==================== design 1
$ cat config.mk
export PLATFORM = sky130hd
export DESIGN_NAME = branch_predictor
export DESIGN_NICKNAME = d
export VERILOG_FILES = /design/src/rtl/bp_pkg.sv /design/src/rtl/bp_sat_counter.sv /design/src/rtl/branch_predictor.sv
export SDC_FILE = /design/constraint.sdc
export NUM_CORES = 1
export LEC_CHECK = 0
export ABC_AREA = 0
export CAP_MARGIN = 30
export CORE_MARGIN = 2
export CORE_UTILIZATION = 51
export DETAILED_ROUTE_END_ITERATION = 6
export PLACE_DENSITY = 0.74
export SYNTH_ARGS = -nofsm -noshare
export SYNTH_HDL_FRONTEND = slang
export SYNTH_SLANG_ARGS = --single-unit
$ cat constraint.sdc
create_clock -name clk -period 6.3 [get_ports clk]
set_input_delay 0.945 -clock clk [delete_from_list [all_inputs] [get_ports clk]]
set_output_delay 0.945 -clock clk [all_outputs]
set_load 0.02 [all_outputs]
$ cat src/rtl/bp_pkg.sv
// Shared definitions for the bimodal branch predictor.
//   DEF_IDX_W  : default table index width (64 counters)
//   CTR_W      : saturating counter width; MSB is the taken prediction
//   CTR_INIT   : reset value of every counter (weakly not-taken)
//   ctr_t      : one table entry
//   sat_update : next value of a counter after a resolved branch
package bp_pkg;

    localparam int DEF_IDX_W = 6;
    localparam int CTR_W     = 2;

    typedef logic [CTR_W-1:0] ctr_t;

    localparam ctr_t CTR_INIT = 2'b01;

    // Step toward the actual outcome, clamping at both ends so a long run
    // of one direction never wraps into the opposite prediction.
    function automatic ctr_t sat_update(input ctr_t ctr, input logic taken);
        ctr_t next_ctr;
        next_ctr = ctr;
        if (taken) begin
            if (ctr != {CTR_W{1'b1}}) next_ctr = ctr + 1'b1;
        end else begin
            if (ctr != '0) next_ctr = ctr - 1'b1;
        end
        return next_ctr;
    endfunction

endpackage

$ cat src/rtl/bp_sat_counter.sv
// One saturating direction counter of the predictor table.
//   clk    : system clock, rising edge
//   reset  : asynchronous active-high reset, loads INIT
//   en     : train this counter on the current edge
//   taken  : actual branch outcome (1 = count up, 0 = count down)
//   value  : current counter value
module bp_sat_counter
    import bp_pkg::*;
#(
    parameter ctr_t INIT = CTR_INIT
) (
    input  logic             clk,
    input  logic             reset,
    input  logic             en,
    input  logic             taken,
    output logic [CTR_W-1:0] value
);

    // NOTE: the table is built from flops rather than a RAM so the async
    // reset reaches every entry; a RAM macro could not be cleared this way.
    // NOTE: state is updated with <= so every counter samples the old values
    // of its inputs on the same edge, independent of process ordering.
    always_ff @(posedge clk or posedge reset) begin
        if (reset) begin
            value <= INIT;
        end else if (en) begin
            value <= sat_update(value, taken);
        end
    end

endmodule

$ cat src/rtl/branch_predictor.sv
// Bimodal branch-direction predictor for the fetch stage.
//   clk, reset        : clock and asynchronous active-high reset
//   f_pc              : PC being fetched
//   f_pred_taken      : predicted direction for f_pc (combinational)
//   f_pred_idx        : table index used, carried down the pipe
//   d_valid           : decode instruction valid and not stalled
//   d_is_branch       : decode instruction is a conditional branch
//   d_idx             : f_pred_idx carried with the decode instruction
//   d_pred_taken      : f_pred_taken carried with the decode instruction
//   d_bcres           : actual branch outcome
//   d_mispredict      : resolved branch disagrees with its prediction
//   stat_branches     : resolved branch count (wraps)
//   stat_mispredicts  : mispredicted branch count (wraps)
module branch_predictor
    import bp_pkg::*;
#(
    parameter int IDX_W = DEF_IDX_W
) (
    input  logic             clk,
    input  logic             reset,
    input  logic [31:0]      f_pc,
    output logic             f_pred_taken,
    output logic [IDX_W-1:0] f_pred_idx,
    input  logic             d_valid,
    input  logic             d_is_branch,
    input  logic [IDX_W-1:0] d_idx,
    input  logic             d_pred_taken,
    input  logic             d_bcres,
    output logic             d_mispredict,
    output logic [31:0]      stat_branches,
    output logic [31:0]      stat_mispredicts
);

    localparam int ENTRIES = 1 << IDX_W;

    ctr_t table_q [ENTRIES];
    logic res;

    assign res = d_valid & d_is_branch;

    // PC[1:0] is ignored; upper PC bits alias onto the same entry by design.
    assign f_pred_idx   = f_pc[IDX_W+1:2];
    // Reads the registered table directly: a same-cycle update to this
    // entry becomes visible only from the next cycle.
    assign f_pred_taken = table_q[f_pred_idx][CTR_W-1];
    assign d_mispredict = res & (d_pred_taken ^ d_bcres);

    for (genvar g = 0; g < ENTRIES; g++) begin : g_entry
        bp_sat_counter #(
            .INIT (CTR_INIT)
        ) u_ctr (
            .clk   (clk),
            .reset (reset),
            .en    (res && (d_idx == IDX_W'(g))),
            .taken (d_bcres),
            .value (table_q[g])
        );
    end

    always_ff @(posedge clk or posedge reset) begin
        if (reset) begin
            stat_branches    <= '0;
            stat_mispredicts <= '0;
        end else if (res) begin
            stat_branches <= stat_branches + 32'd1;
            if (d_mispredict) stat_mispredicts <= stat_mispredicts + 32'd1;
        end
    end

endmodule

Fig. 1: design 1, routed metal, one colour a layer
Scale: 2 px per um. Two of the layers only.
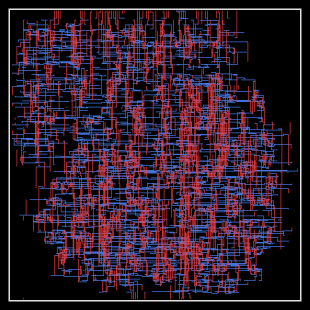
Key: red = metal 2 [wire length 10800 um]; blue = metal 1 [wire length 10900 um]

Fig. 2: design 1, the metal 3 layer
Scale: 2 px per um.
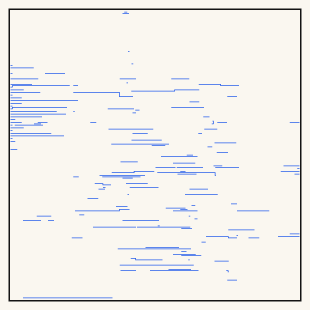
The wires run mostly horizontal. The longest straight run is 44.4 um. The layer carries 1330 um of wire. The layer holds 5.7% of the routed length.

==> kinds of logic after synthesis <==
group / share of synthesized area [%]
compound gates: 15.65
xor+xnor: 5.446
fa+ha+maj: 0.2470
buf+inv: 5.039
flops: 48.22
mux: 4.903
simple gates: 20.50
==> cells in the final DEF (no fill, tap or decap), types with 38 or more instances in the layout <==
cell | Yosys | layout
nor2_1 | 164 | 164
dfrtp_1 | 128 | 128
a21oi_1 | 111 | 111
o21ai_0 | 99 | 99
or3_1 | 38 | 38
a211oi_1 | 48 | 48
clkdlybuf4s50_1 | 0 | 88
dfstp_2 | 64 | 64
inv_1 | 57 | 56
xnor2_1 | 49 | 49
nand2_1 | 102 | 102
==> critical path: cells and delay by family <==
family | cells | cell delay, ns
mux | 2 | 1.19
buf+inv | 2 | 1.49
compound gates | 2 | 0.28
==> where the power goes <==
| group | internal [uW] | total, uW | switching (uW) |
|---|---|---|---|
| registers | 1290 | 1340 | 52.7 |
| logic | 139 | 333 | 195 |
| clock network | 541 | 1100 | 562 |
==> metal layers <==
metal | track usage, % | up-vias
met2 | 35.55 | 234
met5 | 0 | -
met1 | 33.00 | 4061
li1 | - | 4009
met4 | 6.980 | 0
met3 | 5.283 | 36
==> Changelog: implementation <==
### Metrics

* Status: complete, no violations
* Fin cells at 1443
* Max layer used: met4
* GRT Total Usage at 23.16%
* Clk buf depth at 2
* Signal buffers at 98
* Slowest cell on crit path: clkdlybuf4s50_1
* Nonclk inv count at 57
* Critical path startpoint category: primary input
* Row cnt at 51
* Die Footprint at 21010 um^2
* Crit Path Class: in -> out
* Number of enable flip-flop cells at 0
* Post-synth ARST share at 100.0%
* Inserted Diodes at 0
* Combinational share of cell area at 40.30%
* Fillers at 1621

==================== design 2
Fig. 3: design 2, routed metal, one colour a layer
Scale: 3 px per um. Two of the layers only.
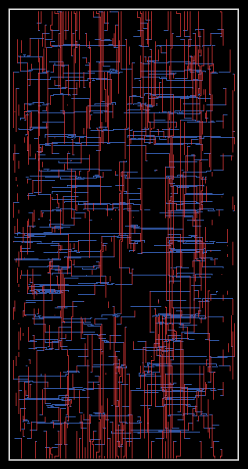
Fig. 4: design 2, cell placement
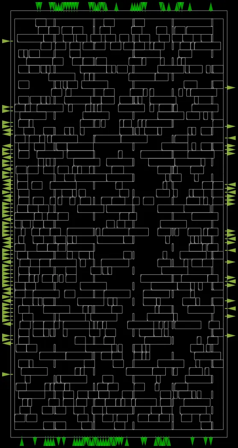
### config.mk
export PLATFORM = sky130hd
export DESIGN_NAME = mem_arbiter_flat
export DESIGN_NICKNAME = d
export VERILOG_FILES = /design/src/rtl/mem_arbiter_if.sv /design/src/rtl/mem_arbiter.sv /design/src/flat_wrapper.sv
export SDC_FILE = /design/constraint.sdc
export NUM_CORES = 1
export LEC_CHECK = 0
export CELL_PAD_IN_SITES_DETAIL_PLACEMENT = 0
export CELL_PAD_IN_SITES_GLOBAL_PLACEMENT = 1
export CORE_ASPECT_RATIO = 2
export CORE_UTILIZATION = 30
export CTS_CLUSTER_DIAMETER = 30
export DETAILED_ROUTE_END_ITERATION = 10
export PLACE_DENSITY_LB_ADDON = 0.05
export SLEW_MARGIN = 25
export SYNTH_ARGS = -nofsm -noshare
export SYNTH_HDL_FRONTEND = slang
export SYNTH_SLANG_ARGS = --single-unit
### constraint.sdc
create_clock -name clk -period 2.45 [get_ports clk]
set_input_delay 0.49 -clock clk [delete_from_list [all_inputs] [get_ports clk]]
set_output_delay 0.49 -clock clk [all_outputs]
set_load 0.02 [all_outputs]
### src/rtl/mem_arbiter_if.sv
// Bus bundle between two requesters, the arbiter and a combinational-read data memory.
// The slave modport is the arbiter. The master modport is the requesters plus the memory.
interface mem_arbiter_if #(
    parameter int WIDTH = 16
);
    logic             req0, we0, gnt0, rvalid0, err0;
    logic [WIDTH-1:0] addr0, wdata0, rdata0;
    logic             req1, we1, gnt1, rvalid1, err1;
    logic [WIDTH-1:0] addr1, wdata1, rdata1;
    logic             mem_we;
    logic [WIDTH-1:0] mem_a, mem_wd, mem_rd;

    modport slave (
        input  req0, we0, addr0, wdata0, req1, we1, addr1, wdata1, mem_rd,
        output gnt0, rvalid0, rdata0, err0, gnt1, rvalid1, rdata1, err1,
        output mem_we, mem_a, mem_wd
    );

    modport master (
        output req0, we0, addr0, wdata0, req1, we1, addr1, wdata1, mem_rd,
        input  gnt0, rvalid0, rdata0, err0, gnt1, rvalid1, rdata1, err1,
        input  mem_we, mem_a, mem_wd
    );
endinterface

### src/rtl/mem_arbiter.sv
// Two-port data-segment arbiter: grant, then one memory access, then one response cycle.
// Define MEM_ARBITER_ROUND_ROBIN_EN for round-robin arbitration; otherwise port 0 has fixed priority.
module mem_arbiter #(
    parameter int WIDTH      = 16,
    parameter int DSEG_DEPTH = 32
) (
    input  logic          clk,
    input  logic          rst,
    mem_arbiter_if.slave  bus
);
    localparam logic [WIDTH-1:0] DEPTH_W = WIDTH'(DSEG_DEPTH);

    typedef enum logic [1:0] {IDLE, SERVE, RESP} state_t;

    state_t           state_reg;
    logic             sel_reg;
    logic             we_reg;
    logic             err_reg;
    logic [WIDTH-1:0] addr_reg;
    logic [WIDTH-1:0] wdata_reg;
    logic [WIDTH-1:0] rdata0_reg;
    logic [WIDTH-1:0] rdata1_reg;

    logic             any_req;
    logic             accept;
    logic             win;
    logic             in_range;
    logic [WIDTH-1:0] rd_next;

    assign any_req  = bus.req0 | bus.req1;
    assign accept   = any_req && ((state_reg == IDLE) || (state_reg == RESP));
    assign in_range = addr_reg < DEPTH_W;
    assign rd_next  = (!we_reg && in_range) ? bus.mem_rd : '0;

`ifdef MEM_ARBITER_ROUND_ROBIN_EN
    logic ptr_reg;
    // On a tie the pointer picks the port; otherwise the only requester wins.
    assign win = (bus.req0 && bus.req1) ? ptr_reg : bus.req1;
`else
    assign win = !bus.req0;
`endif

    always_ff @(posedge clk or posedge rst) begin
        if (rst) begin
            state_reg  <= IDLE;
            sel_reg    <= 1'b0;
            we_reg     <= 1'b0;
            err_reg    <= 1'b0;
            addr_reg   <= '0;
            wdata_reg  <= '0;
            rdata0_reg <= '0;
            rdata1_reg <= '0;
`ifdef MEM_ARBITER_ROUND_ROBIN_EN
            ptr_reg    <= 1'b0;
`endif
        end else begin
            case (state_reg)
                IDLE, RESP: begin
                    if (any_req) begin
                        sel_reg   <= win;
                        we_reg    <= win ? bus.we1    : bus.we0;
                        addr_reg  <= win ? bus.addr1  : bus.addr0;
                        wdata_reg <= win ? bus.wdata1 : bus.wdata0;
                        state_reg <= SERVE;
`ifdef MEM_ARBITER_ROUND_ROBIN_EN
                        ptr_reg   <= ~win;
`endif
                    end else begin
                        state_reg <= IDLE;
                    end
                end
                SERVE: begin
                    err_reg <= !in_range;
                    if (sel_reg) rdata1_reg <= rd_next;
                    else         rdata0_reg <= rd_next;
                    state_reg <= RESP;
                end
                default: state_reg <= IDLE;
            endcase
        end
    end

    assign bus.gnt0    = accept && !win;
    assign bus.gnt1    = accept && win;
    assign bus.rvalid0 = (state_reg == RESP) && !sel_reg;
    assign bus.rvalid1 = (state_reg == RESP) && sel_reg;
    assign bus.err0    = bus.rvalid0 && err_reg;
    assign bus.err1    = bus.rvalid1 && err_reg;
    assign bus.rdata0  = rdata0_reg;
    assign bus.rdata1  = rdata1_reg;

    // Out-of-range writes never reach the memory, so aliasing memories stay intact.
    assign bus.mem_we  = (state_reg == SERVE) && we_reg && in_range;
    assign bus.mem_a   = addr_reg;
    assign bus.mem_wd  = wdata_reg;
endmodule

### src/flat_wrapper.sv
// flat-port wrapper written by rule: the top's interface ports become plain ports
module mem_arbiter_flat 
#(
    parameter int WIDTH      = 16,
    parameter int DSEG_DEPTH = 32
)
  (clk, rst, bus_req0, bus_we0, bus_addr0, bus_wdata0, bus_req1, bus_we1, bus_addr1, bus_wdata1, bus_mem_rd, bus_gnt0, bus_rvalid0, bus_rdata0, bus_err0, bus_gnt1, bus_rvalid1, bus_rdata1, bus_err1, bus_mem_we, bus_mem_a, bus_mem_wd);
  mem_arbiter_if #(.WIDTH(WIDTH)) bus_i ();
  input  logic clk;
  input  logic rst;
  input wire logic [$bits(bus_i.req0)-1:0] bus_req0;
  input wire logic [$bits(bus_i.we0)-1:0] bus_we0;
  input wire logic [$bits(bus_i.addr0)-1:0] bus_addr0;
  input wire logic [$bits(bus_i.wdata0)-1:0] bus_wdata0;
  input wire logic [$bits(bus_i.req1)-1:0] bus_req1;
  input wire logic [$bits(bus_i.we1)-1:0] bus_we1;
  input wire logic [$bits(bus_i.addr1)-1:0] bus_addr1;
  input wire logic [$bits(bus_i.wdata1)-1:0] bus_wdata1;
  input wire logic [$bits(bus_i.mem_rd)-1:0] bus_mem_rd;
  output wire logic [$bits(bus_i.gnt0)-1:0] bus_gnt0;
  output wire logic [$bits(bus_i.rvalid0)-1:0] bus_rvalid0;
  output wire logic [$bits(bus_i.rdata0)-1:0] bus_rdata0;
  output wire logic [$bits(bus_i.err0)-1:0] bus_err0;
  output wire logic [$bits(bus_i.gnt1)-1:0] bus_gnt1;
  output wire logic [$bits(bus_i.rvalid1)-1:0] bus_rvalid1;
  output wire logic [$bits(bus_i.rdata1)-1:0] bus_rdata1;
  output wire logic [$bits(bus_i.err1)-1:0] bus_err1;
  output wire logic [$bits(bus_i.mem_we)-1:0] bus_mem_we;
  output wire logic [$bits(bus_i.mem_a)-1:0] bus_mem_a;
  output wire logic [$bits(bus_i.mem_wd)-1:0] bus_mem_wd;
  assign bus_i.req0 = bus_req0;
  assign bus_i.we0 = bus_we0;
  assign bus_i.addr0 = bus_addr0;
  assign bus_i.wdata0 = bus_wdata0;
  assign bus_i.req1 = bus_req1;
  assign bus_i.we1 = bus_we1;
  assign bus_i.addr1 = bus_addr1;
  assign bus_i.wdata1 = bus_wdata1;
  assign bus_i.mem_rd = bus_mem_rd;
  assign bus_gnt0 = bus_i.gnt0;
  assign bus_rvalid0 = bus_i.rvalid0;
  assign bus_rdata0 = bus_i.rdata0;
  assign bus_err0 = bus_i.err0;
  assign bus_gnt1 = bus_i.gnt1;
  assign bus_rvalid1 = bus_i.rvalid1;
  assign bus_rdata1 = bus_i.rdata1;
  assign bus_err1 = bus_i.err1;
  assign bus_mem_we = bus_i.mem_we;
  assign bus_mem_a = bus_i.mem_a;
  assign bus_mem_wd = bus_i.mem_wd;
  mem_arbiter #(.WIDTH(WIDTH), .DSEG_DEPTH(DSEG_DEPTH)) u_core (.clk(clk), .rst(rst), .bus(bus_i));
endmodule
==> Changelog: implementation <==
### Metrics

* Worst-path fanout max at 2
* Crit path capture: bus_gnt1
* Worst-case reg-to-reg path depth at 4
* Critical path startpoint category: primary input
* RSZ-0062 raised after global routing: no
* Hold_sp: u_core.bus.rdata0[2]$_DFFE_PP0P_
* Final instance area at 5298 um^2
* Post-Syn Area at 3274 um^2
* Switch Pwr at 1030 uW
* End point of the worst hold path: u_core.bus.rdata0[2]$_DFFE_PP0P_
* WL/cell at 15.01 um
* Clk power at 1480 uW
* Count leader, synth: nand2_1
* Worst slew pin tran at 0.7622 ns
* Status: complete, no violations
* Crit Path Class: in -> out
* Clk buf depth at 2
* Mapped Cells at 312
* And+or+nand+nor area frac at 15.21%
* Post-synth ARST share at 100.0%
* Largest net degree at the start of global routing at 70
* Pint at 2704 uW
* AO/OA Area Share at 17.39%
* Final setup violation count at 0
* Vias at 2790
* Slack of the worst reg-to-reg path at 0.82 ns
* P per Cell Area at 704.9 nW/um^2
* Reg clk slew, reported paths at 0.05 ns
* Worst Hold Class: reg -> reg
## Picture notes: Fig. 3
Key: blue = metal 1 [wire length 3270 um]; red = metal 2 [wire length 4920 um]

## Picture notes: Fig. 4
# Taps: 137
FF+latch count: 69
flop share of the area: 32.62%

## routing by layer
layer / GRT usage (%) / vias up
li1: - / 1362
met1: 18.10 / 1310
met2: 30.71 / 100
met3: 5.791 / 18
met4: 9.167 / 0
met5: 0 / -
## cell type report
class / instances / area [um^2] / share of cell area [%]
Timing Repair Buffer: 164 / 1628 / 30.73
Tap cell: 137 / 171.4 / 3.236
Clock buffer: 12 / 246.5 / 4.653
Multi-Input combinational cell: 216 / 1421 / 26.83
Inverter: 2 / 7.507 / 0.1417
Clock inverter: 4 / 95.09 / 1.795
Sequential cell: 69 / 1728 / 32.62
## worst max-delay path, cell delays in order
cell and delay [ns]:
clkdlybuf4s50_1 0.51, o21bai_4 0.08, nor2_1 0.15, clkdlybuf4s50_1 0.63
## repair_timing
action / in CTS / in global routing
gates resized: 1 / 1
hold buffers: 0 / 0
buffers inserted: 0 / 0
endpoints found under the setup margin: 1 / 1
## stage by stage
step / power (uW) / hold WS [ns] / std cells
after detailed placement: 2287 / 0.4699 / 588
after CTS: 3797 / 0.4818 / 604
after floorplan: 1801 / 0.4863 / 312
after global placement: 2281 / 0.4609 / 588
after global routing: 3935 / 0.5078 / 604
final: 3734 / 0.4758 / 604

==================== design 3
--- config.mk ---
export PLATFORM = sky130hd
export DESIGN_NAME = atan2_cordic_flat
export DESIGN_NICKNAME = d
export VERILOG_FILES = /design/src/rtl/atan2_cordic_if.sv /design/src/rtl/atan2_cordic.sv /design/src/flat_wrapper.sv
export SDC_FILE = /design/constraint.sdc
export NUM_CORES = 1
export LEC_CHECK = 0
export CORE_MARGIN = 1.5
export CORE_UTILIZATION = 49
export DETAILED_ROUTE_END_ITERATION = 8
export PLACE_DENSITY_LB_ADDON = 0.08
export SKIP_CTS_REPAIR_TIMING = 1
export SKIP_LAST_GASP = 1
export SYNTH_ARGS = -nofsm -noshare
export SYNTH_HDL_FRONTEND = slang
export SYNTH_SLANG_ARGS = --single-unit
--- constraint.sdc ---
create_clock -name clk -period 7.1 [get_ports clk]
set_clock_uncertainty 0.2 [all_clocks]
set_input_delay 1.065 -clock clk [delete_from_list [all_inputs] [get_ports clk]]
set_output_delay 1.065 -clock clk [all_outputs]
set_load 0.005 [all_outputs]
--- src/rtl/atan2_cordic_if.sv ---
// Handshake bundle for the atan2 CORDIC: Cartesian sample in, 32-bit phase out.
// The master side drives the sample and consumes the phase; the slave side is the CORDIC core.
interface atan2_cordic_if;
    logic signed [31:0] x_i;
    logic signed [31:0] y_i;
    logic               valid_i;
    logic               ready_o;
    logic        [31:0] phase_o;
    logic               valid_o;
    logic               ready_i;

    modport master (
        output x_i, y_i, valid_i, ready_i,
        input  ready_o, phase_o, valid_o
    );

    modport slave (
        input  x_i, y_i, valid_i, ready_i,
        output ready_o, phase_o, valid_o
    );
endinterface

--- src/rtl/atan2_cordic.sv ---
// Iterative vectoring-mode CORDIC: converts a Q2.30 (x, y) pair into a 32-bit phase
// (radian / 2pi * 2^32), one micro-rotation per clock.
module atan2_cordic #(
    parameter int ITERATIONS = 30,
    parameter int GUARD_BITS = 3
) (
    input  logic          clk,
    input  logic          resetn,
    atan2_cordic_if.slave bus
);
    localparam int DATA_W = 32;
    localparam int W      = 36 + GUARD_BITS;

    typedef enum logic [1:0] {IDLE, ROT, DONE} state_t;

    state_t              state, state_nx;
    logic [4:0]          iter;
    logic                zero_q;
    logic [31:0]         phase_q;
    logic signed [W-1:0] x_r, y_r;
    logic [31:0]         z_r;
    logic signed [W-1:0] x_nx, y_nx;
    logic [31:0]         z_nx;
    logic                accept;
    logic                last;

    function automatic logic [31:0] atan_tab(input logic [4:0] i);
        case (i)
            5'd0:  atan_tab = 32'h2000_0000;
            5'd1:  atan_tab = 32'h12E4_051E;
            5'd2:  atan_tab = 32'h09FB_385B;
            5'd3:  atan_tab = 32'h0511_11D4;
            5'd4:  atan_tab = 32'h028B_0D43;
            5'd5:  atan_tab = 32'h0145_D7E1;
            5'd6:  atan_tab = 32'h00A2_F61E;
            5'd7:  atan_tab = 32'h0051_7C55;
            5'd8:  atan_tab = 32'h0028_BE53;
            5'd9:  atan_tab = 32'h0014_5F2F;
            5'd10: atan_tab = 32'h000A_2F98;
            5'd11: atan_tab = 32'h0005_17CC;
            5'd12: atan_tab = 32'h0002_8BE6;
            5'd13: atan_tab = 32'h0001_45F3;
            5'd14: atan_tab = 32'h0000_A2FA;
            5'd15: atan_tab = 32'h0000_517D;
            5'd16: atan_tab = 32'h0000_28BE;
            5'd17: atan_tab = 32'h0000_145F;
            5'd18: atan_tab = 32'h0000_0A30;
            5'd19: atan_tab = 32'h0000_0518;
            5'd20: atan_tab = 32'h0000_028C;
            5'd21: atan_tab = 32'h0000_0146;
            5'd22: atan_tab = 32'h0000_00A3;
            5'd23: atan_tab = 32'h0000_0051;
            5'd24: atan_tab = 32'h0000_0029;
            5'd25: atan_tab = 32'h0000_0014;
            5'd26: atan_tab = 32'h0000_000A;
            5'd27: atan_tab = 32'h0000_0005;
            5'd28: atan_tab = 32'h0000_0003;
            5'd29: atan_tab = 32'h0000_0001;
            5'd30: atan_tab = 32'h0000_0001;
            default: atan_tab = 32'h0000_0000;
        endcase
    endfunction

    // Four extra integer bits cover CORDIC gain times the diagonal of the +/-2 square.
    function automatic logic signed [W-1:0] widen(input logic signed [DATA_W-1:0] v);
        widen = {{(W - DATA_W - GUARD_BITS){v[DATA_W-1]}}, v, {GUARD_BITS{1'b0}}};
    endfunction

    assign accept = bus.valid_i && (state == IDLE);
    assign last   = (iter == 5'(ITERATIONS - 1));

    always_comb begin
        state_nx    = state;
        bus.ready_o = 1'b0;
        bus.valid_o = 1'b0;
        bus.phase_o = phase_q;
        case (state)
            IDLE: begin
                bus.ready_o = 1'b1;
                if (bus.valid_i) state_nx = ROT;
            end
            ROT: begin
                if (last) state_nx = DONE;
            end
            DONE: begin
                bus.valid_o = 1'b1;
                if (bus.ready_i) state_nx = IDLE;
            end
            default: state_nx = IDLE;
        endcase
    end

    // Micro-rotation toward the +x axis; both shifts use the pre-update x/y.
    always_comb begin
        x_nx = x_r;
        y_nx = y_r;
        z_nx = z_r;
        if (!y_r[W-1]) begin
            x_nx = x_r + (y_r >>> iter);
            y_nx = y_r - (x_r >>> iter);
            z_nx = z_r + atan_tab(iter);
        end else begin
            x_nx = x_r - (y_r >>> iter);
            y_nx = y_r + (x_r >>> iter);
            z_nx = z_r - atan_tab(iter);
        end
    end

    always_ff @(posedge clk or negedge resetn) begin
        if (!resetn) begin
            state   <= IDLE;
            iter    <= 5'd0;
            zero_q  <= 1'b0;
            phase_q <= 32'h0;
        end else begin
            state <= state_nx;
            if (accept) begin
                iter   <= 5'd0;
                zero_q <= (bus.x_i == 32'sd0) && (bus.y_i == 32'sd0);
            end else if (state == ROT) begin
                iter <= iter + 5'd1;
                if (last) phase_q <= zero_q ? 32'h0 : z_nx;
            end
        end
    end

    // Datapath registers carry no reset; the FSM alone decides when they are meaningful.
    always_ff @(posedge clk) begin
        if (accept) begin
            if (bus.x_i[DATA_W-1]) begin
                x_r <= -widen(bus.x_i);
                y_r <= -widen(bus.y_i);
                z_r <= 32'h8000_0000;
            end else begin
                x_r <= widen(bus.x_i);
                y_r <= widen(bus.y_i);
                z_r <= 32'h0;
            end
        end else if (state == ROT) begin
            x_r <= x_nx;
            y_r <= y_nx;
            z_r <= z_nx;
        end
    end
endmodule

--- src/flat_wrapper.sv ---
// flat-port wrapper written by rule: the top's interface ports become plain ports
module atan2_cordic_flat 
#(
    parameter int ITERATIONS = 30,
    parameter int GUARD_BITS = 3
)
  (clk, resetn, bus_x_i, bus_y_i, bus_valid_i, bus_ready_i, bus_ready_o, bus_phase_o, bus_valid_o);
  atan2_cordic_if bus_i ();
  input  logic clk;
  input  logic resetn;
  input wire logic [$bits(bus_i.x_i)-1:0] bus_x_i;
  input wire logic [$bits(bus_i.y_i)-1:0] bus_y_i;
  input wire logic [$bits(bus_i.valid_i)-1:0] bus_valid_i;
  input wire logic [$bits(bus_i.ready_i)-1:0] bus_ready_i;
  output wire logic [$bits(bus_i.ready_o)-1:0] bus_ready_o;
  output wire logic [$bits(bus_i.phase_o)-1:0] bus_phase_o;
  output wire logic [$bits(bus_i.valid_o)-1:0] bus_valid_o;
  assign bus_i.x_i = bus_x_i;
  assign bus_i.y_i = bus_y_i;
  assign bus_i.valid_i = bus_valid_i;
  assign bus_i.ready_i = bus_ready_i;
  assign bus_ready_o = bus_i.ready_o;
  assign bus_phase_o = bus_i.phase_o;
  assign bus_valid_o = bus_i.valid_o;
  atan2_cordic #(.ITERATIONS(ITERATIONS), .GUARD_BITS(GUARD_BITS)) u_core (.clk(clk), .resetn(resetn), .bus(bus_i));
endmodule
Fig. 5: design 3, the metal 3 layer
Scale: 1.5 px per um.
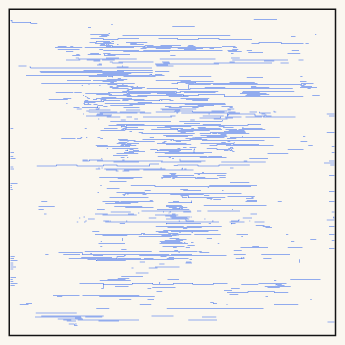
The layer carries 8300 um of wire. 385 nets have wire on it. The wires run mostly horizontal. The longest straight run is 82.8 um.

Fig. 6: design 3, where the registers sit
Scale: 3 px per um. Other sequential cells in the stronger grey, the rest of the logic in the fainter grey.
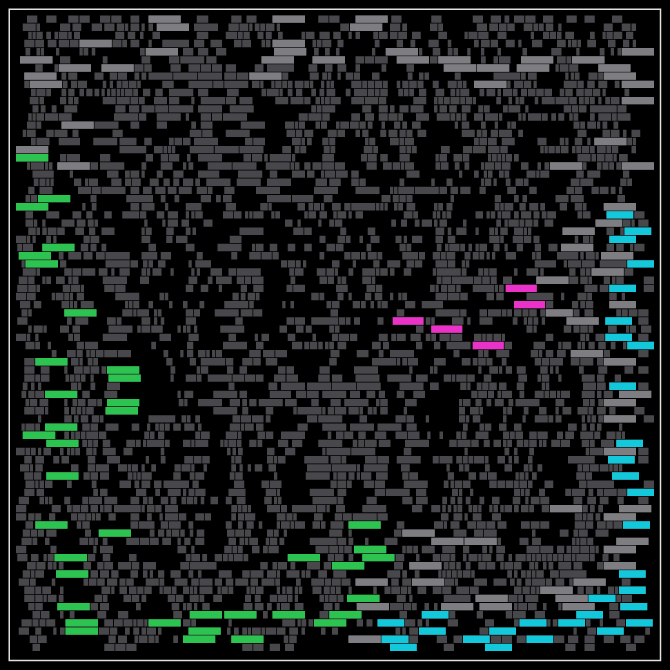
Key: cyan = u_core.bus.phase_o [flops 32]; green = u_core.x_r [flops 39]; magenta = u_core.iter [flops 5, where right middle]
Another 74 sequential cells are not coloured.

==> Changelog: implementation <==
### Metrics

* Max incr delay on CP at 0.75 ns
* Failing checks: design-rule violations
* DP Worst Slack at -0.01091 ns
* Fmax at 145.8 MHz
* Synth warnings at 0
* Util after Layout at 55.83%
* Worst path cell trace: buf_12, mux4_2, mux2i_1, a211oi_1, nor4_1, nor4b_2, and4_1, nand3_1, o211ai_1, o311ai_0, a22o_1, ha_1, and3_1, and4_1, nand4_1, a21oi_1, a311oi_1, buf_4, nand2b_1, a21o_1, a21oi_1, xor2_1, o21ai_0
* Die X at 216.5 um
* Top cell excl fill/tap: nand2_1
* Core box area at 45190 um^2
* Residual DRC count at 1
* Fin cells at 3380
* Crit Path Class: reg -> reg
* Die Footprint at 46890 um^2
* Number of enable flip-flop cells at 110
* Global placement routability congestion at 1.056
* Synthesized area per cell at 8.394 um^2
* Number of I/O pins at 102
* # Cells Yosys at 2662
* Status: finished, violations left
* First-pass GRT wire length at 132.4 mm
* Cell family with the largest share of critical-path delay: simple AND/OR/NAND/NOR gates
* Final hold viol count at 0
* Die Ht at 216.5 um
* Inst Count DP at 3342
* Mux contribution to synthesized area at 16.64%
* Nets at 2958
* Metal2 WL at 38.40 mm
* Adder Area Share at 6.988%
* Worst hold slack at 0.2732 ns
* Main logic family after synthesis: AND-OR/OR-AND gates
* Dominant register cell: edfxtp_1
* Critical path startpoint category: register
* Flop area at 4323 um^2
* Via density per instance at 6.780
-- cell type report --
class                           count  share of cell area (%)
Tap cell                          600                   2.976
Multi-Input combinational cell   2275                   67.41
Inverter                           56                  0.8432
Clock inverter                     15                  0.6299
Clock buffer                       17                   1.686
Timing Repair Buffer              267                   9.319
Sequential cell                   150                   17.14
-- final timing paths --
| path | start | to | slack [ns] | depth (start not counted) |
|---|---|---|---|---|
| setup / recovery | u_core.iter[3]$_DFFE_PN0P_ | u_core.y_r[30]$_DFFE_PP_ | 0.24 | 23 |
| hold / removal | u_core.bus.phase_o[2]$_DFFE_PN0P_ | u_core.bus.phase_o[2]$_DFFE_PN0P_ | 0.27 | 2 |
| setup reg to reg | u_core.iter[3]$_DFFE_PN0P_ | u_core.y_r[30]$_DFFE_PP_ | 0.24 | 23 |
| hold reg to reg | u_core.bus.phase_o[2]$_DFFE_PN0P_ | u_core.bus.phase_o[2]$_DFFE_PN0P_ | 0.27 | 2 |
| max in group asynchronous | resetn | u_core.iter[2]$_DFFE_PN0P_ | 5.50 | 1 |
| min in group asynchronous | resetn | u_core.bus.phase_o[14]$_DFFE_PN0P_ | 0.50 | 1 |

==================== design 4
Fig. 7: design 4, the metal 3 layer
Scale: 8 px per um.
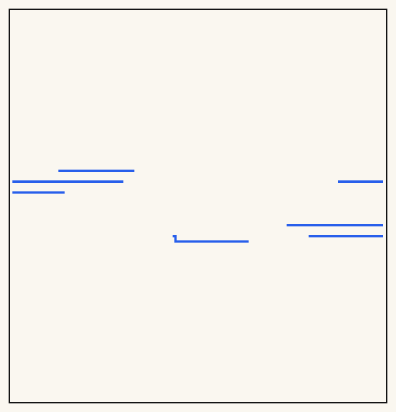
File: src/rtl/clock_divider_by_2n.sv
// clock_divider_by_2n
// -------------------
// Binary clock divider built from one 4-bit synchronous up-counter. Each
// counter bit is exported as a divided output. The outputs are registered
// data signals in the clk domain. They are not clock-tree clocks.
//
// Parameters:
//   WIDTH  - counter width; fixed at 4 (one bit per output div2..div16)
//
// Ports:
//   clk    in   system clock; all state updates on its rising edge
//   rst    in   synchronous reset, active low
//   en     in   count enable, active high; when low the count holds
//   div2   out  counter bit 0 (clk/2 when en is held high)
//   div4   out  counter bit 1 (clk/4)
//   div8   out  counter bit 2 (clk/8)
//   div16  out  counter bit 3 (clk/16)

module clock_divider_by_2n #(
  parameter int WIDTH = 4
) (
  input  logic clk,
  input  logic rst,
  input  logic en,
  output logic div2,
  output logic div4,
  output logic div8,
  output logic div16
);

  localparam logic [WIDTH-1:0] CNT_ZERO = WIDTH'(0);
  localparam logic [WIDTH-1:0] CNT_ONE  = WIDTH'(1);

  logic [WIDTH-1:0] cnt;

  // Counter register: reset has priority over enable, and the count wraps modulo 2^WIDTH
  always_ff @(posedge clk) begin
    if (!rst) begin
      cnt <= CNT_ZERO;
    end else if (en) begin
      cnt <= cnt + CNT_ONE;
    end else begin
      cnt <= cnt;
    end
  end

  // Ports are wired straight from the counter flops, so the outputs cannot glitch
  assign div2  = cnt[0];
  assign div4  = cnt[1];
  assign div8  = cnt[2];
  assign div16 = cnt[3];

endmodule

File: config.mk
export PLATFORM = sky130hd
export DESIGN_NAME = clock_divider_by_2n
export DESIGN_NICKNAME = d
export VERILOG_FILES = /design/src/rtl/clock_divider_by_2n.sv
export SDC_FILE = /design/constraint.sdc
export NUM_CORES = 1
export LEC_CHECK = 0
export ABC_AREA = 0
export ABC_CLOCK_PERIOD_IN_PS = 1000
export CORE_AREA = 5 5 42 44
export DETAILED_ROUTE_END_ITERATION = 7
export DIE_AREA = 0 0 47 49
export HOLD_SLACK_MARGIN = 0.03
export SLEW_MARGIN = 10
export SYNTH_ARGS = -nofsm -noshare
export SYNTH_HDL_FRONTEND = slang
export SYNTH_SLANG_ARGS = --single-unit
export TNS_END_PERCENT = 5
File: constraint.sdc
create_clock -name clk -period 1 [get_ports clk]
set_input_delay 0.3 -clock clk [delete_from_list [all_inputs] [get_ports clk]]
set_output_delay 0.3 -clock clk [all_outputs]
set_load 0.005 [all_outputs]
==> Changelog: implementation <==
### Metrics

* Count leader, synth: dfxtp_1
* GR Util met1 at 5.055%
* Final setup violation count at 1
* Worst hold slack at 0.4754 ns
* Final instance area at 331.6 um^2
* Number of I/O pins at 7
* Worst path cell trace: buf_6, ha_4, and3b_2, o21a_1
* Die Ht at 49 um
* Worst-Skew Late Latency at 0.24 ns
* Comb_multi_in at 12
* Biggest Area Class: multi-input combinational cells
* Largest net degree at the start of global routing at 6
* Met3 usage at 6.642%
* Max-area cell share at 45.39%
* Gate Area at 108.9 um^2
* Flop share of the area at 25.66%
* Combinational share of cell area at 32.83%
* Final setup margin at -0.02613 ns
* Detail Route met3 WL at 64 um
* Synthesized area per cell at 11.03 um^2
* Final Cycle Share at 102.6%
* # hold bufs at CTS at 0
* Sum of negative setup slack at -0.02613 ns
* Slowest cell on crit path: dfxtp_2
* P per Cell Area at 1377 nW/um^2
* Failing checks: negative setup slack
* # Taps at 16
* Nonclk inv count at 0
* Crit path time final at 1.026 ns
* First-pass GRT wire length at 710 um
* Met2 Resource Use GR at 5.656%
* Post-synth ARST share at 0%
* Dominant register cell: dfxtp_1
* Core box area at 1401 um^2
* Reg clk slew, reported paths at 0.04 ns
* Final hold viol count at 0
* Fmax at 974.5 MHz
* Non-clock buffer share at 28.68%
* Worst Hold Class: reg -> reg
* Initial antenna violation count at 0
* Largest reg by FF count: cnt
* Crit end category: register
* Gr ovfl total at 0
* Fin. max-slew vios at 0
* # Cells Yosys at 16
* Global placement routability congestion at 0.6254
* Synth unique cells at 12
* CTS buffer count at 3
* Inserted Diodes at 0
* Combinational cell fraction of total power at 17.1%
* Status: finished, violations left
* Row cnt at 14
* Flop pwr share at 38.8%
* Synth cell count leaders: dfxtp_1 (4), mux2i_1 (2)
* Fin cells at 45
* CP arrival at 1.15 ns
* GRT Total Usage at 5.070%
* RSZ-0062 raised after global routing: yes
* Tally of max-capacitance violations at 0
About Fig. 7:
The layer holds 16% of the routed length. 6 nets have wire on it.

==> what timing repair did <==
item | CTS | global route
resized | 22 | 6
pin swaps | 0 | 0
endpoints found under the setup margin | 8 | 5
==> path summary, 6_finish.rpt <==
kind / cells after the start / startpoint / to / slack [ns]
worst max-delay path: 4 / cnt[0]$_SDFFE_PN0P_ / cnt[2]$_SDFFE_PN0P_ / -0.03
worst min-delay path: 2 / cnt[3]$_SDFFE_PN0P_ / cnt[3]$_SDFFE_PN0P_ / 0.48
worst max register to register: 4 / cnt[0]$_SDFFE_PN0P_ / cnt[2]$_SDFFE_PN0P_ / -0.03
worst min register to register: 2 / cnt[3]$_SDFFE_PN0P_ / cnt[3]$_SDFFE_PN0P_ / 0.48
==> logic make-up (layout without fill, tap and decap cells) <==
family	count (synthesis)	count (layout)	share of synthesized area (%)
compound gates	2	2	8.514
xor+xnor	1	1	4.965
fa+ha+maj	1	1	7.091
buf+inv	0	13	0
flops	4	4	45.39
mux	2	2	11.35
simple gates	6	6	22.70
==> cell usage in the layout, fill, tap and decap left out, types with 2 or more instances in the layout <==
cell,n
buf_4,2
buf_6,5
clkbuf_4,3
dfxtp_2,4
mux2i_1,2

==================== design 5
Fig. 8: design 5, where the registers sit
Scale: 6 px per um. Other sequential cells in the stronger grey, the rest of the logic in the fainter grey.
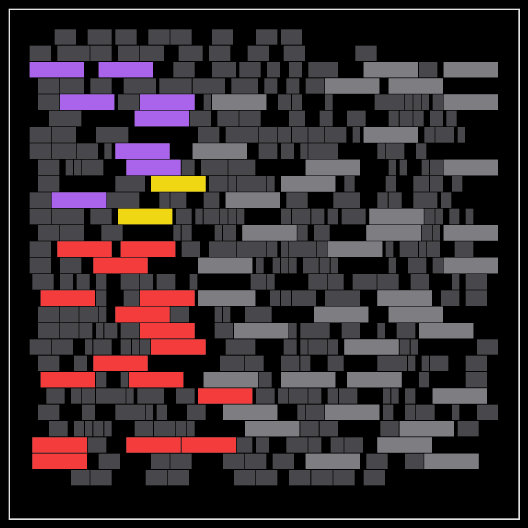
Fig. 9: design 5, routed metal, one colour a layer
Scale: 4 px per um. Two of the layers only.
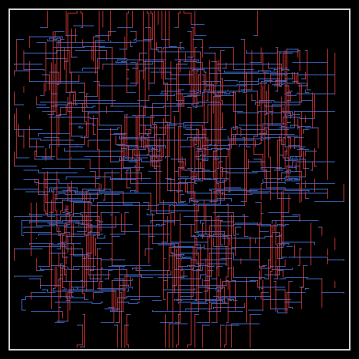
### config.mk
export PLATFORM = sky130hd
export DESIGN_NAME = axis_rr_arb_2_1
export DESIGN_NICKNAME = d
export VERILOG_FILES = /design/src/rtl/axis_pkg.sv /design/src/rtl/axis_out_reg.sv /design/src/rtl/axis_rr_arb_2_1.sv
export SDC_FILE = /design/constraint.sdc
export NUM_CORES = 1
export LEC_CHECK = 0
export CAP_MARGIN = 40
export CORE_MARGIN = 3
export CORE_UTILIZATION = 51
export CTS_CLUSTER_SIZE = 12
export DETAILED_ROUTE_END_ITERATION = 8
export PLACE_DENSITY_LB_ADDON = 0.08
export SYNTH_ARGS = -nofsm -noshare
export SYNTH_HDL_FRONTEND = slang
export SYNTH_HIERARCHICAL = 1
export SYNTH_SLANG_ARGS = --single-unit
### constraint.sdc
create_clock -name clk -period 3.12 [get_ports clk]
set_input_delay 0.624 -clock clk [delete_from_list [all_inputs] [get_ports clk]]
set_output_delay 0.624 -clock clk [all_outputs]
set_load 0.02 [all_outputs]
### src/rtl/axis_pkg.sv
// axis_pkg -- shared definitions for the 2:1 round-robin AXI-Stream arbiter.
//   arb_state_t        : arbiter FSM state encoding (IDLE / GRANT0 / GRANT1)
//   MAX_BEATS_DEFAULT  : default packet length limit before forced termination
//   CNT_W              : width of the beat and packet counters
//   grant_state()      : maps a requester index to its GRANT state
package axis_pkg;

  typedef enum logic [1:0] {
    ST_IDLE   = 2'd0,
    ST_GRANT0 = 2'd1,
    ST_GRANT1 = 2'd2
  } arb_state_t;

  localparam int MAX_BEATS_DEFAULT = 256;
  localparam int CNT_W             = 16;

  function automatic arb_state_t grant_state(input logic req);
    return req ? ST_GRANT1 : ST_GRANT0;
  endfunction

endpackage

### src/rtl/axis_out_reg.sv
// axis_out_reg -- single-entry AXI-Stream output register slice.
// Ports:
//   clk, reset          : rising-edge clock, asynchronous active-high reset
//   in_valid            : a beat is being accepted this cycle (already qualified by in_ready)
//   in_data, in_last    : payload and last flag of the accepted beat
//   in_ready            : the slice can take a beat this cycle (empty, or draining now)
//   m_tdata/m_tvalid/m_tlast, m_tready : registered AXI-Stream master side
module axis_out_reg #(
  parameter int DATA_W = 8
) (
  input  logic              clk,
  input  logic              reset,
  input  logic              in_valid,
  input  logic [DATA_W-1:0] in_data,
  input  logic              in_last,
  output logic              in_ready,
  output logic [DATA_W-1:0] m_tdata,
  output logic              m_tvalid,
  output logic              m_tlast,
  input  logic              m_tready
);

  logic [DATA_W-1:0] tdata_reg;
  logic              tvalid_reg;
  logic              tlast_reg;

  // Accepting while the held beat drains keeps full throughput with one register.
  assign in_ready = !tvalid_reg || m_tready;

  always_ff @(posedge clk or posedge reset) begin
    if (reset) begin
      tdata_reg  <= '0;
      tvalid_reg <= 1'b0;
      tlast_reg  <= 1'b0;
    end else if (in_valid) begin
      tdata_reg  <= in_data;
      tlast_reg  <= in_last;
      tvalid_reg <= 1'b1;
    end else if (m_tready) begin
      // Payload is left as-is; only valid drops once the beat is taken.
      tvalid_reg <= 1'b0;
    end
  end

  assign m_tdata  = tdata_reg;
  assign m_tvalid = tvalid_reg;
  assign m_tlast  = tlast_reg;

endmodule

### src/rtl/axis_rr_arb_2_1.sv
// axis_rr_arb_2_1 -- packet-level round-robin arbiter, two AXI-Stream sources
// into one registered AXI-Stream output.
// Ports:
//   clk, reset                 : rising-edge clock, asynchronous active-high reset
//   s0_* / s1_*                : requester streams (tdata, tvalid, tlast in; tready out)
//   m_tdata/m_tvalid/m_tlast   : registered output stream, m_tready from downstream
//   sel                        : current or most recent grant (0 = s0, 1 = s1)
//   busy                       : a packet is in progress
//   pkt_cnt0 / pkt_cnt1        : completed packets per requester (wrapping)
//   err_oversize               : sticky, some packet was cut at MAX_BEATS
module axis_rr_arb_2_1
  import axis_pkg::*;
#(
  parameter int DATA_W    = 8,
  parameter int MAX_BEATS = MAX_BEATS_DEFAULT
) (
  input  logic              clk,
  input  logic              reset,
  input  logic [DATA_W-1:0] s0_tdata,
  input  logic              s0_tvalid,
  input  logic              s0_tlast,
  output logic              s0_tready,
  input  logic [DATA_W-1:0] s1_tdata,
  input  logic              s1_tvalid,
  input  logic              s1_tlast,
  output logic              s1_tready,
  output logic [DATA_W-1:0] m_tdata,
  output logic              m_tvalid,
  output logic              m_tlast,
  input  logic              m_tready,
  output logic              sel,
  output logic              busy,
  output logic [15:0]       pkt_cnt0,
  output logic [15:0]       pkt_cnt1,
  output logic              err_oversize
);

  arb_state_t        state_reg;
  arb_state_t        state_next;
  logic              rr_ptr_reg;
  logic              sel_reg;
  logic [CNT_W-1:0]  beat_cnt_reg;
  logic [CNT_W-1:0]  pkt_cnt0_reg;
  logic [CNT_W-1:0]  pkt_cnt1_reg;
  logic              err_oversize_reg;

  logic              out_ready;
  logic [DATA_W-1:0] in_data;
  logic              in_valid;
  logic              in_last;
  logic              in_ready;
  logic              in_accept;
  logic              at_max;
  logic              pkt_end;
  logic              force_end;

  // 2:1 payload select. sel_reg equals the granted requester in both GRANT
  // states, so the select is correct whenever a beat can be accepted.
  assign in_data   = sel_reg ? s1_tdata  : s0_tdata;
  assign in_valid  = sel_reg ? s1_tvalid : s0_tvalid;
  assign in_last   = sel_reg ? s1_tlast  : s0_tlast;
  assign in_ready  = sel_reg ? s1_tready : s0_tready;
  assign in_accept = in_valid && in_ready;

  // The beat that would make the packet MAX_BEATS long always closes it.
  assign at_max    = (beat_cnt_reg == CNT_W'(MAX_BEATS - 1));
  assign pkt_end   = in_accept && (in_last || at_max);
  assign force_end = in_accept && at_max && !in_last;

  // ---------------- FSM: state register ----------------
  always_ff @(posedge clk or posedge reset) begin
    if (reset) begin
      state_reg <= ST_IDLE;
    end else begin
      state_reg <= state_next;
    end
  end

  // ---------------- FSM: next state ----------------
  always_comb begin
    state_next = state_reg;
    case (state_reg)
      ST_IDLE: begin
        if (s0_tvalid && s1_tvalid) begin
          // Contention goes to the requester that was not served last.
          state_next = grant_state(!rr_ptr_reg);
        end else if (s0_tvalid) begin
          state_next = ST_GRANT0;
        end else if (s1_tvalid) begin
          state_next = ST_GRANT1;
        end
      end
      ST_GRANT0,
      ST_GRANT1: begin
        // Grant is held until the packet ends, even across tvalid gaps.
        if (pkt_end) begin
          state_next = ST_IDLE;
        end
      end
      default: state_next = ST_IDLE;
    endcase
  end

  // ---------------- FSM: outputs ----------------
  always_comb begin
    s0_tready = 1'b0;
    s1_tready = 1'b0;
    busy      = 1'b0;
    case (state_reg)
      ST_GRANT0: begin
        s0_tready = out_ready;
        busy      = 1'b1;
      end
      ST_GRANT1: begin
        s1_tready = out_ready;
        busy      = 1'b1;
      end
      default: begin
        s0_tready = 1'b0;
        s1_tready = 1'b0;
        busy      = 1'b0;
      end
    endcase
  end

  // ---------------- grant bookkeeping and status counters ----------------
  always_ff @(posedge clk or posedge reset) begin
    if (reset) begin
      rr_ptr_reg       <= 1'b1;
      sel_reg          <= 1'b0;
      beat_cnt_reg     <= '0;
      pkt_cnt0_reg     <= '0;
      pkt_cnt1_reg     <= '0;
      err_oversize_reg <= 1'b0;
    end else begin
      if ((state_reg == ST_IDLE) && (state_next != ST_IDLE)) begin
        sel_reg <= (state_next == ST_GRANT1);
      end

      if (pkt_end) begin
        beat_cnt_reg <= '0;
        rr_ptr_reg   <= sel_reg;
        if (sel_reg) begin
          pkt_cnt1_reg <= pkt_cnt1_reg + CNT_W'(1);
        end else begin
          pkt_cnt0_reg <= pkt_cnt0_reg + CNT_W'(1);
        end
      end else if (in_accept) begin
        beat_cnt_reg <= beat_cnt_reg + CNT_W'(1);
      end

      if (force_end) begin
        err_oversize_reg <= 1'b1;
      end
    end
  end

  // A forced end is marked on the output so downstream sees a closed packet.
  axis_out_reg #(
    .DATA_W (DATA_W)
  ) u_out_reg (
    .clk      (clk),
    .reset    (reset),
    .in_valid (in_accept),
    .in_data  (in_data),
    .in_last  (in_last || at_max),
    .in_ready (out_ready),
    .m_tdata  (m_tdata),
    .m_tvalid (m_tvalid),
    .m_tlast  (m_tlast),
    .m_tready (m_tready)
  );

  assign sel          = sel_reg;
  assign pkt_cnt0     = pkt_cnt0_reg;
  assign pkt_cnt1     = pkt_cnt1_reg;
  assign err_oversize = err_oversize_reg;

endmodule

==> Changelog: implementation <==
### Metrics

* Status: complete, no violations
* Via density per instance at 5.431
* Inst Count DP at 436
* Tally of max-capacitance violations at 0
* Post-CTS sizing at 0
* Hold_sp: pkt_cnt1[15]$_DFFE_PP0P_
* Yosys stat chip area at 3162 um^2
* Number of I/O pins at 70
* Main logic family after synthesis: simple AND/OR/NAND/NOR gates
* Core box area at 5956 um^2
* Clk power at 636 uW
* Worst-case reg-to-reg path depth at 5
* Post-synth ARST share at 100.0%
* GRT Total Usage at 20.55%
* Synth top area cells: dfrtp_1 (49%), xnor2_1 (6.4%), xor2_1 (4.4%)
* WHS Path Cells at 1
* # Cells Yosys at 292
* Number of enable flip-flop cells at 0
* Util after Layout at 69.31%
* Comb group at 993 uW
* And+or+nand+nor area frac at 19.79%
* Vias at 2455
* Flop area at 1578 um^2
* Fin. max-slew vios at 0
* Fmax at 371.0 MHz
* Clk buf depth at 2
* Final instance area at 4128 um^2
* Mapped Cells at 292
* Nonclk inv count at 11
* Leakage at 0.001862 uW
* Sum of negative setup slack at 0 ns
* Combinational cell fraction of total power at 36.1%
* Flop pwr share at 40.8%
* Synth cell count leaders: dfrtp_1 (62), nor2_1 (23), xnor2_1 (23)
* CTS buffer count at 9
* Post-synth regs at 63
* Critical path startpoint category: primary input
* Synth unique cells at 43
* Residual DRC count at 0
* Die Ht at 84.74 um
* Largest area contributor in the netlist: dfrtp_1
* FP Util at 53.09%
* Xor+xnor area frac at 10.80%
* Crit end category: output port
* Reg clk slew, reported paths at 0.07 ns
* Post-CTS Setup Repair Bufs at 0
* Slack of the worst reg-to-reg path at 0.68 ns
* WL/cell at 15.48 um
* DRT iter0 DRCs at 115
* Comb_multi_in at 213
* End point of the worst hold path: pkt_cnt1[15]$_DFFE_PP0P_
* Count leader, synth: dfrtp_1
* Fin cells at 452
* RSZ-0062 raised after global routing: no
* Row cnt at 28
* Area growth from synthesis to layout at 30.55%
* Gr ovfl total at 0
* Top pwr grp: sequential cells
* H-Tree Depth at 3
* FF+latch count at 63
* Post-route antenna net violation count at 0
* Worst-Skew Late Latency at 0.34 ns
* Nets at 402
* CTS tree: built
* Floorplan Nets at 322
* Final setup margin at 0.4248 ns
About Fig. 8:
Key: red = pkt_cnt0 [flops 16]; yellow = state_reg [flops 2]; purple = u_out_reg/m_tdata [flops 8, where top left]

About Fig. 9:
Key: blue = metal 1 [wire length 3180 um]; red = metal 2 [wire length 3500 um]

worst max-delay path, stage by stage:
cell             delay, ns
clkdlybuf4s50_1       0.44
nand2b_1              0.20
and2_1                0.19
clkdlybuf4s50_1       0.61
per-layer routing:
layer	track usage, %	vias up	routed length (um)
met5	0	-	0
met4	6.475	0	50
met3	6.379	4	269
met2	33.74	59	3500
met1	26.03	1209	3175
li1	-	1183	-
worst max-delay path by stage:
stage	from	to	cells after the start	slack [ns]
after floorplan	beat_cnt_reg[12]$_DFFE_PP0P_	pkt_cnt1[1]$_DFFE_PP0P_	4	0.89
after global placement	m_tready	s1_tready	4	0.46
after detailed placement	m_tready	s0_tready	4	0.43
after CTS	m_tready	s0_tready	4	0.43
after global routing	m_tready	s0_tready	4	0.34
final	m_tready	s0_tready	4	0.42
cells in the final DEF (no fill, tap or decap), drive strengths merged, types with 2 or more instances in the layout:
master	instances
dfrtp	62
clkbuf	15
mux2	19
nand3	15
or3	4
clkdlybuf4s50	69
mux2i	2
nor2	23
and3	9
a21oi	6
nand2b	4
and2	2
o21ai	11
inv	11
and3b	2
o211ai	4
nand3b	2
buf	5
xnor2	23
nand4	10
ha	7
nor3	14
and4	4
nor4	3
or4	3
nand2	22
xor2	16

==================== design 6
[src/rtl/branch_pkg.sv]
// Shared types and constants for the branch cache sequencer.
package branch_pkg;

    // Sequencer states; encoding is fixed so other blocks can decode it.
    typedef enum logic [1:0] {
        ST_INIT  = 2'd0,
        ST_RUN   = 2'd1,
        ST_FLUSH = 2'd2
    } bc_state_e;

    // One resolved-branch update: {hit, target, inst_addr}.
    localparam int UPD_W = 65;

    typedef struct packed {
        logic        hit;
        logic [31:0] target;
        logic [31:0] inst_addr;
    } upd_entry_t;

    // Set index of the two-way cache is taken from word-address bits [4:2].
    localparam int SET_LO = 2;
    localparam int SET_HI = 4;

    function automatic logic [SET_HI-SET_LO:0] set_idx(input logic [31:0] addr);
        return addr[SET_HI:SET_LO];
    endfunction

endpackage

[src/rtl/branch_upd_fifo.sv]
// Synchronous FIFO holding pending branch-cache updates.
// Push and pop arrive pre-qualified from the arbiter; a push while full is
// only issued together with a pop, so occupancy never exceeds DEPTH.
module branch_upd_fifo #(
    parameter int DEPTH = 4,
    parameter int WIDTH = 65
) (
    input  logic                     iCLOCK,
    input  logic                     inRESET,
    input  logic                     iCLEAR,
    input  logic                     iPUSH,
    input  logic [WIDTH-1:0]         iDATA,
    input  logic                     iPOP,
    output logic [WIDTH-1:0]         oDATA,
    output logic                     oFULL,
    output logic                     oEMPTY,
    output logic [$clog2(DEPTH):0]   oCOUNT
);
    localparam int PW = $clog2(DEPTH);

    logic [WIDTH-1:0] mem_q [DEPTH];
    logic [PW-1:0]    wptr_q, wptr_d;
    logic [PW-1:0]    rptr_q, rptr_d;
    logic [PW:0]      cnt_q,  cnt_d;

    // Pointer and occupancy update; pointers wrap naturally at DEPTH.
    always_comb begin
        wptr_d = wptr_q;
        rptr_d = rptr_q;
        cnt_d  = cnt_q;
        if (iCLEAR) begin
            wptr_d = '0;
            rptr_d = '0;
            cnt_d  = '0;
        end else begin
            if (iPUSH) wptr_d = wptr_q + 1'b1;
            if (iPOP)  rptr_d = rptr_q + 1'b1;
            cnt_d = cnt_q + (PW+1)'(iPUSH) - (PW+1)'(iPOP);
        end
    end

    // Control state registers.
    always_ff @(posedge iCLOCK or negedge inRESET) begin
        if (!inRESET) begin
            wptr_q <= '0;
            rptr_q <= '0;
            cnt_q  <= '0;
        end else begin
            wptr_q <= wptr_d;
            rptr_q <= rptr_d;
            cnt_q  <= cnt_d;
        end
    end

    // Storage needs no reset: occupancy gates whether an entry is meaningful.
    always_ff @(posedge iCLOCK) begin
        if (iPUSH && !iCLEAR) mem_q[wptr_q] <= iDATA;
    end

    assign oDATA  = mem_q[rptr_q];
    assign oCOUNT = cnt_q;
    assign oFULL  = (cnt_q == (PW+1)'(DEPTH));
    assign oEMPTY = (cnt_q == '0);

endmodule

[src/rtl/branch_cache_ctrl.sv]
// Sequencer/arbiter in front of the two-way branch cache: queues execute
// updates, issues them on the jump port when they do not collide with the
// fetch search on the same set, and sequences cache flushes.
module branch_cache_ctrl
    import branch_pkg::*;
#(
    parameter int UPD_FIFO_DEPTH = 4,
    parameter int STARVE_LIMIT   = 8
) (
    input  logic        iCLOCK,
    input  logic        inRESET,
    input  logic        iRESET_SYNC,
    input  logic        iFLUSH,
    input  logic        iFETCH_REQ,
    input  logic [31:0] iFETCH_ADDR,
    output logic        oFETCH_STALL,
    input  logic        iEXE_UPD_VALID,
    input  logic        iEXE_UPD_HIT,
    input  logic [31:0] iEXE_UPD_ADDR,
    input  logic [31:0] iEXE_UPD_INST_ADDR,
    output logic        oEXE_UPD_BUSY,
    output logic        oUPD_OVERFLOW,
    output logic        oBC_SEARCH_STB,
    output logic [31:0] oBC_SEARCH_INST_ADDR,
    output logic        oBC_JUMP_STB,
    output logic        oBC_JUMP_HIT,
    output logic [31:0] oBC_JUMP_ADDR,
    output logic [31:0] oBC_JUMP_INST_ADDR,
    output logic        oBC_FLUSH
);
    localparam int         CW    = $clog2(UPD_FIFO_DEPTH);
    localparam logic [7:0] LIMIT = 8'(STARVE_LIMIT);

    bc_state_e  state_q, state_d;
    logic       flush_q, flush_d;
    logic [7:0] starve_q, starve_d;
    logic       ovf_q, ovf_d;

    logic [UPD_W-1:0] fifo_rdata;
    logic             fifo_full, fifo_empty;
    logic [CW:0]      fifo_count;
    upd_entry_t       head, wr_entry;

    logic in_run, flush_req, conflict, forced, issue, defer;
    logic fifo_clr, push, drop;

    assign head     = upd_entry_t'(fifo_rdata);
    assign wr_entry = '{hit: iEXE_UPD_HIT, target: iEXE_UPD_ADDR,
                        inst_addr: iEXE_UPD_INST_ADDR};

    branch_upd_fifo #(
        .DEPTH (UPD_FIFO_DEPTH),
        .WIDTH (UPD_W)
    ) u_fifo (
        .iCLOCK  (iCLOCK),
        .inRESET (inRESET),
        .iCLEAR  (fifo_clr),
        .iPUSH   (push),
        .iDATA   (wr_entry),
        .iPOP    (issue),
        .oDATA   (fifo_rdata),
        .oFULL   (fifo_full),
        .oEMPTY  (fifo_empty),
        .oCOUNT  (fifo_count)
    );

    // Arbitration between fetch search and the queued jump update.
    always_comb begin
        in_run    = (state_q == ST_RUN);
        flush_req = iFLUSH | iRESET_SYNC;
        conflict  = iFETCH_REQ && (set_idx(iFETCH_ADDR) == set_idx(head.inst_addr));
        forced    = in_run && !fifo_empty && conflict && (starve_q == LIMIT);
        issue     = in_run && !fifo_empty && (!conflict || forced);
        defer     = in_run && !fifo_empty && conflict && !forced;
        // A flush seen in RUN wins over a same-edge enqueue.
        fifo_clr  = !in_run || flush_req;
        // Full is tolerated when the head leaves in the same cycle.
        push      = in_run && iEXE_UPD_VALID && (!fifo_full || issue);
        drop      = in_run && iEXE_UPD_VALID && fifo_full && !issue;
    end

    // Next-state for FSM, flush output, starvation counter and overflow flag.
    always_comb begin
        state_d  = state_q;
        flush_d  = flush_q;
        starve_d = starve_q;
        ovf_d    = ovf_q | drop;
        case (state_q)
            ST_INIT:  state_d = ST_RUN;
            ST_RUN:   state_d = flush_req ? ST_FLUSH : ST_RUN;
            ST_FLUSH: state_d = flush_req ? ST_FLUSH : ST_RUN;
            default:  state_d = ST_INIT;
        endcase
        flush_d = (state_d != ST_RUN);
        if (fifo_clr || issue)
            starve_d = '0;
        else if (defer && starve_q != 8'hFF)
            starve_d = starve_q + 8'd1;
    end

    // Sequencer registers; cache flush is asserted straight out of reset.
    always_ff @(posedge iCLOCK or negedge inRESET) begin
        if (!inRESET) begin
            state_q  <= ST_INIT;
            flush_q  <= 1'b1;
            starve_q <= '0;
            ovf_q    <= 1'b0;
        end else begin
            state_q  <= state_d;
            flush_q  <= flush_d;
            starve_q <= starve_d;
            ovf_q    <= ovf_d;
        end
    end

    // Cache-side outputs are combinational so the cache samples them this edge.
    always_comb begin
        oBC_SEARCH_STB = in_run && iFETCH_REQ && !forced;
        oBC_JUMP_STB   = issue;
        oFETCH_STALL   = in_run ? forced : iFETCH_REQ;
    end

    assign oBC_SEARCH_INST_ADDR = iFETCH_ADDR;
    assign oBC_JUMP_HIT         = head.hit;
    assign oBC_JUMP_ADDR        = head.target;
    assign oBC_JUMP_INST_ADDR   = head.inst_addr;
    assign oBC_FLUSH            = flush_q;
    assign oEXE_UPD_BUSY        = fifo_full;
    assign oUPD_OVERFLOW        = ovf_q;

endmodule

[config.mk]
export PLATFORM = sky130hd
export DESIGN_NAME = branch_cache_ctrl
export DESIGN_NICKNAME = d
export VERILOG_FILES = /design/src/rtl/branch_pkg.sv /design/src/rtl/branch_upd_fifo.sv /design/src/rtl/branch_cache_ctrl.sv
export SDC_FILE = /design/constraint.sdc
export NUM_CORES = 1
export LEC_CHECK = 0
export CAP_MARGIN = 20
export CORE_MARGIN = 3
export CORE_UTILIZATION = 40
export DETAILED_ROUTE_END_ITERATION = 7
export GPL_ROUTABILITY_DRIVEN = 0
export SLEW_MARGIN = 0
export SYNTH_ARGS = -nofsm -noshare
export SYNTH_HDL_FRONTEND = slang
export SYNTH_HIERARCHICAL = 1
export SYNTH_SLANG_ARGS = --single-unit
[constraint.sdc]
create_clock -name iCLOCK -period 5.9 [get_ports iCLOCK]
set_clock_uncertainty 0.1 [all_clocks]
set_input_delay 1.18 -clock iCLOCK [delete_from_list [all_inputs] [get_ports iCLOCK]]
set_output_delay 1.18 -clock iCLOCK [all_outputs]
set_load 0.02 [all_outputs]
Fig. 10: design 6, the metal 3 layer
Scale: 2 px per um.
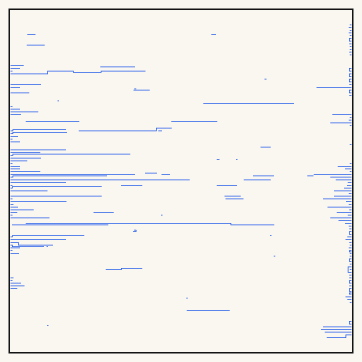
125 nets have wire on it. The wires run mostly horizontal. The layer holds 8.1% of the routed length. The layer carries 1670 um of wire. The longest straight run is 102 um.

Fig. 11: design 6, cell classes on the final placement
Scale: 1.5 px per um.
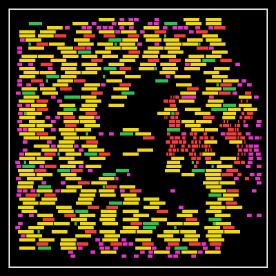
Key: magenta = remaining buffers and delay cells [cells 150, share of their area 12%]; green = clock drivers and dummy loads [cells 53, share of their area 7.0%]; yellow = sequential cells [cells 279, share of their area 64%]; red = combinational and other logic [cells 167, share of their area 17%]

==> Changelog: implementation <==
### Metrics

* Status: complete, no violations
* Mapped Cells at 496
* Detail Route met3 WL at 1.670 mm
* DRT iter0 DRCs at 255
* Clk power at 1710 uW
* Largest net degree at the start of global routing at 66
* DP HPWL at 11.90 mm
* Synth cell count leaders: edfxtp_1 (260), mux4_2 (65), buf_4 (36)
* Max-area cell share at 71.73%
* Seq share, synth at 76.11%
* Leakage at 0.004204 uW
* Comb group at 201 uW
* Met3 usage at 4.667%
* Power share of the clock group at 41.7%
* WHS Path Cells at 1
* # hold bufs at CTS at 0
* Crit path capture: oBC_JUMP_STB
* VDD IR max at 243.5 uV
* Final Cycle Share at 87.09%
* Critical path startpoint category: register
* Dominant register cell: edfxtp_1
* Worst-path fanout max at 27
* Cell Area, Placed at 12420 um^2
* Worst-case reg-to-reg path depth at 12
* Net Sw Frac at 19.38%
* Worst path cell trace: mux4_2, xnor2_1, nand4_1, o21ai_0, clkinv_1, clkdlybuf4s50_1
* Area growth from synthesis to layout at 22.67%
* Number of I/O pins at 206
* Post-CTS sizing at 0
* Synth top area cells: edfxtp_1 (72%), mux4_2 (13%), dfrtp_1 (4.1%)
* Critical Path RT at 4.62 ns
* Buffers & Inverters on Critical Path at 2
* Worst Hold Class: reg -> reg
* Largest area contributor in the netlist: edfxtp_1
* Cell family with the largest share of critical-path delay: buffers and inverters
* H-Tree Depth at 1
* Final setup margin at 0.7614 ns
* CP Launch Point: u_fifo/rptr_q[0]$_DFFE_PN0P_
* Final instance area at 13350 um^2
* Crit Path Class: reg -> out
* First-pass GRT wire length at 32.17 mm
* Buffers on Ports at 147
* Most numerous logic cells after layout: edfxtp_1 (260), clkdlybuf4s50_1 (147), mux4_2 (65)
* Switch Pwr at 795.8 uW
* Max incr delay on CP at 0.79 ns
* FP Util at 41.18%
* Synth warnings at 6
* End point of the worst hold path: oUPD_OVERFLOW$_DFF_PN0_
* Gr ovfl total at 0
Fig. 12: design 6, cell placement
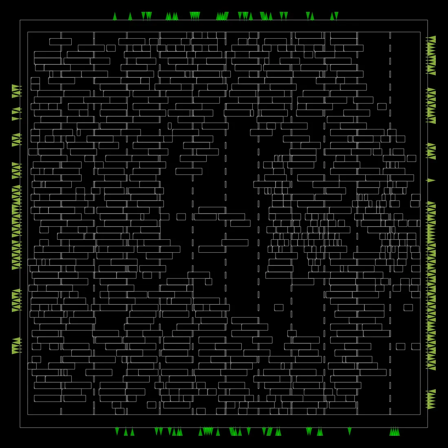
row cnt: 59
Util after Layout: 50.52%
fillers: 2140
core box area: 26430 um^2

[state kept, by name, summed over array words and instances (netlist names)]
name / count
u_fifo/wptr_q: 2
oBC_FLUSH: 1
starve_q: 8
oUPD_OVERFLOW: 1
u_fifo/mem_q: 260
u_fifo/oCOUNT: 3
state_q: 2
u_fifo/rptr_q: 2
[kinds of logic (layout without fill, tap and decap cells)]
logic type      after synthesis  in the layout  synth area share [%]
compound gates               25             25                 1.701
fa+ha+maj                    12             12                 1.448
flops                       279            279                 76.11
buf+inv                      62            215                 3.989
xor+xnor                      6              6                0.6092
simple gates                 46             46                 2.598
mux                          66             66                 13.54
[cell type report]
| cell class | count | area [um^2] | share of cell area [%] |
|---|---|---|---|
| Clock inverter | 20 | 165.2 | 1.237 |
| Inverter | 12 | 45.04 | 0.3374 |
| Clock buffer | 33 | 740.7 | 5.548 |
| Tap cell | 335 | 419.2 | 3.139 |
| Timing Repair Buffer | 150 | 1514 | 11.34 |
| Sequential cell | 279 | 8292 | 62.10 |
| Multi-Input combinational cell | 155 | 2176 | 16.30 |

==================== design 7
### config.mk
export PLATFORM = sky130hd
export DESIGN_NAME = alu_op_sequencer
export DESIGN_NICKNAME = d
export VERILOG_FILES = /design/src/rtl/alu_op_sequencer.sv
export SDC_FILE = /design/constraint.sdc
export NUM_CORES = 1
export LEC_CHECK = 0
export CORE_MARGIN = 3
export CORE_UTILIZATION = 35
export DETAILED_ROUTE_END_ITERATION = 8
export PLACE_DENSITY = 0.73
export SYNTH_ARGS = -nofsm -noshare
export SYNTH_HDL_FRONTEND = slang
export SYNTH_SLANG_ARGS = --single-unit
### constraint.sdc
create_clock -name clk -period 2.5 [get_ports clk]
set_clock_uncertainty 0.05 [all_clocks]
set_input_delay 0.375 -clock clk [delete_from_list [all_inputs] [get_ports clk]]
set_output_delay 0.375 -clock clk [all_outputs]
set_load 0.02 [all_outputs]
### src/rtl/alu_op_sequencer.sv
// Front-end for the 4-bit ALU: debounced mode select, operand latching,
// settle-window sequencing and registered capture of the ALU result.
module alu_op_sequencer #(
  parameter int DEBOUNCE_CYCLES = 4,
  parameter int SETTLE_CYCLES   = 1
) (
  input  logic       clk,
  input  logic       rst,
  input  logic       btn_up,
  input  logic       btn_down,
  input  logic       start,
  input  logic [3:0] a,
  input  logic [3:0] b,
  input  logic [3:0] alu_result,
  input  logic       alu_carry,
  input  logic       alu_zero,
  input  logic       alu_overflow,
  output logic [2:0] alu_control,
  output logic [3:0] alu_a,
  output logic [3:0] alu_b,
  output logic [2:0] control_led,
  output logic [3:0] result,
  output logic       carry,
  output logic       zero,
  output logic       overflow,
  output logic       busy,
  output logic       done,
  output logic [7:0] op_count
);

  localparam int DW = $clog2(DEBOUNCE_CYCLES + 1);
  localparam int SW = (SETTLE_CYCLES > 1) ? $clog2(SETTLE_CYCLES) : 1;

  typedef enum logic [1:0] {
    IDLE = 2'd0,
    EXEC = 2'd1,
    DONE = 2'd2
  } state_t;

  state_t        state_q, state_d;
  logic [1:0]    raw;
  logic [1:0]    sync1_q, sync2_q;
  logic [DW-1:0] cnt_q [2];
  logic [DW-1:0] cnt_d [2];
  logic [1:0]    stable, stable_q, press;
  logic [2:0]    mode_q, mode_d;
  logic [SW-1:0] settle_q, settle_d;
  logic [2:0]    aluCtl_q, aluCtl_d;
  logic [3:0]    aluA_q, aluA_d, aluB_q, aluB_d;
  logic [6:0]    capture_q, capture_d;
  logic [7:0]    opCount_q, opCount_d;

  // Index 0 is the up button, index 1 the down button.
  assign raw = {btn_down, btn_up};

  always_comb begin
    for (int i = 0; i < 2; i++) begin
      cnt_d[i]  = cnt_q[i];
      stable[i] = (cnt_q[i] == DW'(DEBOUNCE_CYCLES));
      if (!sync2_q[i]) begin
        cnt_d[i] = '0;
      end else if (!stable[i]) begin
        cnt_d[i] = cnt_q[i] + DW'(1);
      end
    end
  end

  assign press = stable & ~stable_q;

  // Presses are consumed only while idle; busy-time presses are simply lost.
  always_comb begin
    mode_d = mode_q;
    if (state_q == IDLE) begin
      if (press[0] && !press[1] && mode_q != 3'd7) begin
        mode_d = mode_q + 3'd1;
      end else if (press[1] && !press[0] && mode_q != 3'd0) begin
        mode_d = mode_q - 3'd1;
      end
    end
  end

  always_comb begin
    state_d   = state_q;
    settle_d  = settle_q;
    aluCtl_d  = aluCtl_q;
    aluA_d    = aluA_q;
    aluB_d    = aluB_q;
    capture_d = capture_q;
    opCount_d = opCount_q;
    case (state_q)
      IDLE: begin
        if (start) begin
          aluA_d   = a;
          aluB_d   = b;
          aluCtl_d = mode_q;
          settle_d = '0;
          state_d  = EXEC;
        end
      end
      EXEC: begin
        if (settle_q == SW'(SETTLE_CYCLES - 1)) begin
          capture_d = {alu_carry, alu_zero, alu_overflow, alu_result};
          opCount_d = opCount_q + 8'd1;
          state_d   = DONE;
        end else begin
          settle_d = settle_q + SW'(1);
        end
      end
      DONE: begin
        state_d = IDLE;
      end
      default: begin
        state_d = IDLE;
      end
    endcase
  end

  always_ff @(posedge clk) begin
    if (!rst) begin
      state_q   <= IDLE;
      sync1_q   <= '0;
      sync2_q   <= '0;
      cnt_q[0]  <= '0;
      cnt_q[1]  <= '0;
      stable_q  <= '0;
      mode_q    <= '0;
      settle_q  <= '0;
      aluCtl_q  <= '0;
      aluA_q    <= '0;
      aluB_q    <= '0;
      capture_q <= '0;
      opCount_q <= '0;
    end else begin
      state_q   <= state_d;
      sync1_q   <= raw;
      sync2_q   <= sync1_q;
      cnt_q[0]  <= cnt_d[0];
      cnt_q[1]  <= cnt_d[1];
      stable_q  <= stable;
      mode_q    <= mode_d;
      settle_q  <= settle_d;
      aluCtl_q  <= aluCtl_d;
      aluA_q    <= aluA_d;
      aluB_q    <= aluB_d;
      capture_q <= capture_d;
      opCount_q <= opCount_d;
    end
  end

  assign alu_control = aluCtl_q;
  assign alu_a       = aluA_q;
  assign alu_b       = aluB_q;
  assign control_led = mode_q;
  assign carry       = capture_q[6];
  assign zero        = capture_q[5];
  assign overflow    = capture_q[4];
  assign result      = capture_q[3:0];
  assign op_count    = opCount_q;
  assign busy        = (state_q != IDLE);
  assign done        = (state_q == DONE);

endmodule

Fig. 13: design 7, where the registers sit
Scale: 8 px per um. Other sequential cells in the stronger grey, the rest of the logic in the fainter grey.
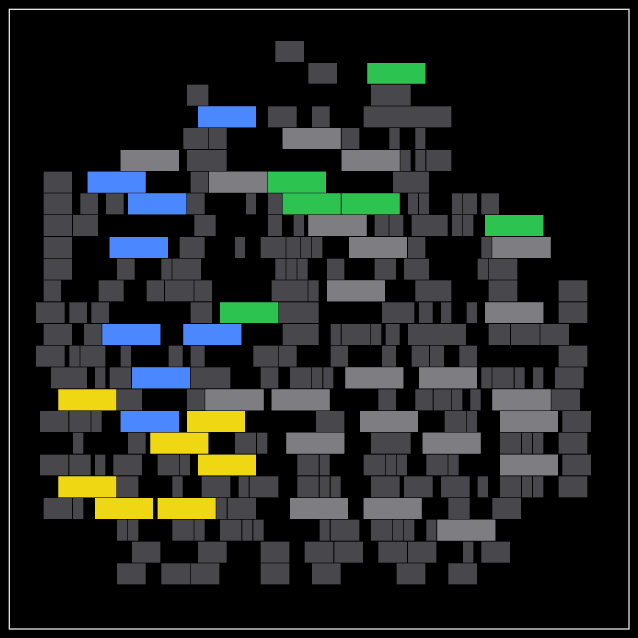
Key: yellow = capture_q [flops 7, where bottom left]; green = cnt_q [flops 6]; blue = op_count [flops 8, where left middle]
Another 22 sequential cells are not coloured.

==> Changelog: implementation <==
### Metrics

* Crit path time final at 2.055 ns
* Via density per instance at 4.566
* Util after Layout at 50.75%
* CTS tree: built
* Critical Path RT at 2.67 ns
* Worst-case reg-to-reg path depth at 9
* Mux contribution to synthesized area at 1.689%
* Crit Path Class: reg -> reg
* Inst Count DP at 311
* Met2 Resource Use GR at 20.55%
* H-Tree Depth at 2
* Vias in the first global route at 1378
* Sum of negative setup slack at 0 ns
* Critical path startpoint category: register
* Levels on crit path at 9
* Post-Syn Area at 1778 um^2
* Flop pwr share at 51.5%
* CP arrival at 2.23 ns
* Die Footprint at 5971 um^2
* Status: complete, no violations
* Dominant register cell: dfxtp_1
* Top cell excl fill/tap: nand2_1
* Fin. max-slew vios at 0
* Worst-path fanout max at 5
* Post-route antenna net violation count at 0
* And+or+nand+nor area frac at 27.59%
* AO/OA Area Share at 10.27%
* Power share of the clock group at 37.5%
* CTS buffer count at 5
* Seq pwr at 718 uW
* Gr ovfl total at 0
* DRT iter0 DRCs at 83
* Mapped Cells at 200
* Fmax at 486.7 MHz
* Final hold viol count at 0
* Design Power at 1393 uW
* Worst Hold Class: reg -> reg
* Final instance area at 2445 um^2
* # Cells Yosys at 200
* Slowest cell on crit path: fa_1
* Largest area contributor in the netlist: dfxtp_1
* Xor+xnor area frac at 3.941%
* Post-synth ARST share at 0%
* Cell Area, Placed at 2338 um^2
* Clk buf depth at 2
* Seq share, synth at 48.42%
* Crit Reg-Reg Startpoint: cnt_q[0][3]$_SDFFE_PN0P_
* GRT Total Usage at 12.78%
* Buffers & Inverters on Critical Path at 1
* Nets at 277
* Vias at 1452
* Hold_sp: sync1_q[0]$_SDFF_PN0_
* Yosys stat chip area at 1778 um^2
* Die Ht at 77.28 um
Fig. 14: design 7, cell classes on the final placement
Scale: 4 px per um.
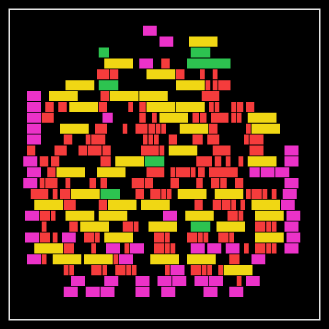
Key: magenta = remaining buffers and delay cells [cells 52, share of their area 22%]; yellow = sequential cells [cells 43, share of their area 36%]; green = clock drivers and dummy loads [cells 7, share of their area 4.5%]; red = combinational and other logic [cells 149, share of their area 37%]

[worst max-delay path by stage]
stage,start,endpoint,slack (ns)
final,cnt_q[0][3]$_SDFFE_PN0P_,control_led[2]$_SDFFE_PN0P_,0.45
after global placement,cnt_q[0][0]$_SDFFE_PN0P_,control_led[2]$_SDFFE_PN0P_,0.56
after detailed placement,cnt_q[0][3]$_SDFFE_PN0P_,control_led[2]$_SDFFE_PN0P_,0.47
after global routing,cnt_q[0][3]$_SDFFE_PN0P_,control_led[2]$_SDFFE_PN0P_,0.23
after CTS,cnt_q[0][3]$_SDFFE_PN0P_,control_led[2]$_SDFFE_PN0P_,0.41
after floorplan,cnt_q[0][0]$_SDFFE_PN0P_,control_led[2]$_SDFFE_PN0P_,0.63
[layout make-up]
class	count	area (um^2)
fill	493	2372
timing repair buffer	52	515.5
sequential	43	860.8
clock inverter	2	37.54
inverter	6	22.52
clock buffer	5	68.82
tap	67	83.83
multi-input combinational	143	855.8
[sequential cells by signal (all words and copies together) (netlist names)]
register and flops:
state_q 2, alu_b 4, cnt_q 6, alu_a 4
op_count 8, sync2_q 2, capture_q 7, sync1_q 2
stable_q 2, control_led 3, alu_control 3

==================== design 8
===== src/rtl/uart_rx_fifo_top.sv =====
// 16x-oversampled 8N1 UART receiver feeding a show-ahead FIFO.
// Define UART_RX_PARITY_EN to expect an even parity bit before stop.
module uart_rx_fifo_top #(
  parameter int P_DATA_WIDTH = 8,
  parameter int P_FIFO_DEPTH = 16
) (
  input  logic                    iClk,
  input  logic                    iRst,
  input  logic                    iTick16x,
  input  logic                    iRx,
  input  logic                    iPopValid,
  output logic [P_DATA_WIDTH-1:0] oPopData,
  output logic                    oEmpty,
  output logic                    oFull,
  output logic                    oBusy,
  output logic                    oFrameErr,
  output logic                    oOverrun,
  output logic                    oParityErr
);

  localparam int AW = $clog2(P_FIFO_DEPTH);
  localparam int CW = AW + 1;
  localparam int BW = $clog2(P_DATA_WIDTH);

  typedef enum logic [2:0] {
    IDLE,
    START,
    DATA,
`ifdef UART_RX_PARITY_EN
    PARITY,
`endif
    STOP,
    BREAK
  } state_t;

  state_t state, stateNxt;

  logic                    rxMeta, rxS;
  logic [3:0]              tickCnt;
  logic [BW-1:0]           bitCnt;
  logic [P_DATA_WIDTH-1:0] shiftReg;
  logic                    sampleTick, lastBit;
  logic                    pushReq, frameErrNxt;
  logic                    doPush, doPop;

  logic [P_DATA_WIDTH-1:0] mem [P_FIFO_DEPTH];
  logic [AW-1:0]           rdPtr, wrPtr;
  logic [CW-1:0]           count;

`ifdef UART_RX_PARITY_EN
  logic parErr, parityErrNxt;
`endif

  always_ff @(posedge iClk or negedge iRst) begin
    if (!iRst) begin
      rxMeta <= 1'b1;
      rxS    <= 1'b1;
    end else begin
      rxMeta <= iRx;
      rxS    <= rxMeta;
    end
  end

  assign sampleTick = iTick16x && (tickCnt == 4'hF);
  assign lastBit    = bitCnt == BW'(P_DATA_WIDTH - 1);

  always_ff @(posedge iClk or negedge iRst) begin
    if (!iRst) state <= IDLE;
    else       state <= stateNxt;
  end

  always_comb begin
    stateNxt = state;
    unique case (state)
      IDLE:
        if (iTick16x && !rxS) stateNxt = START;
      START:
        if (iTick16x && tickCnt == 4'd7)
          stateNxt = rxS ? IDLE : DATA;
      DATA:
        if (sampleTick && lastBit)
`ifdef UART_RX_PARITY_EN
          stateNxt = PARITY;
      PARITY:
        if (sampleTick) stateNxt = STOP;
`else
          stateNxt = STOP;
`endif
      STOP:
        if (sampleTick) stateNxt = rxS ? IDLE : BREAK;
      BREAK:
        if (rxS) stateNxt = IDLE;
      default:
        stateNxt = IDLE;
    endcase
  end

  always_comb begin
    pushReq     = 1'b0;
    frameErrNxt = 1'b0;
`ifdef UART_RX_PARITY_EN
    parityErrNxt = 1'b0;
`endif
    if (state == STOP && sampleTick) begin
`ifdef UART_RX_PARITY_EN
      pushReq      = rxS & ~parErr;
      parityErrNxt = rxS & parErr;
`else
      pushReq      = rxS;
`endif
      frameErrNxt  = ~rxS;
    end
  end

  assign oBusy = state != IDLE;

  // tickCnt is re-zeroed at the start midpoint so data samples land mid-bit
  always_ff @(posedge iClk or negedge iRst) begin
    if (!iRst) begin
      tickCnt  <= '0;
      bitCnt   <= '0;
      shiftReg <= '0;
`ifdef UART_RX_PARITY_EN
      parErr   <= 1'b0;
`endif
    end else if (iTick16x) begin
      if (state == IDLE) begin
        tickCnt <= '0;
        bitCnt  <= '0;
      end else if (state == START && tickCnt == 4'd7) begin
        tickCnt <= '0;
      end else begin
        tickCnt <= tickCnt + 4'd1;
      end
      if (state == DATA && tickCnt == 4'hF) begin
        shiftReg <= {rxS, shiftReg[P_DATA_WIDTH-1:1]};
        bitCnt   <= bitCnt + BW'(1);
      end
`ifdef UART_RX_PARITY_EN
      if (state == PARITY && tickCnt == 4'hF)
        parErr <= rxS ^ (^shiftReg);
`endif
    end
  end

  assign oEmpty   = count == '0;
  assign oFull    = count == CW'(P_FIFO_DEPTH);
  assign oPopData = mem[rdPtr];
  assign doPop    = iPopValid && !oEmpty;
  assign doPush   = pushReq && (!oFull || doPop);

  always_ff @(posedge iClk or negedge iRst) begin
    if (!iRst) begin
      oFrameErr <= 1'b0;
      oOverrun  <= 1'b0;
    end else begin
      oFrameErr <= frameErrNxt;
      oOverrun  <= pushReq && oFull && !doPop;
    end
  end

`ifdef UART_RX_PARITY_EN
  always_ff @(posedge iClk or negedge iRst) begin
    if (!iRst) oParityErr <= 1'b0;
    else       oParityErr <= parityErrNxt;
  end
`else
  assign oParityErr = 1'b0;
`endif

  // on a full FIFO the write slot equals the slot being popped
  always_ff @(posedge iClk or negedge iRst) begin
    if (!iRst) begin
      rdPtr <= '0;
      wrPtr <= '0;
      count <= '0;
      for (int i = 0; i < P_FIFO_DEPTH; i++) mem[i] <= '0;
    end else begin
      if (doPush) begin
        mem[wrPtr] <= shiftReg;
        wrPtr      <= wrPtr + AW'(1);
      end
      if (doPop) rdPtr <= rdPtr + AW'(1);
      unique case ({doPush, doPop})
        2'b10:   count <= count + CW'(1);
        2'b01:   count <= count - CW'(1);
        default: count <= count;
      endcase
    end
  end

endmodule


===== config.mk =====
export PLATFORM = sky130hd
export DESIGN_NAME = uart_rx_fifo_top
export DESIGN_NICKNAME = d
export VERILOG_FILES = /design/src/rtl/uart_rx_fifo_top.sv
export SDC_FILE = /design/constraint.sdc
export NUM_CORES = 1
export LEC_CHECK = 0
export CAP_MARGIN = 5
export CORE_ASPECT_RATIO = 1.75
export CORE_MARGIN = 1
export CORE_UTILIZATION = 55
export CTS_BUF_LIST = sky130_fd_sc_hd__clkbuf_8
export DETAILED_ROUTE_END_ITERATION = 8
export GPL_TIMING_DRIVEN = 0
export PLACE_DENSITY_LB_ADDON = 0.15
export SETUP_SLACK_MARGIN = 0.2
export SYNTH_ARGS = -nofsm -noshare
export SYNTH_HDL_FRONTEND = slang
export SYNTH_SLANG_ARGS = --single-unit

===== constraint.sdc =====
create_clock -name iClk -period 2.65 [get_ports iClk]
set_input_delay 0.3975 -clock iClk [delete_from_list [all_inputs] [get_ports iClk]]
set_output_delay 0.3975 -clock iClk [all_outputs]
set_load 0.02 [all_outputs]

Fig. 15: design 8, cell classes on the final placement
Scale: 2 px per um.
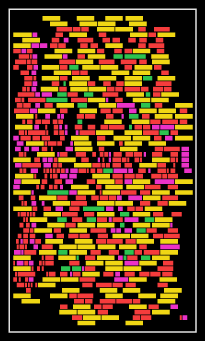
Key: yellow = sequential cells [cells 163, share of their area 45%]; magenta = remaining buffers and delay cells [cells 99, share of their area 10%]; red = combinational and other logic [cells 326, share of their area 41%]; green = clock drivers and dummy loads [cells 31, share of their area 4.8%]

Fig. 16: design 8, the metal 3 layer
Scale: 3 px per um.
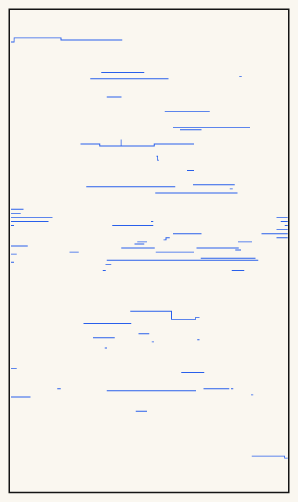
The wires run mostly horizontal. 43 nets have wire on it. The longest straight run is 50.1 um.

==> Changelog: implementation <==
### Metrics

* Synth warnings at 0
* Cell family with the largest share of critical-path delay: buffers and inverters
* Worst Hold Class: in -> async
* Status: finished, violations left
* RSZ-0062 raised after global routing: yes
* Met3 usage at 3.693%
* Worst hold slack at -0.001234 ns
* Final setup margin at -0.02903 ns
* Largest reg by FF count: mem
* Failing checks: negative hold slack, negative setup slack
* Sum of negative setup slack at -0.05859 ns
* Fmax at 373.3 MHz
* Worst-Skew Late Latency at 0.44 ns
* Final setup violation count at 5
* Final hold viol count at 4
* Max incr delay on CP at 0.50 ns
where the power goes:
group	leakage, uW	total [uW]	internal [uW]	switching (uW)
Clock	0.000219	1960	1090	874
Combinational	0.00197	1940	1030	919
Sequential	0.00223	2750	2600	152
Total	0.00442	6660	4710	1940
synthesized netlist by cell type (7+ instances only):
library cell / n / area [um^2]
a22oi_1: 16 / 120.1
xor2_1: 7 / 61.31
mux4_2: 32 / 720.7
inv_1: 9 / 33.78
dfrtp_1: 161 / 4029
buf_2: 14 / 70.07
clkbuf_1: 9 / 33.78
nor2_1: 9 / 33.78
and3_1: 8 / 50.05
buf_1: 10 / 37.54
nand2_1: 23 / 86.33
ha_1: 11 / 137.6
mux2_4: 56 / 840.8
and3_2: 9 / 67.56
buf_6: 10 / 112.6
mux2_2: 84 / 945.9
layout make-up:
type                    count  area, um^2  share of cell area (%)
clock inverters            11       160.2                   1.707
inverters                   9       33.78                  0.3601
well taps                 177       221.5                   2.361
repair buffers             54       570.5                   6.082
flip-flops and latches    163        4085                   43.54
multi-input cells         317        3687                   39.30
plain buffers              45       347.8                   3.708
clock buffers              20       275.3                   2.934

==================== design 9
--- src/rtl/membus_arb2.sv ---
// Round-robin arbiter: two masters share one split-transaction slave bus.
// Read issuers are queued in an in-order ID FIFO so responses return to the right master.
module membus_arb2 #(
  parameter int ADDR_W    = 32,
  parameter int DATA_W    = 32,
  parameter int MAX_OUTST = 4
) (
  input  logic                         clk_i,
  input  logic                         rst_ni,

  input  logic                         m0_req_i,
  input  logic                         m0_we_i,
  input  logic [ADDR_W-1:0]            m0_addr_bi,
  input  logic [DATA_W/8-1:0]          m0_be_bi,
  input  logic [DATA_W-1:0]            m0_wdata_bi,
  output logic                         m0_ack_o,
  output logic                         m0_resp_o,
  output logic [DATA_W-1:0]            m0_rdata_bo,

  input  logic                         m1_req_i,
  input  logic                         m1_we_i,
  input  logic [ADDR_W-1:0]            m1_addr_bi,
  input  logic [DATA_W/8-1:0]          m1_be_bi,
  input  logic [DATA_W-1:0]            m1_wdata_bi,
  output logic                         m1_ack_o,
  output logic                         m1_resp_o,
  output logic [DATA_W-1:0]            m1_rdata_bo,

  output logic                         s_req_o,
  output logic                         s_we_o,
  output logic [ADDR_W-1:0]            s_addr_bo,
  output logic [DATA_W/8-1:0]          s_be_bo,
  output logic [DATA_W-1:0]            s_wdata_bo,
  input  logic                         s_ack_i,
  input  logic                         s_resp_i,
  input  logic [DATA_W-1:0]            s_rdata_bi,

  output logic [$clog2(MAX_OUTST):0]   outst_bo,
  output logic                         stray_resp_o
);

  localparam int CNT_W = $clog2(MAX_OUTST) + 1;
  localparam int PTR_W = (MAX_OUTST > 1) ? $clog2(MAX_OUTST) : 1;
  localparam logic [CNT_W-1:0] FULL_CNT = CNT_W'(MAX_OUTST);
  localparam logic [PTR_W-1:0] LAST_PTR = PTR_W'(MAX_OUTST - 1);

  logic [CNT_W-1:0] cnt_q;
  logic [PTR_W-1:0] wr_ptr_q;
  logic [PTR_W-1:0] rd_ptr_q;
  logic             id_mem_q [MAX_OUTST];
  logic             rr_last_q;
  logic             stray_q;

  logic             fifo_full;
  logic             fifo_empty;
  logic             pop;
  logic             push;
  logic             accept;
  logic             head_id;
  logic             m0_elig;
  logic             m1_elig;
  logic             gnt_vld;
  logic             gnt_id;

  function automatic logic [PTR_W-1:0] ptr_inc(input logic [PTR_W-1:0] p);
    return (p == LAST_PTR) ? '0 : p + 1'b1;
  endfunction

  assign fifo_full  = (cnt_q == FULL_CNT);
  assign fifo_empty = (cnt_q == '0);
  assign pop        = s_resp_i & ~fifo_empty;
  assign head_id    = id_mem_q[rd_ptr_q];

  // A read is held back only while the FIFO is full and no response frees a slot
  // this cycle; a write from either master is never held back by the FIFO.
  assign m0_elig = m0_req_i & (m0_we_i | ~fifo_full | s_resp_i);
  assign m1_elig = m1_req_i & (m1_we_i | ~fifo_full | s_resp_i);

  // NOTE: every always_comb output gets a default first so no latch is inferred.
  always_comb begin
    gnt_vld = 1'b0;
    gnt_id  = 1'b0;
    if (m0_elig && m1_elig) begin
      gnt_vld = 1'b1;
      gnt_id  = ~rr_last_q;
    end else if (m0_elig) begin
      gnt_vld = 1'b1;
      gnt_id  = 1'b0;
    end else if (m1_elig) begin
      gnt_vld = 1'b1;
      gnt_id  = 1'b1;
    end
  end

  always_comb begin
    s_req_o    = 1'b0;
    s_we_o     = 1'b0;
    s_addr_bo  = '0;
    s_be_bo    = '0;
    s_wdata_bo = '0;
    // Nothing is forwarded while reset is held, so no handshake can slip through.
    if (gnt_vld && rst_ni) begin
      s_req_o = 1'b1;
      if (gnt_id) begin
        s_we_o     = m1_we_i;
        s_addr_bo  = m1_addr_bi;
        s_be_bo    = m1_be_bi;
        s_wdata_bo = m1_wdata_bi;
      end else begin
        s_we_o     = m0_we_i;
        s_addr_bo  = m0_addr_bi;
        s_be_bo    = m0_be_bi;
        s_wdata_bo = m0_wdata_bi;
      end
    end
  end

  assign accept   = s_req_o & s_ack_i;
  assign push     = accept & ~s_we_o;
  assign m0_ack_o = accept & ~gnt_id;
  assign m1_ack_o = accept &  gnt_id;

  always_comb begin
    m0_resp_o   = 1'b0;
    m1_resp_o   = 1'b0;
    m0_rdata_bo = '0;
    m1_rdata_bo = '0;
    if (pop) begin
      if (head_id) begin
        m1_resp_o   = 1'b1;
        m1_rdata_bo = s_rdata_bi;
      end else begin
        m0_resp_o   = 1'b1;
        m0_rdata_bo = s_rdata_bi;
      end
    end
  end

  // NOTE: sequential state is written with non-blocking assignments only.
  always_ff @(posedge clk_i or negedge rst_ni) begin
    if (!rst_ni) begin
      rr_last_q <= 1'b1;
      stray_q   <= 1'b0;
    end else begin
      if (accept) rr_last_q <= gnt_id;
      if (s_resp_i && fifo_empty) stray_q <= 1'b1;
    end
  end

  always_ff @(posedge clk_i or negedge rst_ni) begin
    if (!rst_ni) begin
      cnt_q    <= '0;
      wr_ptr_q <= '0;
      rd_ptr_q <= '0;
    end else begin
      if (push) wr_ptr_q <= ptr_inc(wr_ptr_q);
      if (pop)  rd_ptr_q <= ptr_inc(rd_ptr_q);
      case ({push, pop})
        2'b10:   cnt_q <= cnt_q + 1'b1;
        2'b01:   cnt_q <= cnt_q - 1'b1;
        default: cnt_q <= cnt_q;
      endcase
    end
  end

  // NOTE: the ID storage has no reset; only entries between the reset-cleared
  // pointers are ever read, so stale contents are harmless.
  always_ff @(posedge clk_i) begin
    if (push) id_mem_q[wr_ptr_q] <= gnt_id;
  end

  assign outst_bo     = cnt_q;
  assign stray_resp_o = stray_q;

endmodule
--- config.mk ---
export PLATFORM = sky130hd
export DESIGN_NAME = membus_arb2
export DESIGN_NICKNAME = d
export VERILOG_FILES = /design/src/rtl/membus_arb2.sv
export SDC_FILE = /design/constraint.sdc
export NUM_CORES = 1
export LEC_CHECK = 0
export CAP_MARGIN = 30
export CORE_AREA = 2 2 123 125
export CTS_BUF_LIST = sky130_fd_sc_hd__clkbuf_16
export CTS_CLUSTER_SIZE = 16
export DETAILED_ROUTE_END_ITERATION = 6
export DIE_AREA = 0 0 125 127
export GPL_ROUTABILITY_DRIVEN = 0
export MAX_ROUTING_LAYER = met4
export PLACE_DENSITY = 0.71
export SETUP_SLACK_MARGIN = 0.3
export SLEW_MARGIN = 0
export SYNTH_ARGS = -nofsm -noshare
export SYNTH_HDL_FRONTEND = slang
export SYNTH_SLANG_ARGS = --single-unit
--- constraint.sdc ---
create_clock -name clk_i -period 2.4 [get_ports clk_i]
set_input_delay 0.36 -clock clk_i [delete_from_list [all_inputs] [get_ports clk_i]]
set_output_delay 0.36 -clock clk_i [all_outputs]
set_load 0.02 [all_outputs]
Fig. 17: design 9, cell placement
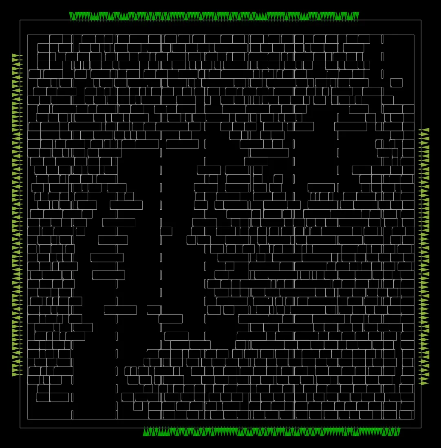
fillers: 1098
row cnt: 44
FF+latch count: 13
core box area: 14420 um^2
# Taps: 184

Fig. 18: design 9, cell classes on the final placement
Scale: 2 px per um.
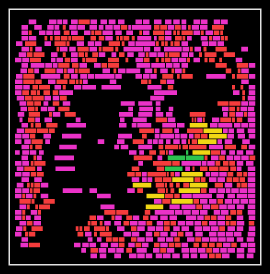
Key: yellow = sequential cells [cells 13, share of their area 4.0%]; magenta = remaining buffers and delay cells [cells 461, share of their area 60%]; red = combinational and other logic [cells 324, share of their area 35%]; green = clock drivers and dummy loads [cells 4, share of their area 0.90%]

Fig. 19: design 9, routed metal, one colour a layer
Scale: 3 px per um. Two of the layers only.
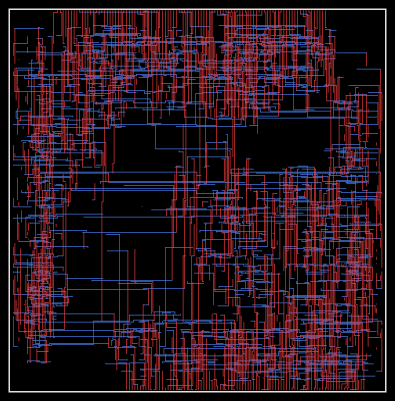
Key: red = metal 2 [wire length 10700 um]; blue = metal 1 [wire length 7260 um]

==> Changelog: implementation <==
### Metrics

* Status: finished, violations left
* Failing checks: negative setup slack
* Net Sw Frac at 40.87%
* Final setup margin at -0.4056 ns
* Die X at 125 um
* Layout Skew at 0.0004413 ns
* Switch Pwr at 2240 uW
* First-pass GRT wire length at 28.59 mm
* Inst Count DP at 896
* Final instance area at 8975 um^2
* Final setup violation count at 119
* Max incr delay on CP at 0.54 ns
* Post-synth ARST share at 69.23%
* Worst path cell trace: or4b_4, buf_6, o211ai_4, buf_12, buf_12, buf_12, clkbuf_16, nand3_2, a21oi_2, buf_6
* Top cell by count, worst path: buf_12
* Design Power at 5482 uW
* Worst Hold Class: reg -> reg
* Fin cells at 986
* Signal buffers at 461
* Synth cell count leaders: a21oi_1 (69), and2_1 (68), nand3_1 (68)
* Cell family with the largest share of critical-path delay: buffers and inverters
* Flop pwr share at 7.1%
* Worst slew pin tran at 0.5209 ns
* Mapped Cells at 380
* Biggest Area Class: buffers
* Util after Layout at 62.22%
* Worst hold slack at 0.4817 ns
* Critical Path RT at 2.04 ns
* WHS Path Cells at 1
* VDD IR max at 311.1 uV
* Gate Area at 3024 um^2
sequential cells by signal, indices dropped and copies added (netlist names):
signal	count
rr_last_q	1
outst_bo	3
rd_ptr_q	2
stray_resp_o	1
id_mem_q	4
wr_ptr_q	2
layout by cell type (no fill, tap or decap), types with 7 or more instances in the layout:
| cell | count |
|---|---|
| o21ai_2 | 21 |
| and2_1 | 7 |
| o21ai_0 | 18 |
| clkdlybuf4s50_1 | 177 |
| a21oi_4 | 46 |
| buf_4 | 60 |
| a21oi_2 | 19 |
| buf_6 | 170 |
| buf_16 | 15 |
| and2_4 | 61 |
| o21ai_1 | 27 |
| nand3_1 | 41 |
| nand3_2 | 22 |
| buf_12 | 25 |
routing by layer:
layer / wire, um / GRT usage [%] / up-vias
li1: - / - / 2204
met1: 7260 / 25.84 / 2364
met2: 10740 / 43.03 / 223
met3: 993 / 2.806 / 36
met4: 548 / 6.275 / 0
met5: 0 / - / -
power by group through the flow:
| stage | clock, uW | sequential [uW] | combinational [uW] |
|---|---|---|---|
| global placement | 0 | 369 | 2950 |
| detailed placement | 0 | 379 | 3030 |
| CTS | 308 | 380 | 4400 |
| floorplan | 0 | 430 | 1550 |
| global route | 324 | 398 | 5000 |
| finish | 301 | 387 | 4790 |

==================== design 10
Fig. 20: design 10, where the registers sit
Scale: 6 px per um. Other sequential cells in the stronger grey, the rest of the logic in the fainter grey.
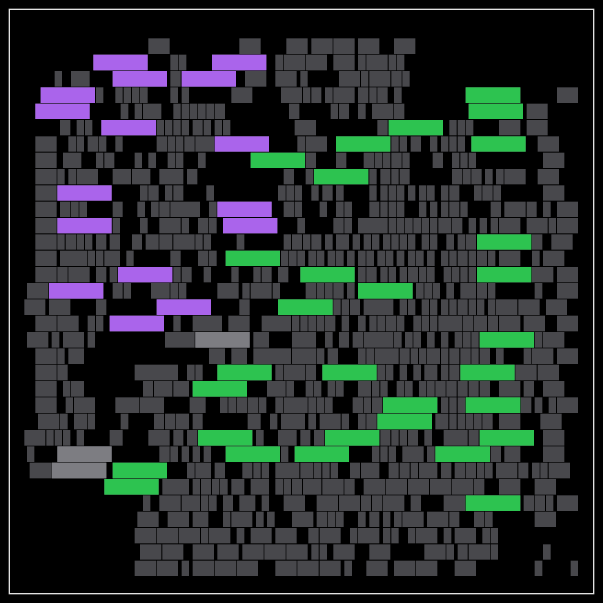
Fig. 21: design 10, cell classes on the final placement
Scale: 3 px per um.
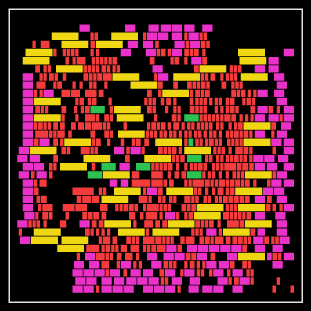
==> config.mk <==
export PLATFORM = sky130hd
export DESIGN_NAME = pc_select_reg_flat
export DESIGN_NICKNAME = d
export VERILOG_FILES = /design/src/rtl/pc_select_reg_if.sv /design/src/rtl/pc_select_reg.sv /design/src/flat_wrapper.sv
export SDC_FILE = /design/constraint.sdc
export NUM_CORES = 1
export LEC_CHECK = 0
export ABC_AREA = 1
export CORE_MARGIN = 2
export CORE_UTILIZATION = 45
export DETAILED_ROUTE_END_ITERATION = 8
export PLACE_DENSITY = 0.92
export SYNTH_ARGS = -nofsm -noshare
export SYNTH_HDL_FRONTEND = slang
export SYNTH_SLANG_ARGS = --single-unit
==> constraint.sdc <==
create_clock -name CLK -period 4 [get_ports CLK]
set_input_delay 0.6 -clock CLK [delete_from_list [all_inputs] [get_ports CLK]]
set_output_delay 0.6 -clock CLK [all_outputs]
set_load 0.01 [all_outputs]
==> src/rtl/pc_select_reg_if.sv <==
// Fetch-address select bundle: redirect, stall and halt inputs
// plus the fetch PC, flush, status and counter outputs.
//
// Ports (grouped signals):
//   PCWrite, EX_BranchTaken, EX_BranchPC, ID_Jump, ID_JumpPC,
//   ID_Halt                         -> into the PC selector
//   IF_PC, IF_PCadd4, IF_ID_Flush, ID_EX_Flush, Halted, PC_Err,
//   RedirectCnt                     <- from the PC selector
interface pc_select_reg_if #(
    parameter int CNT_W = 16
);
    logic             PCWrite;
    logic             EX_BranchTaken;
    logic [31:0]      EX_BranchPC;
    logic             ID_Jump;
    logic [31:0]      ID_JumpPC;
    logic             ID_Halt;
    logic [31:0]      IF_PC;
    logic [31:0]      IF_PCadd4;
    logic             IF_ID_Flush;
    logic             ID_EX_Flush;
    logic             Halted;
    logic             PC_Err;
    logic [CNT_W-1:0] RedirectCnt;

    modport master (
        output PCWrite, EX_BranchTaken, EX_BranchPC,
        output ID_Jump, ID_JumpPC, ID_Halt,
        input  IF_PC, IF_PCadd4, IF_ID_Flush, ID_EX_Flush,
        input  Halted, PC_Err, RedirectCnt
    );

    modport slave (
        input  PCWrite, EX_BranchTaken, EX_BranchPC,
        input  ID_Jump, ID_JumpPC, ID_Halt,
        output IF_PC, IF_PCadd4, IF_ID_Flush, ID_EX_Flush,
        output Halted, PC_Err, RedirectCnt
    );
endinterface

==> src/rtl/pc_select_reg.sv <==
// Fetch PC register with branch/jump redirect, stall, halt,
// misaligned-target flag and saturating redirect counter.
//
// Ports:
//   CLK    - rising-edge clock
//   Reset  - asynchronous active-low reset
//   bus    - pc_select_reg_if.slave (inputs and outputs above)
module pc_select_reg #(
    parameter logic [31:0] RESET_PC = 32'h0000_0000,
    parameter int          CNT_W    = 16
) (
    input  logic            CLK,
    input  logic            Reset,
    pc_select_reg_if.slave  bus
);

    typedef enum logic {RUN, HALT} state_t;

    state_t           state;
    logic [31:0]      pc;
    logic [31:0]      pc_add4;
    logic             halted;
    logic             err;
    logic [CNT_W-1:0] cnt;

    logic             run;
    logic             take_br;
    logic             take_jmp;
    logic             go_halt;
    logic             redirect;
    logic [31:0]      tgt;

    assign run     = (state == RUN);
    assign pc_add4 = pc + 32'd4;

    // A taken branch wins over everything: the instruction in ID
    // (stalled, jumping or halting) is on the wrong path.
    // Halt and jump both need a live ID slot; halt wins if both.
    assign take_br  = run & bus.EX_BranchTaken;
    assign go_halt  = run & ~bus.EX_BranchTaken & bus.PCWrite
                    & bus.ID_Halt;
    assign take_jmp = run & ~bus.EX_BranchTaken & bus.PCWrite
                    & bus.ID_Jump & ~bus.ID_Halt;
    assign redirect = take_br | take_jmp;
    assign tgt      = take_br ? bus.EX_BranchPC : bus.ID_JumpPC;

    always_ff @(posedge CLK or negedge Reset) begin
        if (!Reset) begin
            state  <= RUN;
            pc     <= RESET_PC;
            halted <= 1'b0;
            err    <= 1'b0;
            cnt    <= '0;
        end else if (run) begin
            if (redirect) begin
                // Misaligned targets are word-aligned and flagged.
                pc <= {tgt[31:2], 2'b00};
                if (tgt[1:0] != 2'b00)
                    err <= 1'b1;
                if (cnt != '1)
                    cnt <= cnt + CNT_W'(1);
            end else if (go_halt) begin
                pc     <= pc_add4;
                state  <= HALT;
                halted <= 1'b1;
            end else if (bus.PCWrite) begin
                pc <= pc_add4;
            end
        end
    end

    // Flushes are combinational; Reset gating keeps them low while
    // the async reset is held even if a branch input is active.
    assign bus.IF_ID_Flush = Reset & run
        & (bus.EX_BranchTaken | (bus.ID_Jump & bus.PCWrite));
    assign bus.ID_EX_Flush = Reset & run & bus.EX_BranchTaken;

    assign bus.IF_PC       = pc;
    assign bus.IF_PCadd4   = pc_add4;
    assign bus.Halted      = halted;
    assign bus.PC_Err      = err;
    assign bus.RedirectCnt = cnt;

endmodule

==> src/flat_wrapper.sv <==
// flat-port wrapper written by rule: the top's interface ports become plain ports
module pc_select_reg_flat 
#(
    parameter logic [31:0] RESET_PC = 32'h0000_0000,
    parameter int          CNT_W    = 16
)
  (CLK, Reset, bus_PCWrite, bus_EX_BranchTaken, bus_EX_BranchPC, bus_ID_Jump, bus_ID_JumpPC, bus_ID_Halt, bus_IF_PC, bus_IF_PCadd4, bus_IF_ID_Flush, bus_ID_EX_Flush, bus_Halted, bus_PC_Err, bus_RedirectCnt);
  pc_select_reg_if #(.CNT_W(CNT_W)) bus_i ();
  input  logic CLK;
  input  logic Reset;
  input wire logic [$bits(bus_i.PCWrite)-1:0] bus_PCWrite;
  input wire logic [$bits(bus_i.EX_BranchTaken)-1:0] bus_EX_BranchTaken;
  input wire logic [$bits(bus_i.EX_BranchPC)-1:0] bus_EX_BranchPC;
  input wire logic [$bits(bus_i.ID_Jump)-1:0] bus_ID_Jump;
  input wire logic [$bits(bus_i.ID_JumpPC)-1:0] bus_ID_JumpPC;
  input wire logic [$bits(bus_i.ID_Halt)-1:0] bus_ID_Halt;
  output wire logic [$bits(bus_i.IF_PC)-1:0] bus_IF_PC;
  output wire logic [$bits(bus_i.IF_PCadd4)-1:0] bus_IF_PCadd4;
  output wire logic [$bits(bus_i.IF_ID_Flush)-1:0] bus_IF_ID_Flush;
  output wire logic [$bits(bus_i.ID_EX_Flush)-1:0] bus_ID_EX_Flush;
  output wire logic [$bits(bus_i.Halted)-1:0] bus_Halted;
  output wire logic [$bits(bus_i.PC_Err)-1:0] bus_PC_Err;
  output wire logic [$bits(bus_i.RedirectCnt)-1:0] bus_RedirectCnt;
  assign bus_i.PCWrite = bus_PCWrite;
  assign bus_i.EX_BranchTaken = bus_EX_BranchTaken;
  assign bus_i.EX_BranchPC = bus_EX_BranchPC;
  assign bus_i.ID_Jump = bus_ID_Jump;
  assign bus_i.ID_JumpPC = bus_ID_JumpPC;
  assign bus_i.ID_Halt = bus_ID_Halt;
  assign bus_IF_PC = bus_i.IF_PC;
  assign bus_IF_PCadd4 = bus_i.IF_PCadd4;
  assign bus_IF_ID_Flush = bus_i.IF_ID_Flush;
  assign bus_ID_EX_Flush = bus_i.ID_EX_Flush;
  assign bus_Halted = bus_i.Halted;
  assign bus_PC_Err = bus_i.PC_Err;
  assign bus_RedirectCnt = bus_i.RedirectCnt;
  pc_select_reg #(.RESET_PC(RESET_PC), .CNT_W(CNT_W)) u_core (.CLK(CLK), .Reset(Reset), .bus(bus_i));
endmodule
==> Changelog: implementation <==
### Metrics

* Critical path startpoint category: register
* DP Worst Slack at 1.009 ns
* Largest net degree at the start of global routing at 59
* P per Cell Area at 169.3 nW/um^2
* Largest register FFs at 30
* Levels on crit path at 8
* Design Power at 931.2 uW
* CP Launch Point: u_core.bus.IF_PC[3]$_DFFE_PN0P_
* Routed met1 length at 4.774 mm
* Row cnt at 33
* Cell Area, Placed at 5400 um^2
* Vias in the first global route at 4348
* Clock buffer count at 7
* Nets at 831
* Area growth from synthesis to layout at 40.93%
* CTS buffer count at 5
* Pre-antenna DRT Iters at 5
* Post-route antenna net violation count at 0
* Flop area at 1226 um^2
* Critical Path RT at 3.40 ns
* Status: complete, no violations
* Slowest cell on crit path: clkdlybuf4s50_1
* RR Endpoint: u_core.bus.IF_PC[12]$_DFFE_PN0P_
* Tally of max-capacitance violations at 0
* Via density per instance at 5.221
* DRT iter0 DRCs at 235
* Synth warnings at 0
* Fin. max-slew vios at 0
* Post-Route WL at 11.88 mm
* Detail Route met3 WL at 1.054 mm
* Met3 usage at 5.540%
* Buffers on Ports at 149
* # Cells Yosys at 621
* Comb_multi_in at 474
* Non-clock buffer share at 27.43%
* Number of I/O pins at 154
* Share of cells above drive strength 1 at 5.921%
* Clock Sinks at 49
* Util after Layout at 66.29%
* Inserted Diodes at 0
* # Taps at 105
* Inst Count DP at 857
* Top cell excl fill/tap: nand2_1
* Die Ht at 97.14 um
* Combinational share of cell area at 40.76%
* Worst-Skew Late Latency at 0.31 ns
* Seq share, synth at 31.41%
* Crit Path Class: reg -> out
* Max incr delay on CP at 0.54 ns
* First-pass GRT wire length at 19.87 mm
* GR peak layer: met2
* Crit Reg-Reg Startpoint: u_core.state$_DFF_PN0_
* Vias at 4516
* Post-CTS Setup Repair Bufs at 0
* Met2 Resource Use GR at 42.79%
* Clk buf depth at 2
* Mapped Cells at 621
* FP Util at 47.04%
* Worst slew pin tran at 0.6448 ns
* Core box area at 8299 um^2
* Post-CTS sizing at 0
* FF+latch count at 49
* Gr ovfl total at 0
* DP HPWL at 9.256 mm
* Yosys stat chip area at 3904 um^2
* GR Util met1 at 31.18%
Notes on Fig. 20 above:
Key: green = u_core.bus.IF_PC [flops 30]; purple = u_core.bus.RedirectCnt [flops 16]
Another 3 sequential cells are not coloured.

Notes on Fig. 21 above:
Key: magenta = remaining buffers and delay cells [cells 152, share of their area 28%]; yellow = sequential cells [cells 49, share of their area 23%]; red = combinational and other logic [cells 551, share of their area 47%]; green = clock drivers and dummy loads [cells 8, share of their area 1.9%]

## Yosys cell counts (all sizes together)
master / number / share of area [%]
a21oi: 31 / 4.0
and2: 2 / 0.32
buf: 19 / 3.5
clkbuf: 5 / 0.48
conb: 1 / 0.096
dfrtp: 49 / 31
ha: 2 / 0.64
inv: 77 / 7.5
nand2: 243 / 25
nand3: 48 / 6.7
nand3b: 2 / 0.38
nand4: 1 / 0.16
nor2: 60 / 7.7
nor3: 5 / 0.77
o211ai: 5 / 0.96
o21ai: 54 / 6.9
o21bai: 1 / 0.19
o31ai: 1 / 0.19
xnor2: 6 / 1.3
xor2: 9 / 2.0
## cells by family after synthesis
logic type                 count (synthesis)  synth area share [%]
and+or+nand+nor                          361                 40.80
DFF                                       49                 31.41
adders and majority gates                  2                0.6409
xor gates and xnor gates                  15                 3.365
other                                      1               0.09606
AOI/OAI and AO/OA                         92                 12.24
buffers and inverters                    101                 11.44
## power breakdown
group | total [uW] | switching, uW | internal [uW]
clock network | 333 | 176 | 157
logic | 103 | 36.6 | 66.6
registers | 495 | 0 | 495
total | 931 | 213 | 718

==================== design 11
`config.mk`:
```
export PLATFORM = sky130hd
export DESIGN_NAME = i2c_txn_scheduler
export DESIGN_NICKNAME = d
export VERILOG_FILES = /design/src/rtl/i2c_txn_scheduler.sv
export SDC_FILE = /design/constraint.sdc
export NUM_CORES = 1
export LEC_CHECK = 0
export CORE_ASPECT_RATIO = 0.5
export CORE_MARGIN = 2
export CORE_UTILIZATION = 35
export CTS_CLUSTER_DIAMETER = 200
export CTS_CLUSTER_SIZE = 30
export DETAILED_ROUTE_END_ITERATION = 16
export GPL_TIMING_DRIVEN = 0
export PLACE_DENSITY = 0.7
export RECOVER_POWER = 100
export SLEW_MARGIN = 15
export SYNTH_ARGS = -nofsm -noshare
export SYNTH_HDL_FRONTEND = slang
export SYNTH_SLANG_ARGS = --single-unit
export TNS_END_PERCENT = 100
```
`constraint.sdc`:
```
create_clock -name ACLK -period 3.7 [get_ports ACLK]
set_input_delay 0.555 -clock ACLK [delete_from_list [all_inputs] [get_ports ACLK]]
set_output_delay 0.555 -clock ACLK [all_outputs]
set_load 0.03 [all_outputs]
```
`src/rtl/i2c_txn_scheduler.sv`:
```
// i2c_txn_scheduler: round-robin write/read arbiter feeding one i2c_master.
// One transaction in flight; start, wait for done/nack/timeout, respond.
`timescale 1ns/1ps
module i2c_txn_scheduler #(
  parameter int ADDR_W         = 16,
  parameter int DATA_W         = 8,
  parameter int TIMEOUT_CYCLES = 4096
) (
  input  logic              ACLK,
  input  logic              ARESET,
  input  logic              WR_REQ_VALID,
  output logic              WR_REQ_READY,
  input  logic [ADDR_W-1:0] WR_REQ_ADDR,
  input  logic [DATA_W-1:0] WR_REQ_DATA,
  input  logic              RD_REQ_VALID,
  output logic              RD_REQ_READY,
  input  logic [ADDR_W-1:0] RD_REQ_ADDR,
  output logic              WR_RSP_VALID,
  input  logic              WR_RSP_READY,
  output logic [1:0]        WR_RSP_ERR,
  output logic              RD_RSP_VALID,
  input  logic              RD_RSP_READY,
  output logic [DATA_W-1:0] RD_RSP_DATA,
  output logic [1:0]        RD_RSP_ERR,
  output logic              I2C_START,
  output logic              I2C_ABORT,
  output logic              I2C_RW,
  output logic [ADDR_W-1:0] I2C_ADDR,
  output logic [DATA_W-1:0] I2C_WDATA,
  input  logic              I2C_BUSY,
  input  logic              I2C_DONE,
  input  logic              I2C_NACK,
  input  logic [DATA_W-1:0] I2C_RDATA,
  output logic              SCHED_BUSY
);

  typedef enum logic [1:0] {
    S_IDLE,
    S_ISSUE,
    S_WAIT,
    S_RESP
  } state_t;

  localparam int TW =
    (TIMEOUT_CYCLES > 1) ? $clog2(TIMEOUT_CYCLES) : 1;
  localparam int TLAST_I =
    (TIMEOUT_CYCLES > 0) ? TIMEOUT_CYCLES - 1 : 0;
  localparam logic [TW-1:0] T_LAST = TW'(TLAST_I);
  localparam logic TO_EN = (TIMEOUT_CYCLES != 0);

  state_t            state_q, state_d;
  logic              rw_q, rw_d;
  logic [ADDR_W-1:0] addr_q, addr_d;
  logic [DATA_W-1:0] wdata_q, wdata_d;
  logic              last_rd_q, last_rd_d;
  logic [TW-1:0]     timer_q, timer_d;
  logic [1:0]        err_q, err_d;
  logic [DATA_W-1:0] rdata_q, rdata_d;

  logic wr_gnt;
  logic rd_gnt;
  logic timeout_hit;
  logic rsp_hs;

  // Arbitration, next-state and handshake outputs.
  always_comb begin
    state_d      = state_q;
    rw_d         = rw_q;
    addr_d       = addr_q;
    wdata_d      = wdata_q;
    last_rd_d    = last_rd_q;
    timer_d      = timer_q;
    err_d        = err_q;
    rdata_d      = rdata_q;
    WR_REQ_READY = 1'b0;
    RD_REQ_READY = 1'b0;
    WR_RSP_VALID = 1'b0;
    RD_RSP_VALID = 1'b0;
    I2C_START    = 1'b0;
    I2C_ABORT    = 1'b0;
    wr_gnt       = WR_REQ_VALID &&
                   (!RD_REQ_VALID || last_rd_q);
    rd_gnt       = RD_REQ_VALID && !wr_gnt;
    timeout_hit  = TO_EN && (timer_q == T_LAST);
    rsp_hs       = rw_q ? RD_RSP_READY : WR_RSP_READY;

    unique case (state_q)
      S_IDLE: begin
        if (wr_gnt || rd_gnt) begin
          WR_REQ_READY = wr_gnt;
          RD_REQ_READY = rd_gnt;
          rw_d         = rd_gnt;
          addr_d       = rd_gnt ? RD_REQ_ADDR : WR_REQ_ADDR;
          wdata_d      = rd_gnt ? '0 : WR_REQ_DATA;
          last_rd_d    = rd_gnt;
          state_d      = S_ISSUE;
        end
      end
      S_ISSUE: begin
        if (!I2C_BUSY) begin
          I2C_START = 1'b1;
          timer_d   = '0;
          state_d   = S_WAIT;
        end
      end
      S_WAIT: begin
        timer_d = timer_q + TW'(1);
        if (I2C_DONE) begin
          err_d   = I2C_NACK ? 2'b10 : 2'b00;
          rdata_d = (rw_q && !I2C_NACK) ? I2C_RDATA : '0;
          state_d = S_RESP;
        end else if (timeout_hit) begin
          I2C_ABORT = 1'b1;
          err_d     = 2'b11;
          rdata_d   = '0;
          state_d   = S_RESP;
        end
      end
      S_RESP: begin
        WR_RSP_VALID = !rw_q;
        RD_RSP_VALID = rw_q;
        if (rsp_hs) begin
          state_d = S_IDLE;
        end
      end
      default: state_d = S_IDLE;
    endcase

    if (ARESET) begin
      WR_REQ_READY = 1'b0;
      RD_REQ_READY = 1'b0;
      I2C_START    = 1'b0;
      I2C_ABORT    = 1'b0;
    end
  end

  // State and captured transaction registers.
  always_ff @(posedge ACLK) begin
    if (ARESET) begin
      state_q   <= S_IDLE;
      rw_q      <= 1'b0;
      addr_q    <= '0;
      wdata_q   <= '0;
      last_rd_q <= 1'b1;
      timer_q   <= '0;
      err_q     <= 2'b00;
      rdata_q   <= '0;
    end else begin
      state_q   <= state_d;
      rw_q      <= rw_d;
      addr_q    <= addr_d;
      wdata_q   <= wdata_d;
      last_rd_q <= last_rd_d;
      timer_q   <= timer_d;
      err_q     <= err_d;
      rdata_q   <= rdata_d;
    end
  end

  assign WR_RSP_ERR  = WR_RSP_VALID ? err_q : 2'b00;
  assign RD_RSP_ERR  = RD_RSP_VALID ? err_q : 2'b00;
  assign RD_RSP_DATA = RD_RSP_VALID ? rdata_q : '0;
  assign I2C_RW      = rw_q;
  assign I2C_ADDR    = addr_q;
  assign I2C_WDATA   = wdata_q;
  assign SCHED_BUSY  = (state_q != S_IDLE);

endmodule

```
Fig. 22: design 11, the metal 3 layer
Scale: 4 px per um.
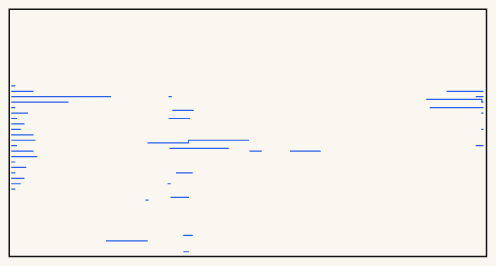
The wires run mostly horizontal. The layer holds 3.3% of the routed length. The layer carries 213 um of wire. The longest straight run is 24.6 um.

==> Changelog: implementation <==
### Metrics

* Status: complete, no violations
* Post-CTS Setup Repair Bufs at 0
* Post-Route WL at 6.450 mm
* Max layer used: met4
* Xor+xnor area frac at 1.137%
* Worst Hold Class: reg -> reg
* Post-Syn Area at 2311 um^2
* Tally of max-capacitance violations at 0
* Crit Reg-Reg Startpoint: timer_q[0]$_SDFFE_PP0P_
* Synth unique cells at 44
* First-pass GRT wire length at 10.35 mm
* Crit path capture: WR_REQ_READY
* Initial antenna violation count at 0
* Area growth from synthesis to layout at 55.01%
* CP arrival at 2.73 ns
* Routed met1 length at 2.957 mm
* Die X at 118.9 um
* Clock buffer count at 6
* Post-synth regs at 50
* Critical Path RT at 3.14 ns
* And+or+nand+nor area frac at 18.30%
* Largest register FFs at 16
* Crit end category: output port
* Row cnt at 20
* Final hold viol count at 0
* GRT Total Usage at 17.75%
* Non-clock buffer share at 29.44%
* Vias at 2253
* Slack of the worst reg-to-reg path at 1.53 ns
* DP HPWL at 5.043 mm
* Gate Area at 1191 um^2
* Fin. max-slew vios at 0
* Nets at 419
* End point of the worst hold path: rdata_q[5]$_SDFFE_PP0P_
* Largest net degree at the start of global routing at 16
* # Cells Yosys at 250
* Layout Skew at 0.003164 ns
* Die Ht at 61.46 um
* AO/OA Area Share at 22.74%
* Adder Area Share at 3.249%
* Synth warnings at 0
* Flop area at 1001 um^2
* Sum of negative setup slack at 0 ns
* DRT iter0 DRCs at 137
* Post-route antenna net violation count at 0
* Core box area at 6231 um^2
* Final setup violation count at 0
* CTS tree: built
* Main logic family after synthesis: AND-OR/OR-AND gates
* CTS root buffer: clkbuf_16
* FF+latch count at 50
* FP Util at 37.09%
* P per Cell Area at 585.8 nW/um^2
* Reg clk slew, reported paths at 0.06 ns
* Final Cycle Share at 88.72%
* Global placement routability congestion at 0.7298
* Signal buffers at 113
* Gr ovfl total at 0
* Leakage at 0.001502 uW
* Slew headroom at 33.76%
* Synthesized area per cell at 9.244 um^2
* Buffers on Ports at 99
* Die Footprint at 7309 um^2
* Clock-cell share at 5.554%
Fig. 23: design 11, routed metal, one colour a layer
Scale: 4 px per um. Two of the layers only.
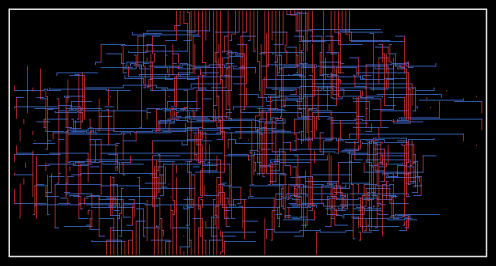
Key: red = metal 2 [wire length 3210 um]; blue = metal 1 [wire length 2960 um]

-- Yosys cell counts (all sizes together), types with 2 or more instances --
cell type  instances
o21ai              7
a22o               8
nand2             10
a22oi              8
inv                7
o2111ai            2
o211ai             3
o31ai              2
ha                 6
clkbuf             9
buf                5
nor2b              2
and3              10
o21a               2
mux2i             17
and2b              2
a21oi             14
and2               7
dfxtp             50
and4               3
a211oi            18
nor2              36
nand3              3
xor2               3
or3                5
-- stage by stage --
step                      std cells  util [%]  total power [uW]  instance area, um^2  setup slack [ns]
after floorplan                 250         -              1208                 2311             1.573
after global placement          437     54.76              1532                 3412            0.5438
after detailed placement        437     54.76              1554                 3412            0.5320
after CTS                       445     57.95              2160                 3611            0.5274
after global routing            445     57.49              2215                 3582            0.2414
final                           445     57.49              2099                 3582            0.4175
-- power by group --
part           internal (uW)  switching [uW]
clock network            406             195
logic                    312             485
registers                640            60.9
-- per-layer routing --
layer  vias up  track usage [%]
met5         -                0
met3         9            3.981
li1       1119                -
met4         0            5.102
met1      1078            21.31
met2        47            33.17
-- worst max-delay path: stages --
cell           delay, ns
dlygate4sd3_1       0.59
nand2_1             0.09
a21oi_1             0.53
and2_1              0.21
dlygate4sd3_1       0.74


## Gallery

Cell classes on the final placement.
shot_01.png
Scale: 3 px per um.
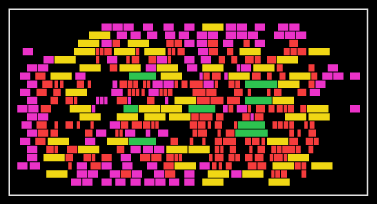
shot_02.png
Scale: 6 px per um.
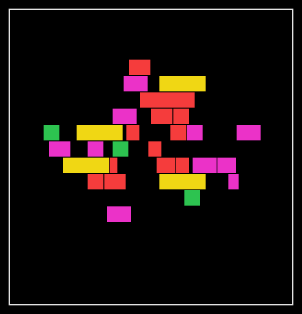
shot_03.png
Scale: 2 px per um.
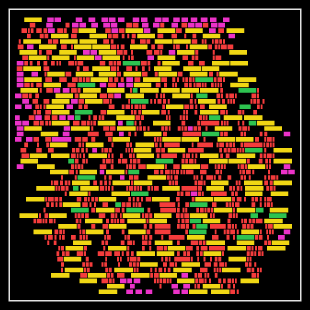
shot_04.png
Scale: 3 px per um.
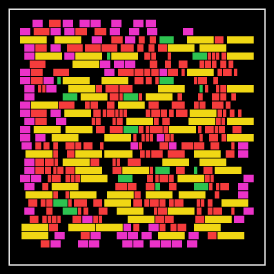
shot_05.png
Scale: 1 px per um.
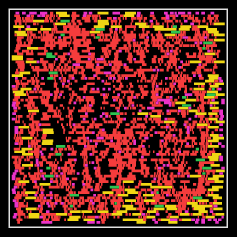
shot_06.png
Scale: 2 px per um.
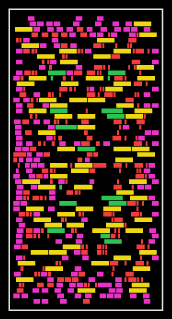
Design 2 is shot_06.png.
Design 3 is shot_05.png.
Design 11 is shot_01.png.
Design 1 is shot_03.png.
Design 4 is shot_02.png.
Design 5 is shot_04.png.
- fewest cells: shot_02.png


==> layout pictures side by side <==
The metal 3 layer.
Plate I
Scale: 4 px per um.
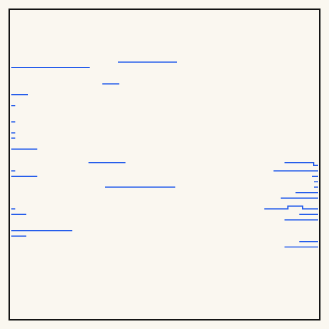
Plate II
Scale: 3 px per um.
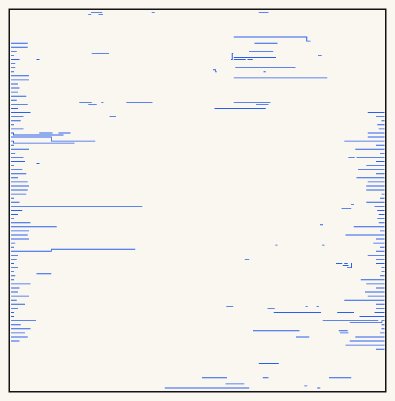
Plate III
Scale: 4 px per um.
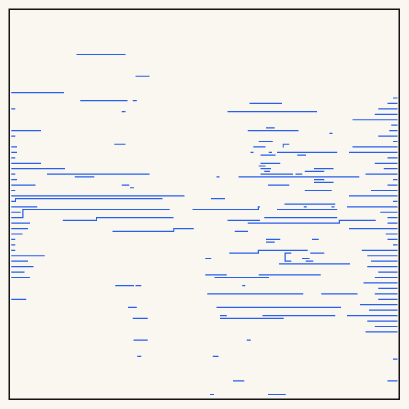
Plate IV
Scale: 3 px per um.
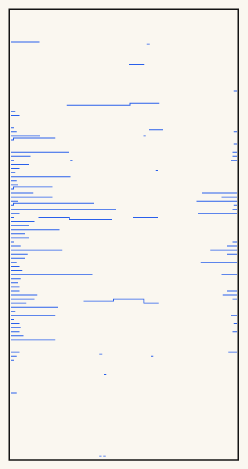
Plate V
Scale: 4 px per um.
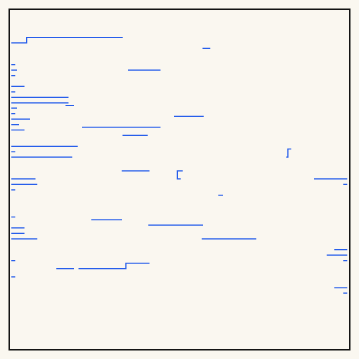
Plate IV: design 2
Plate I: design 7
Plate III: design 10
Plate II: design 9
Plate V: design 5

Power is estimated from default activity; no workload was simulated.
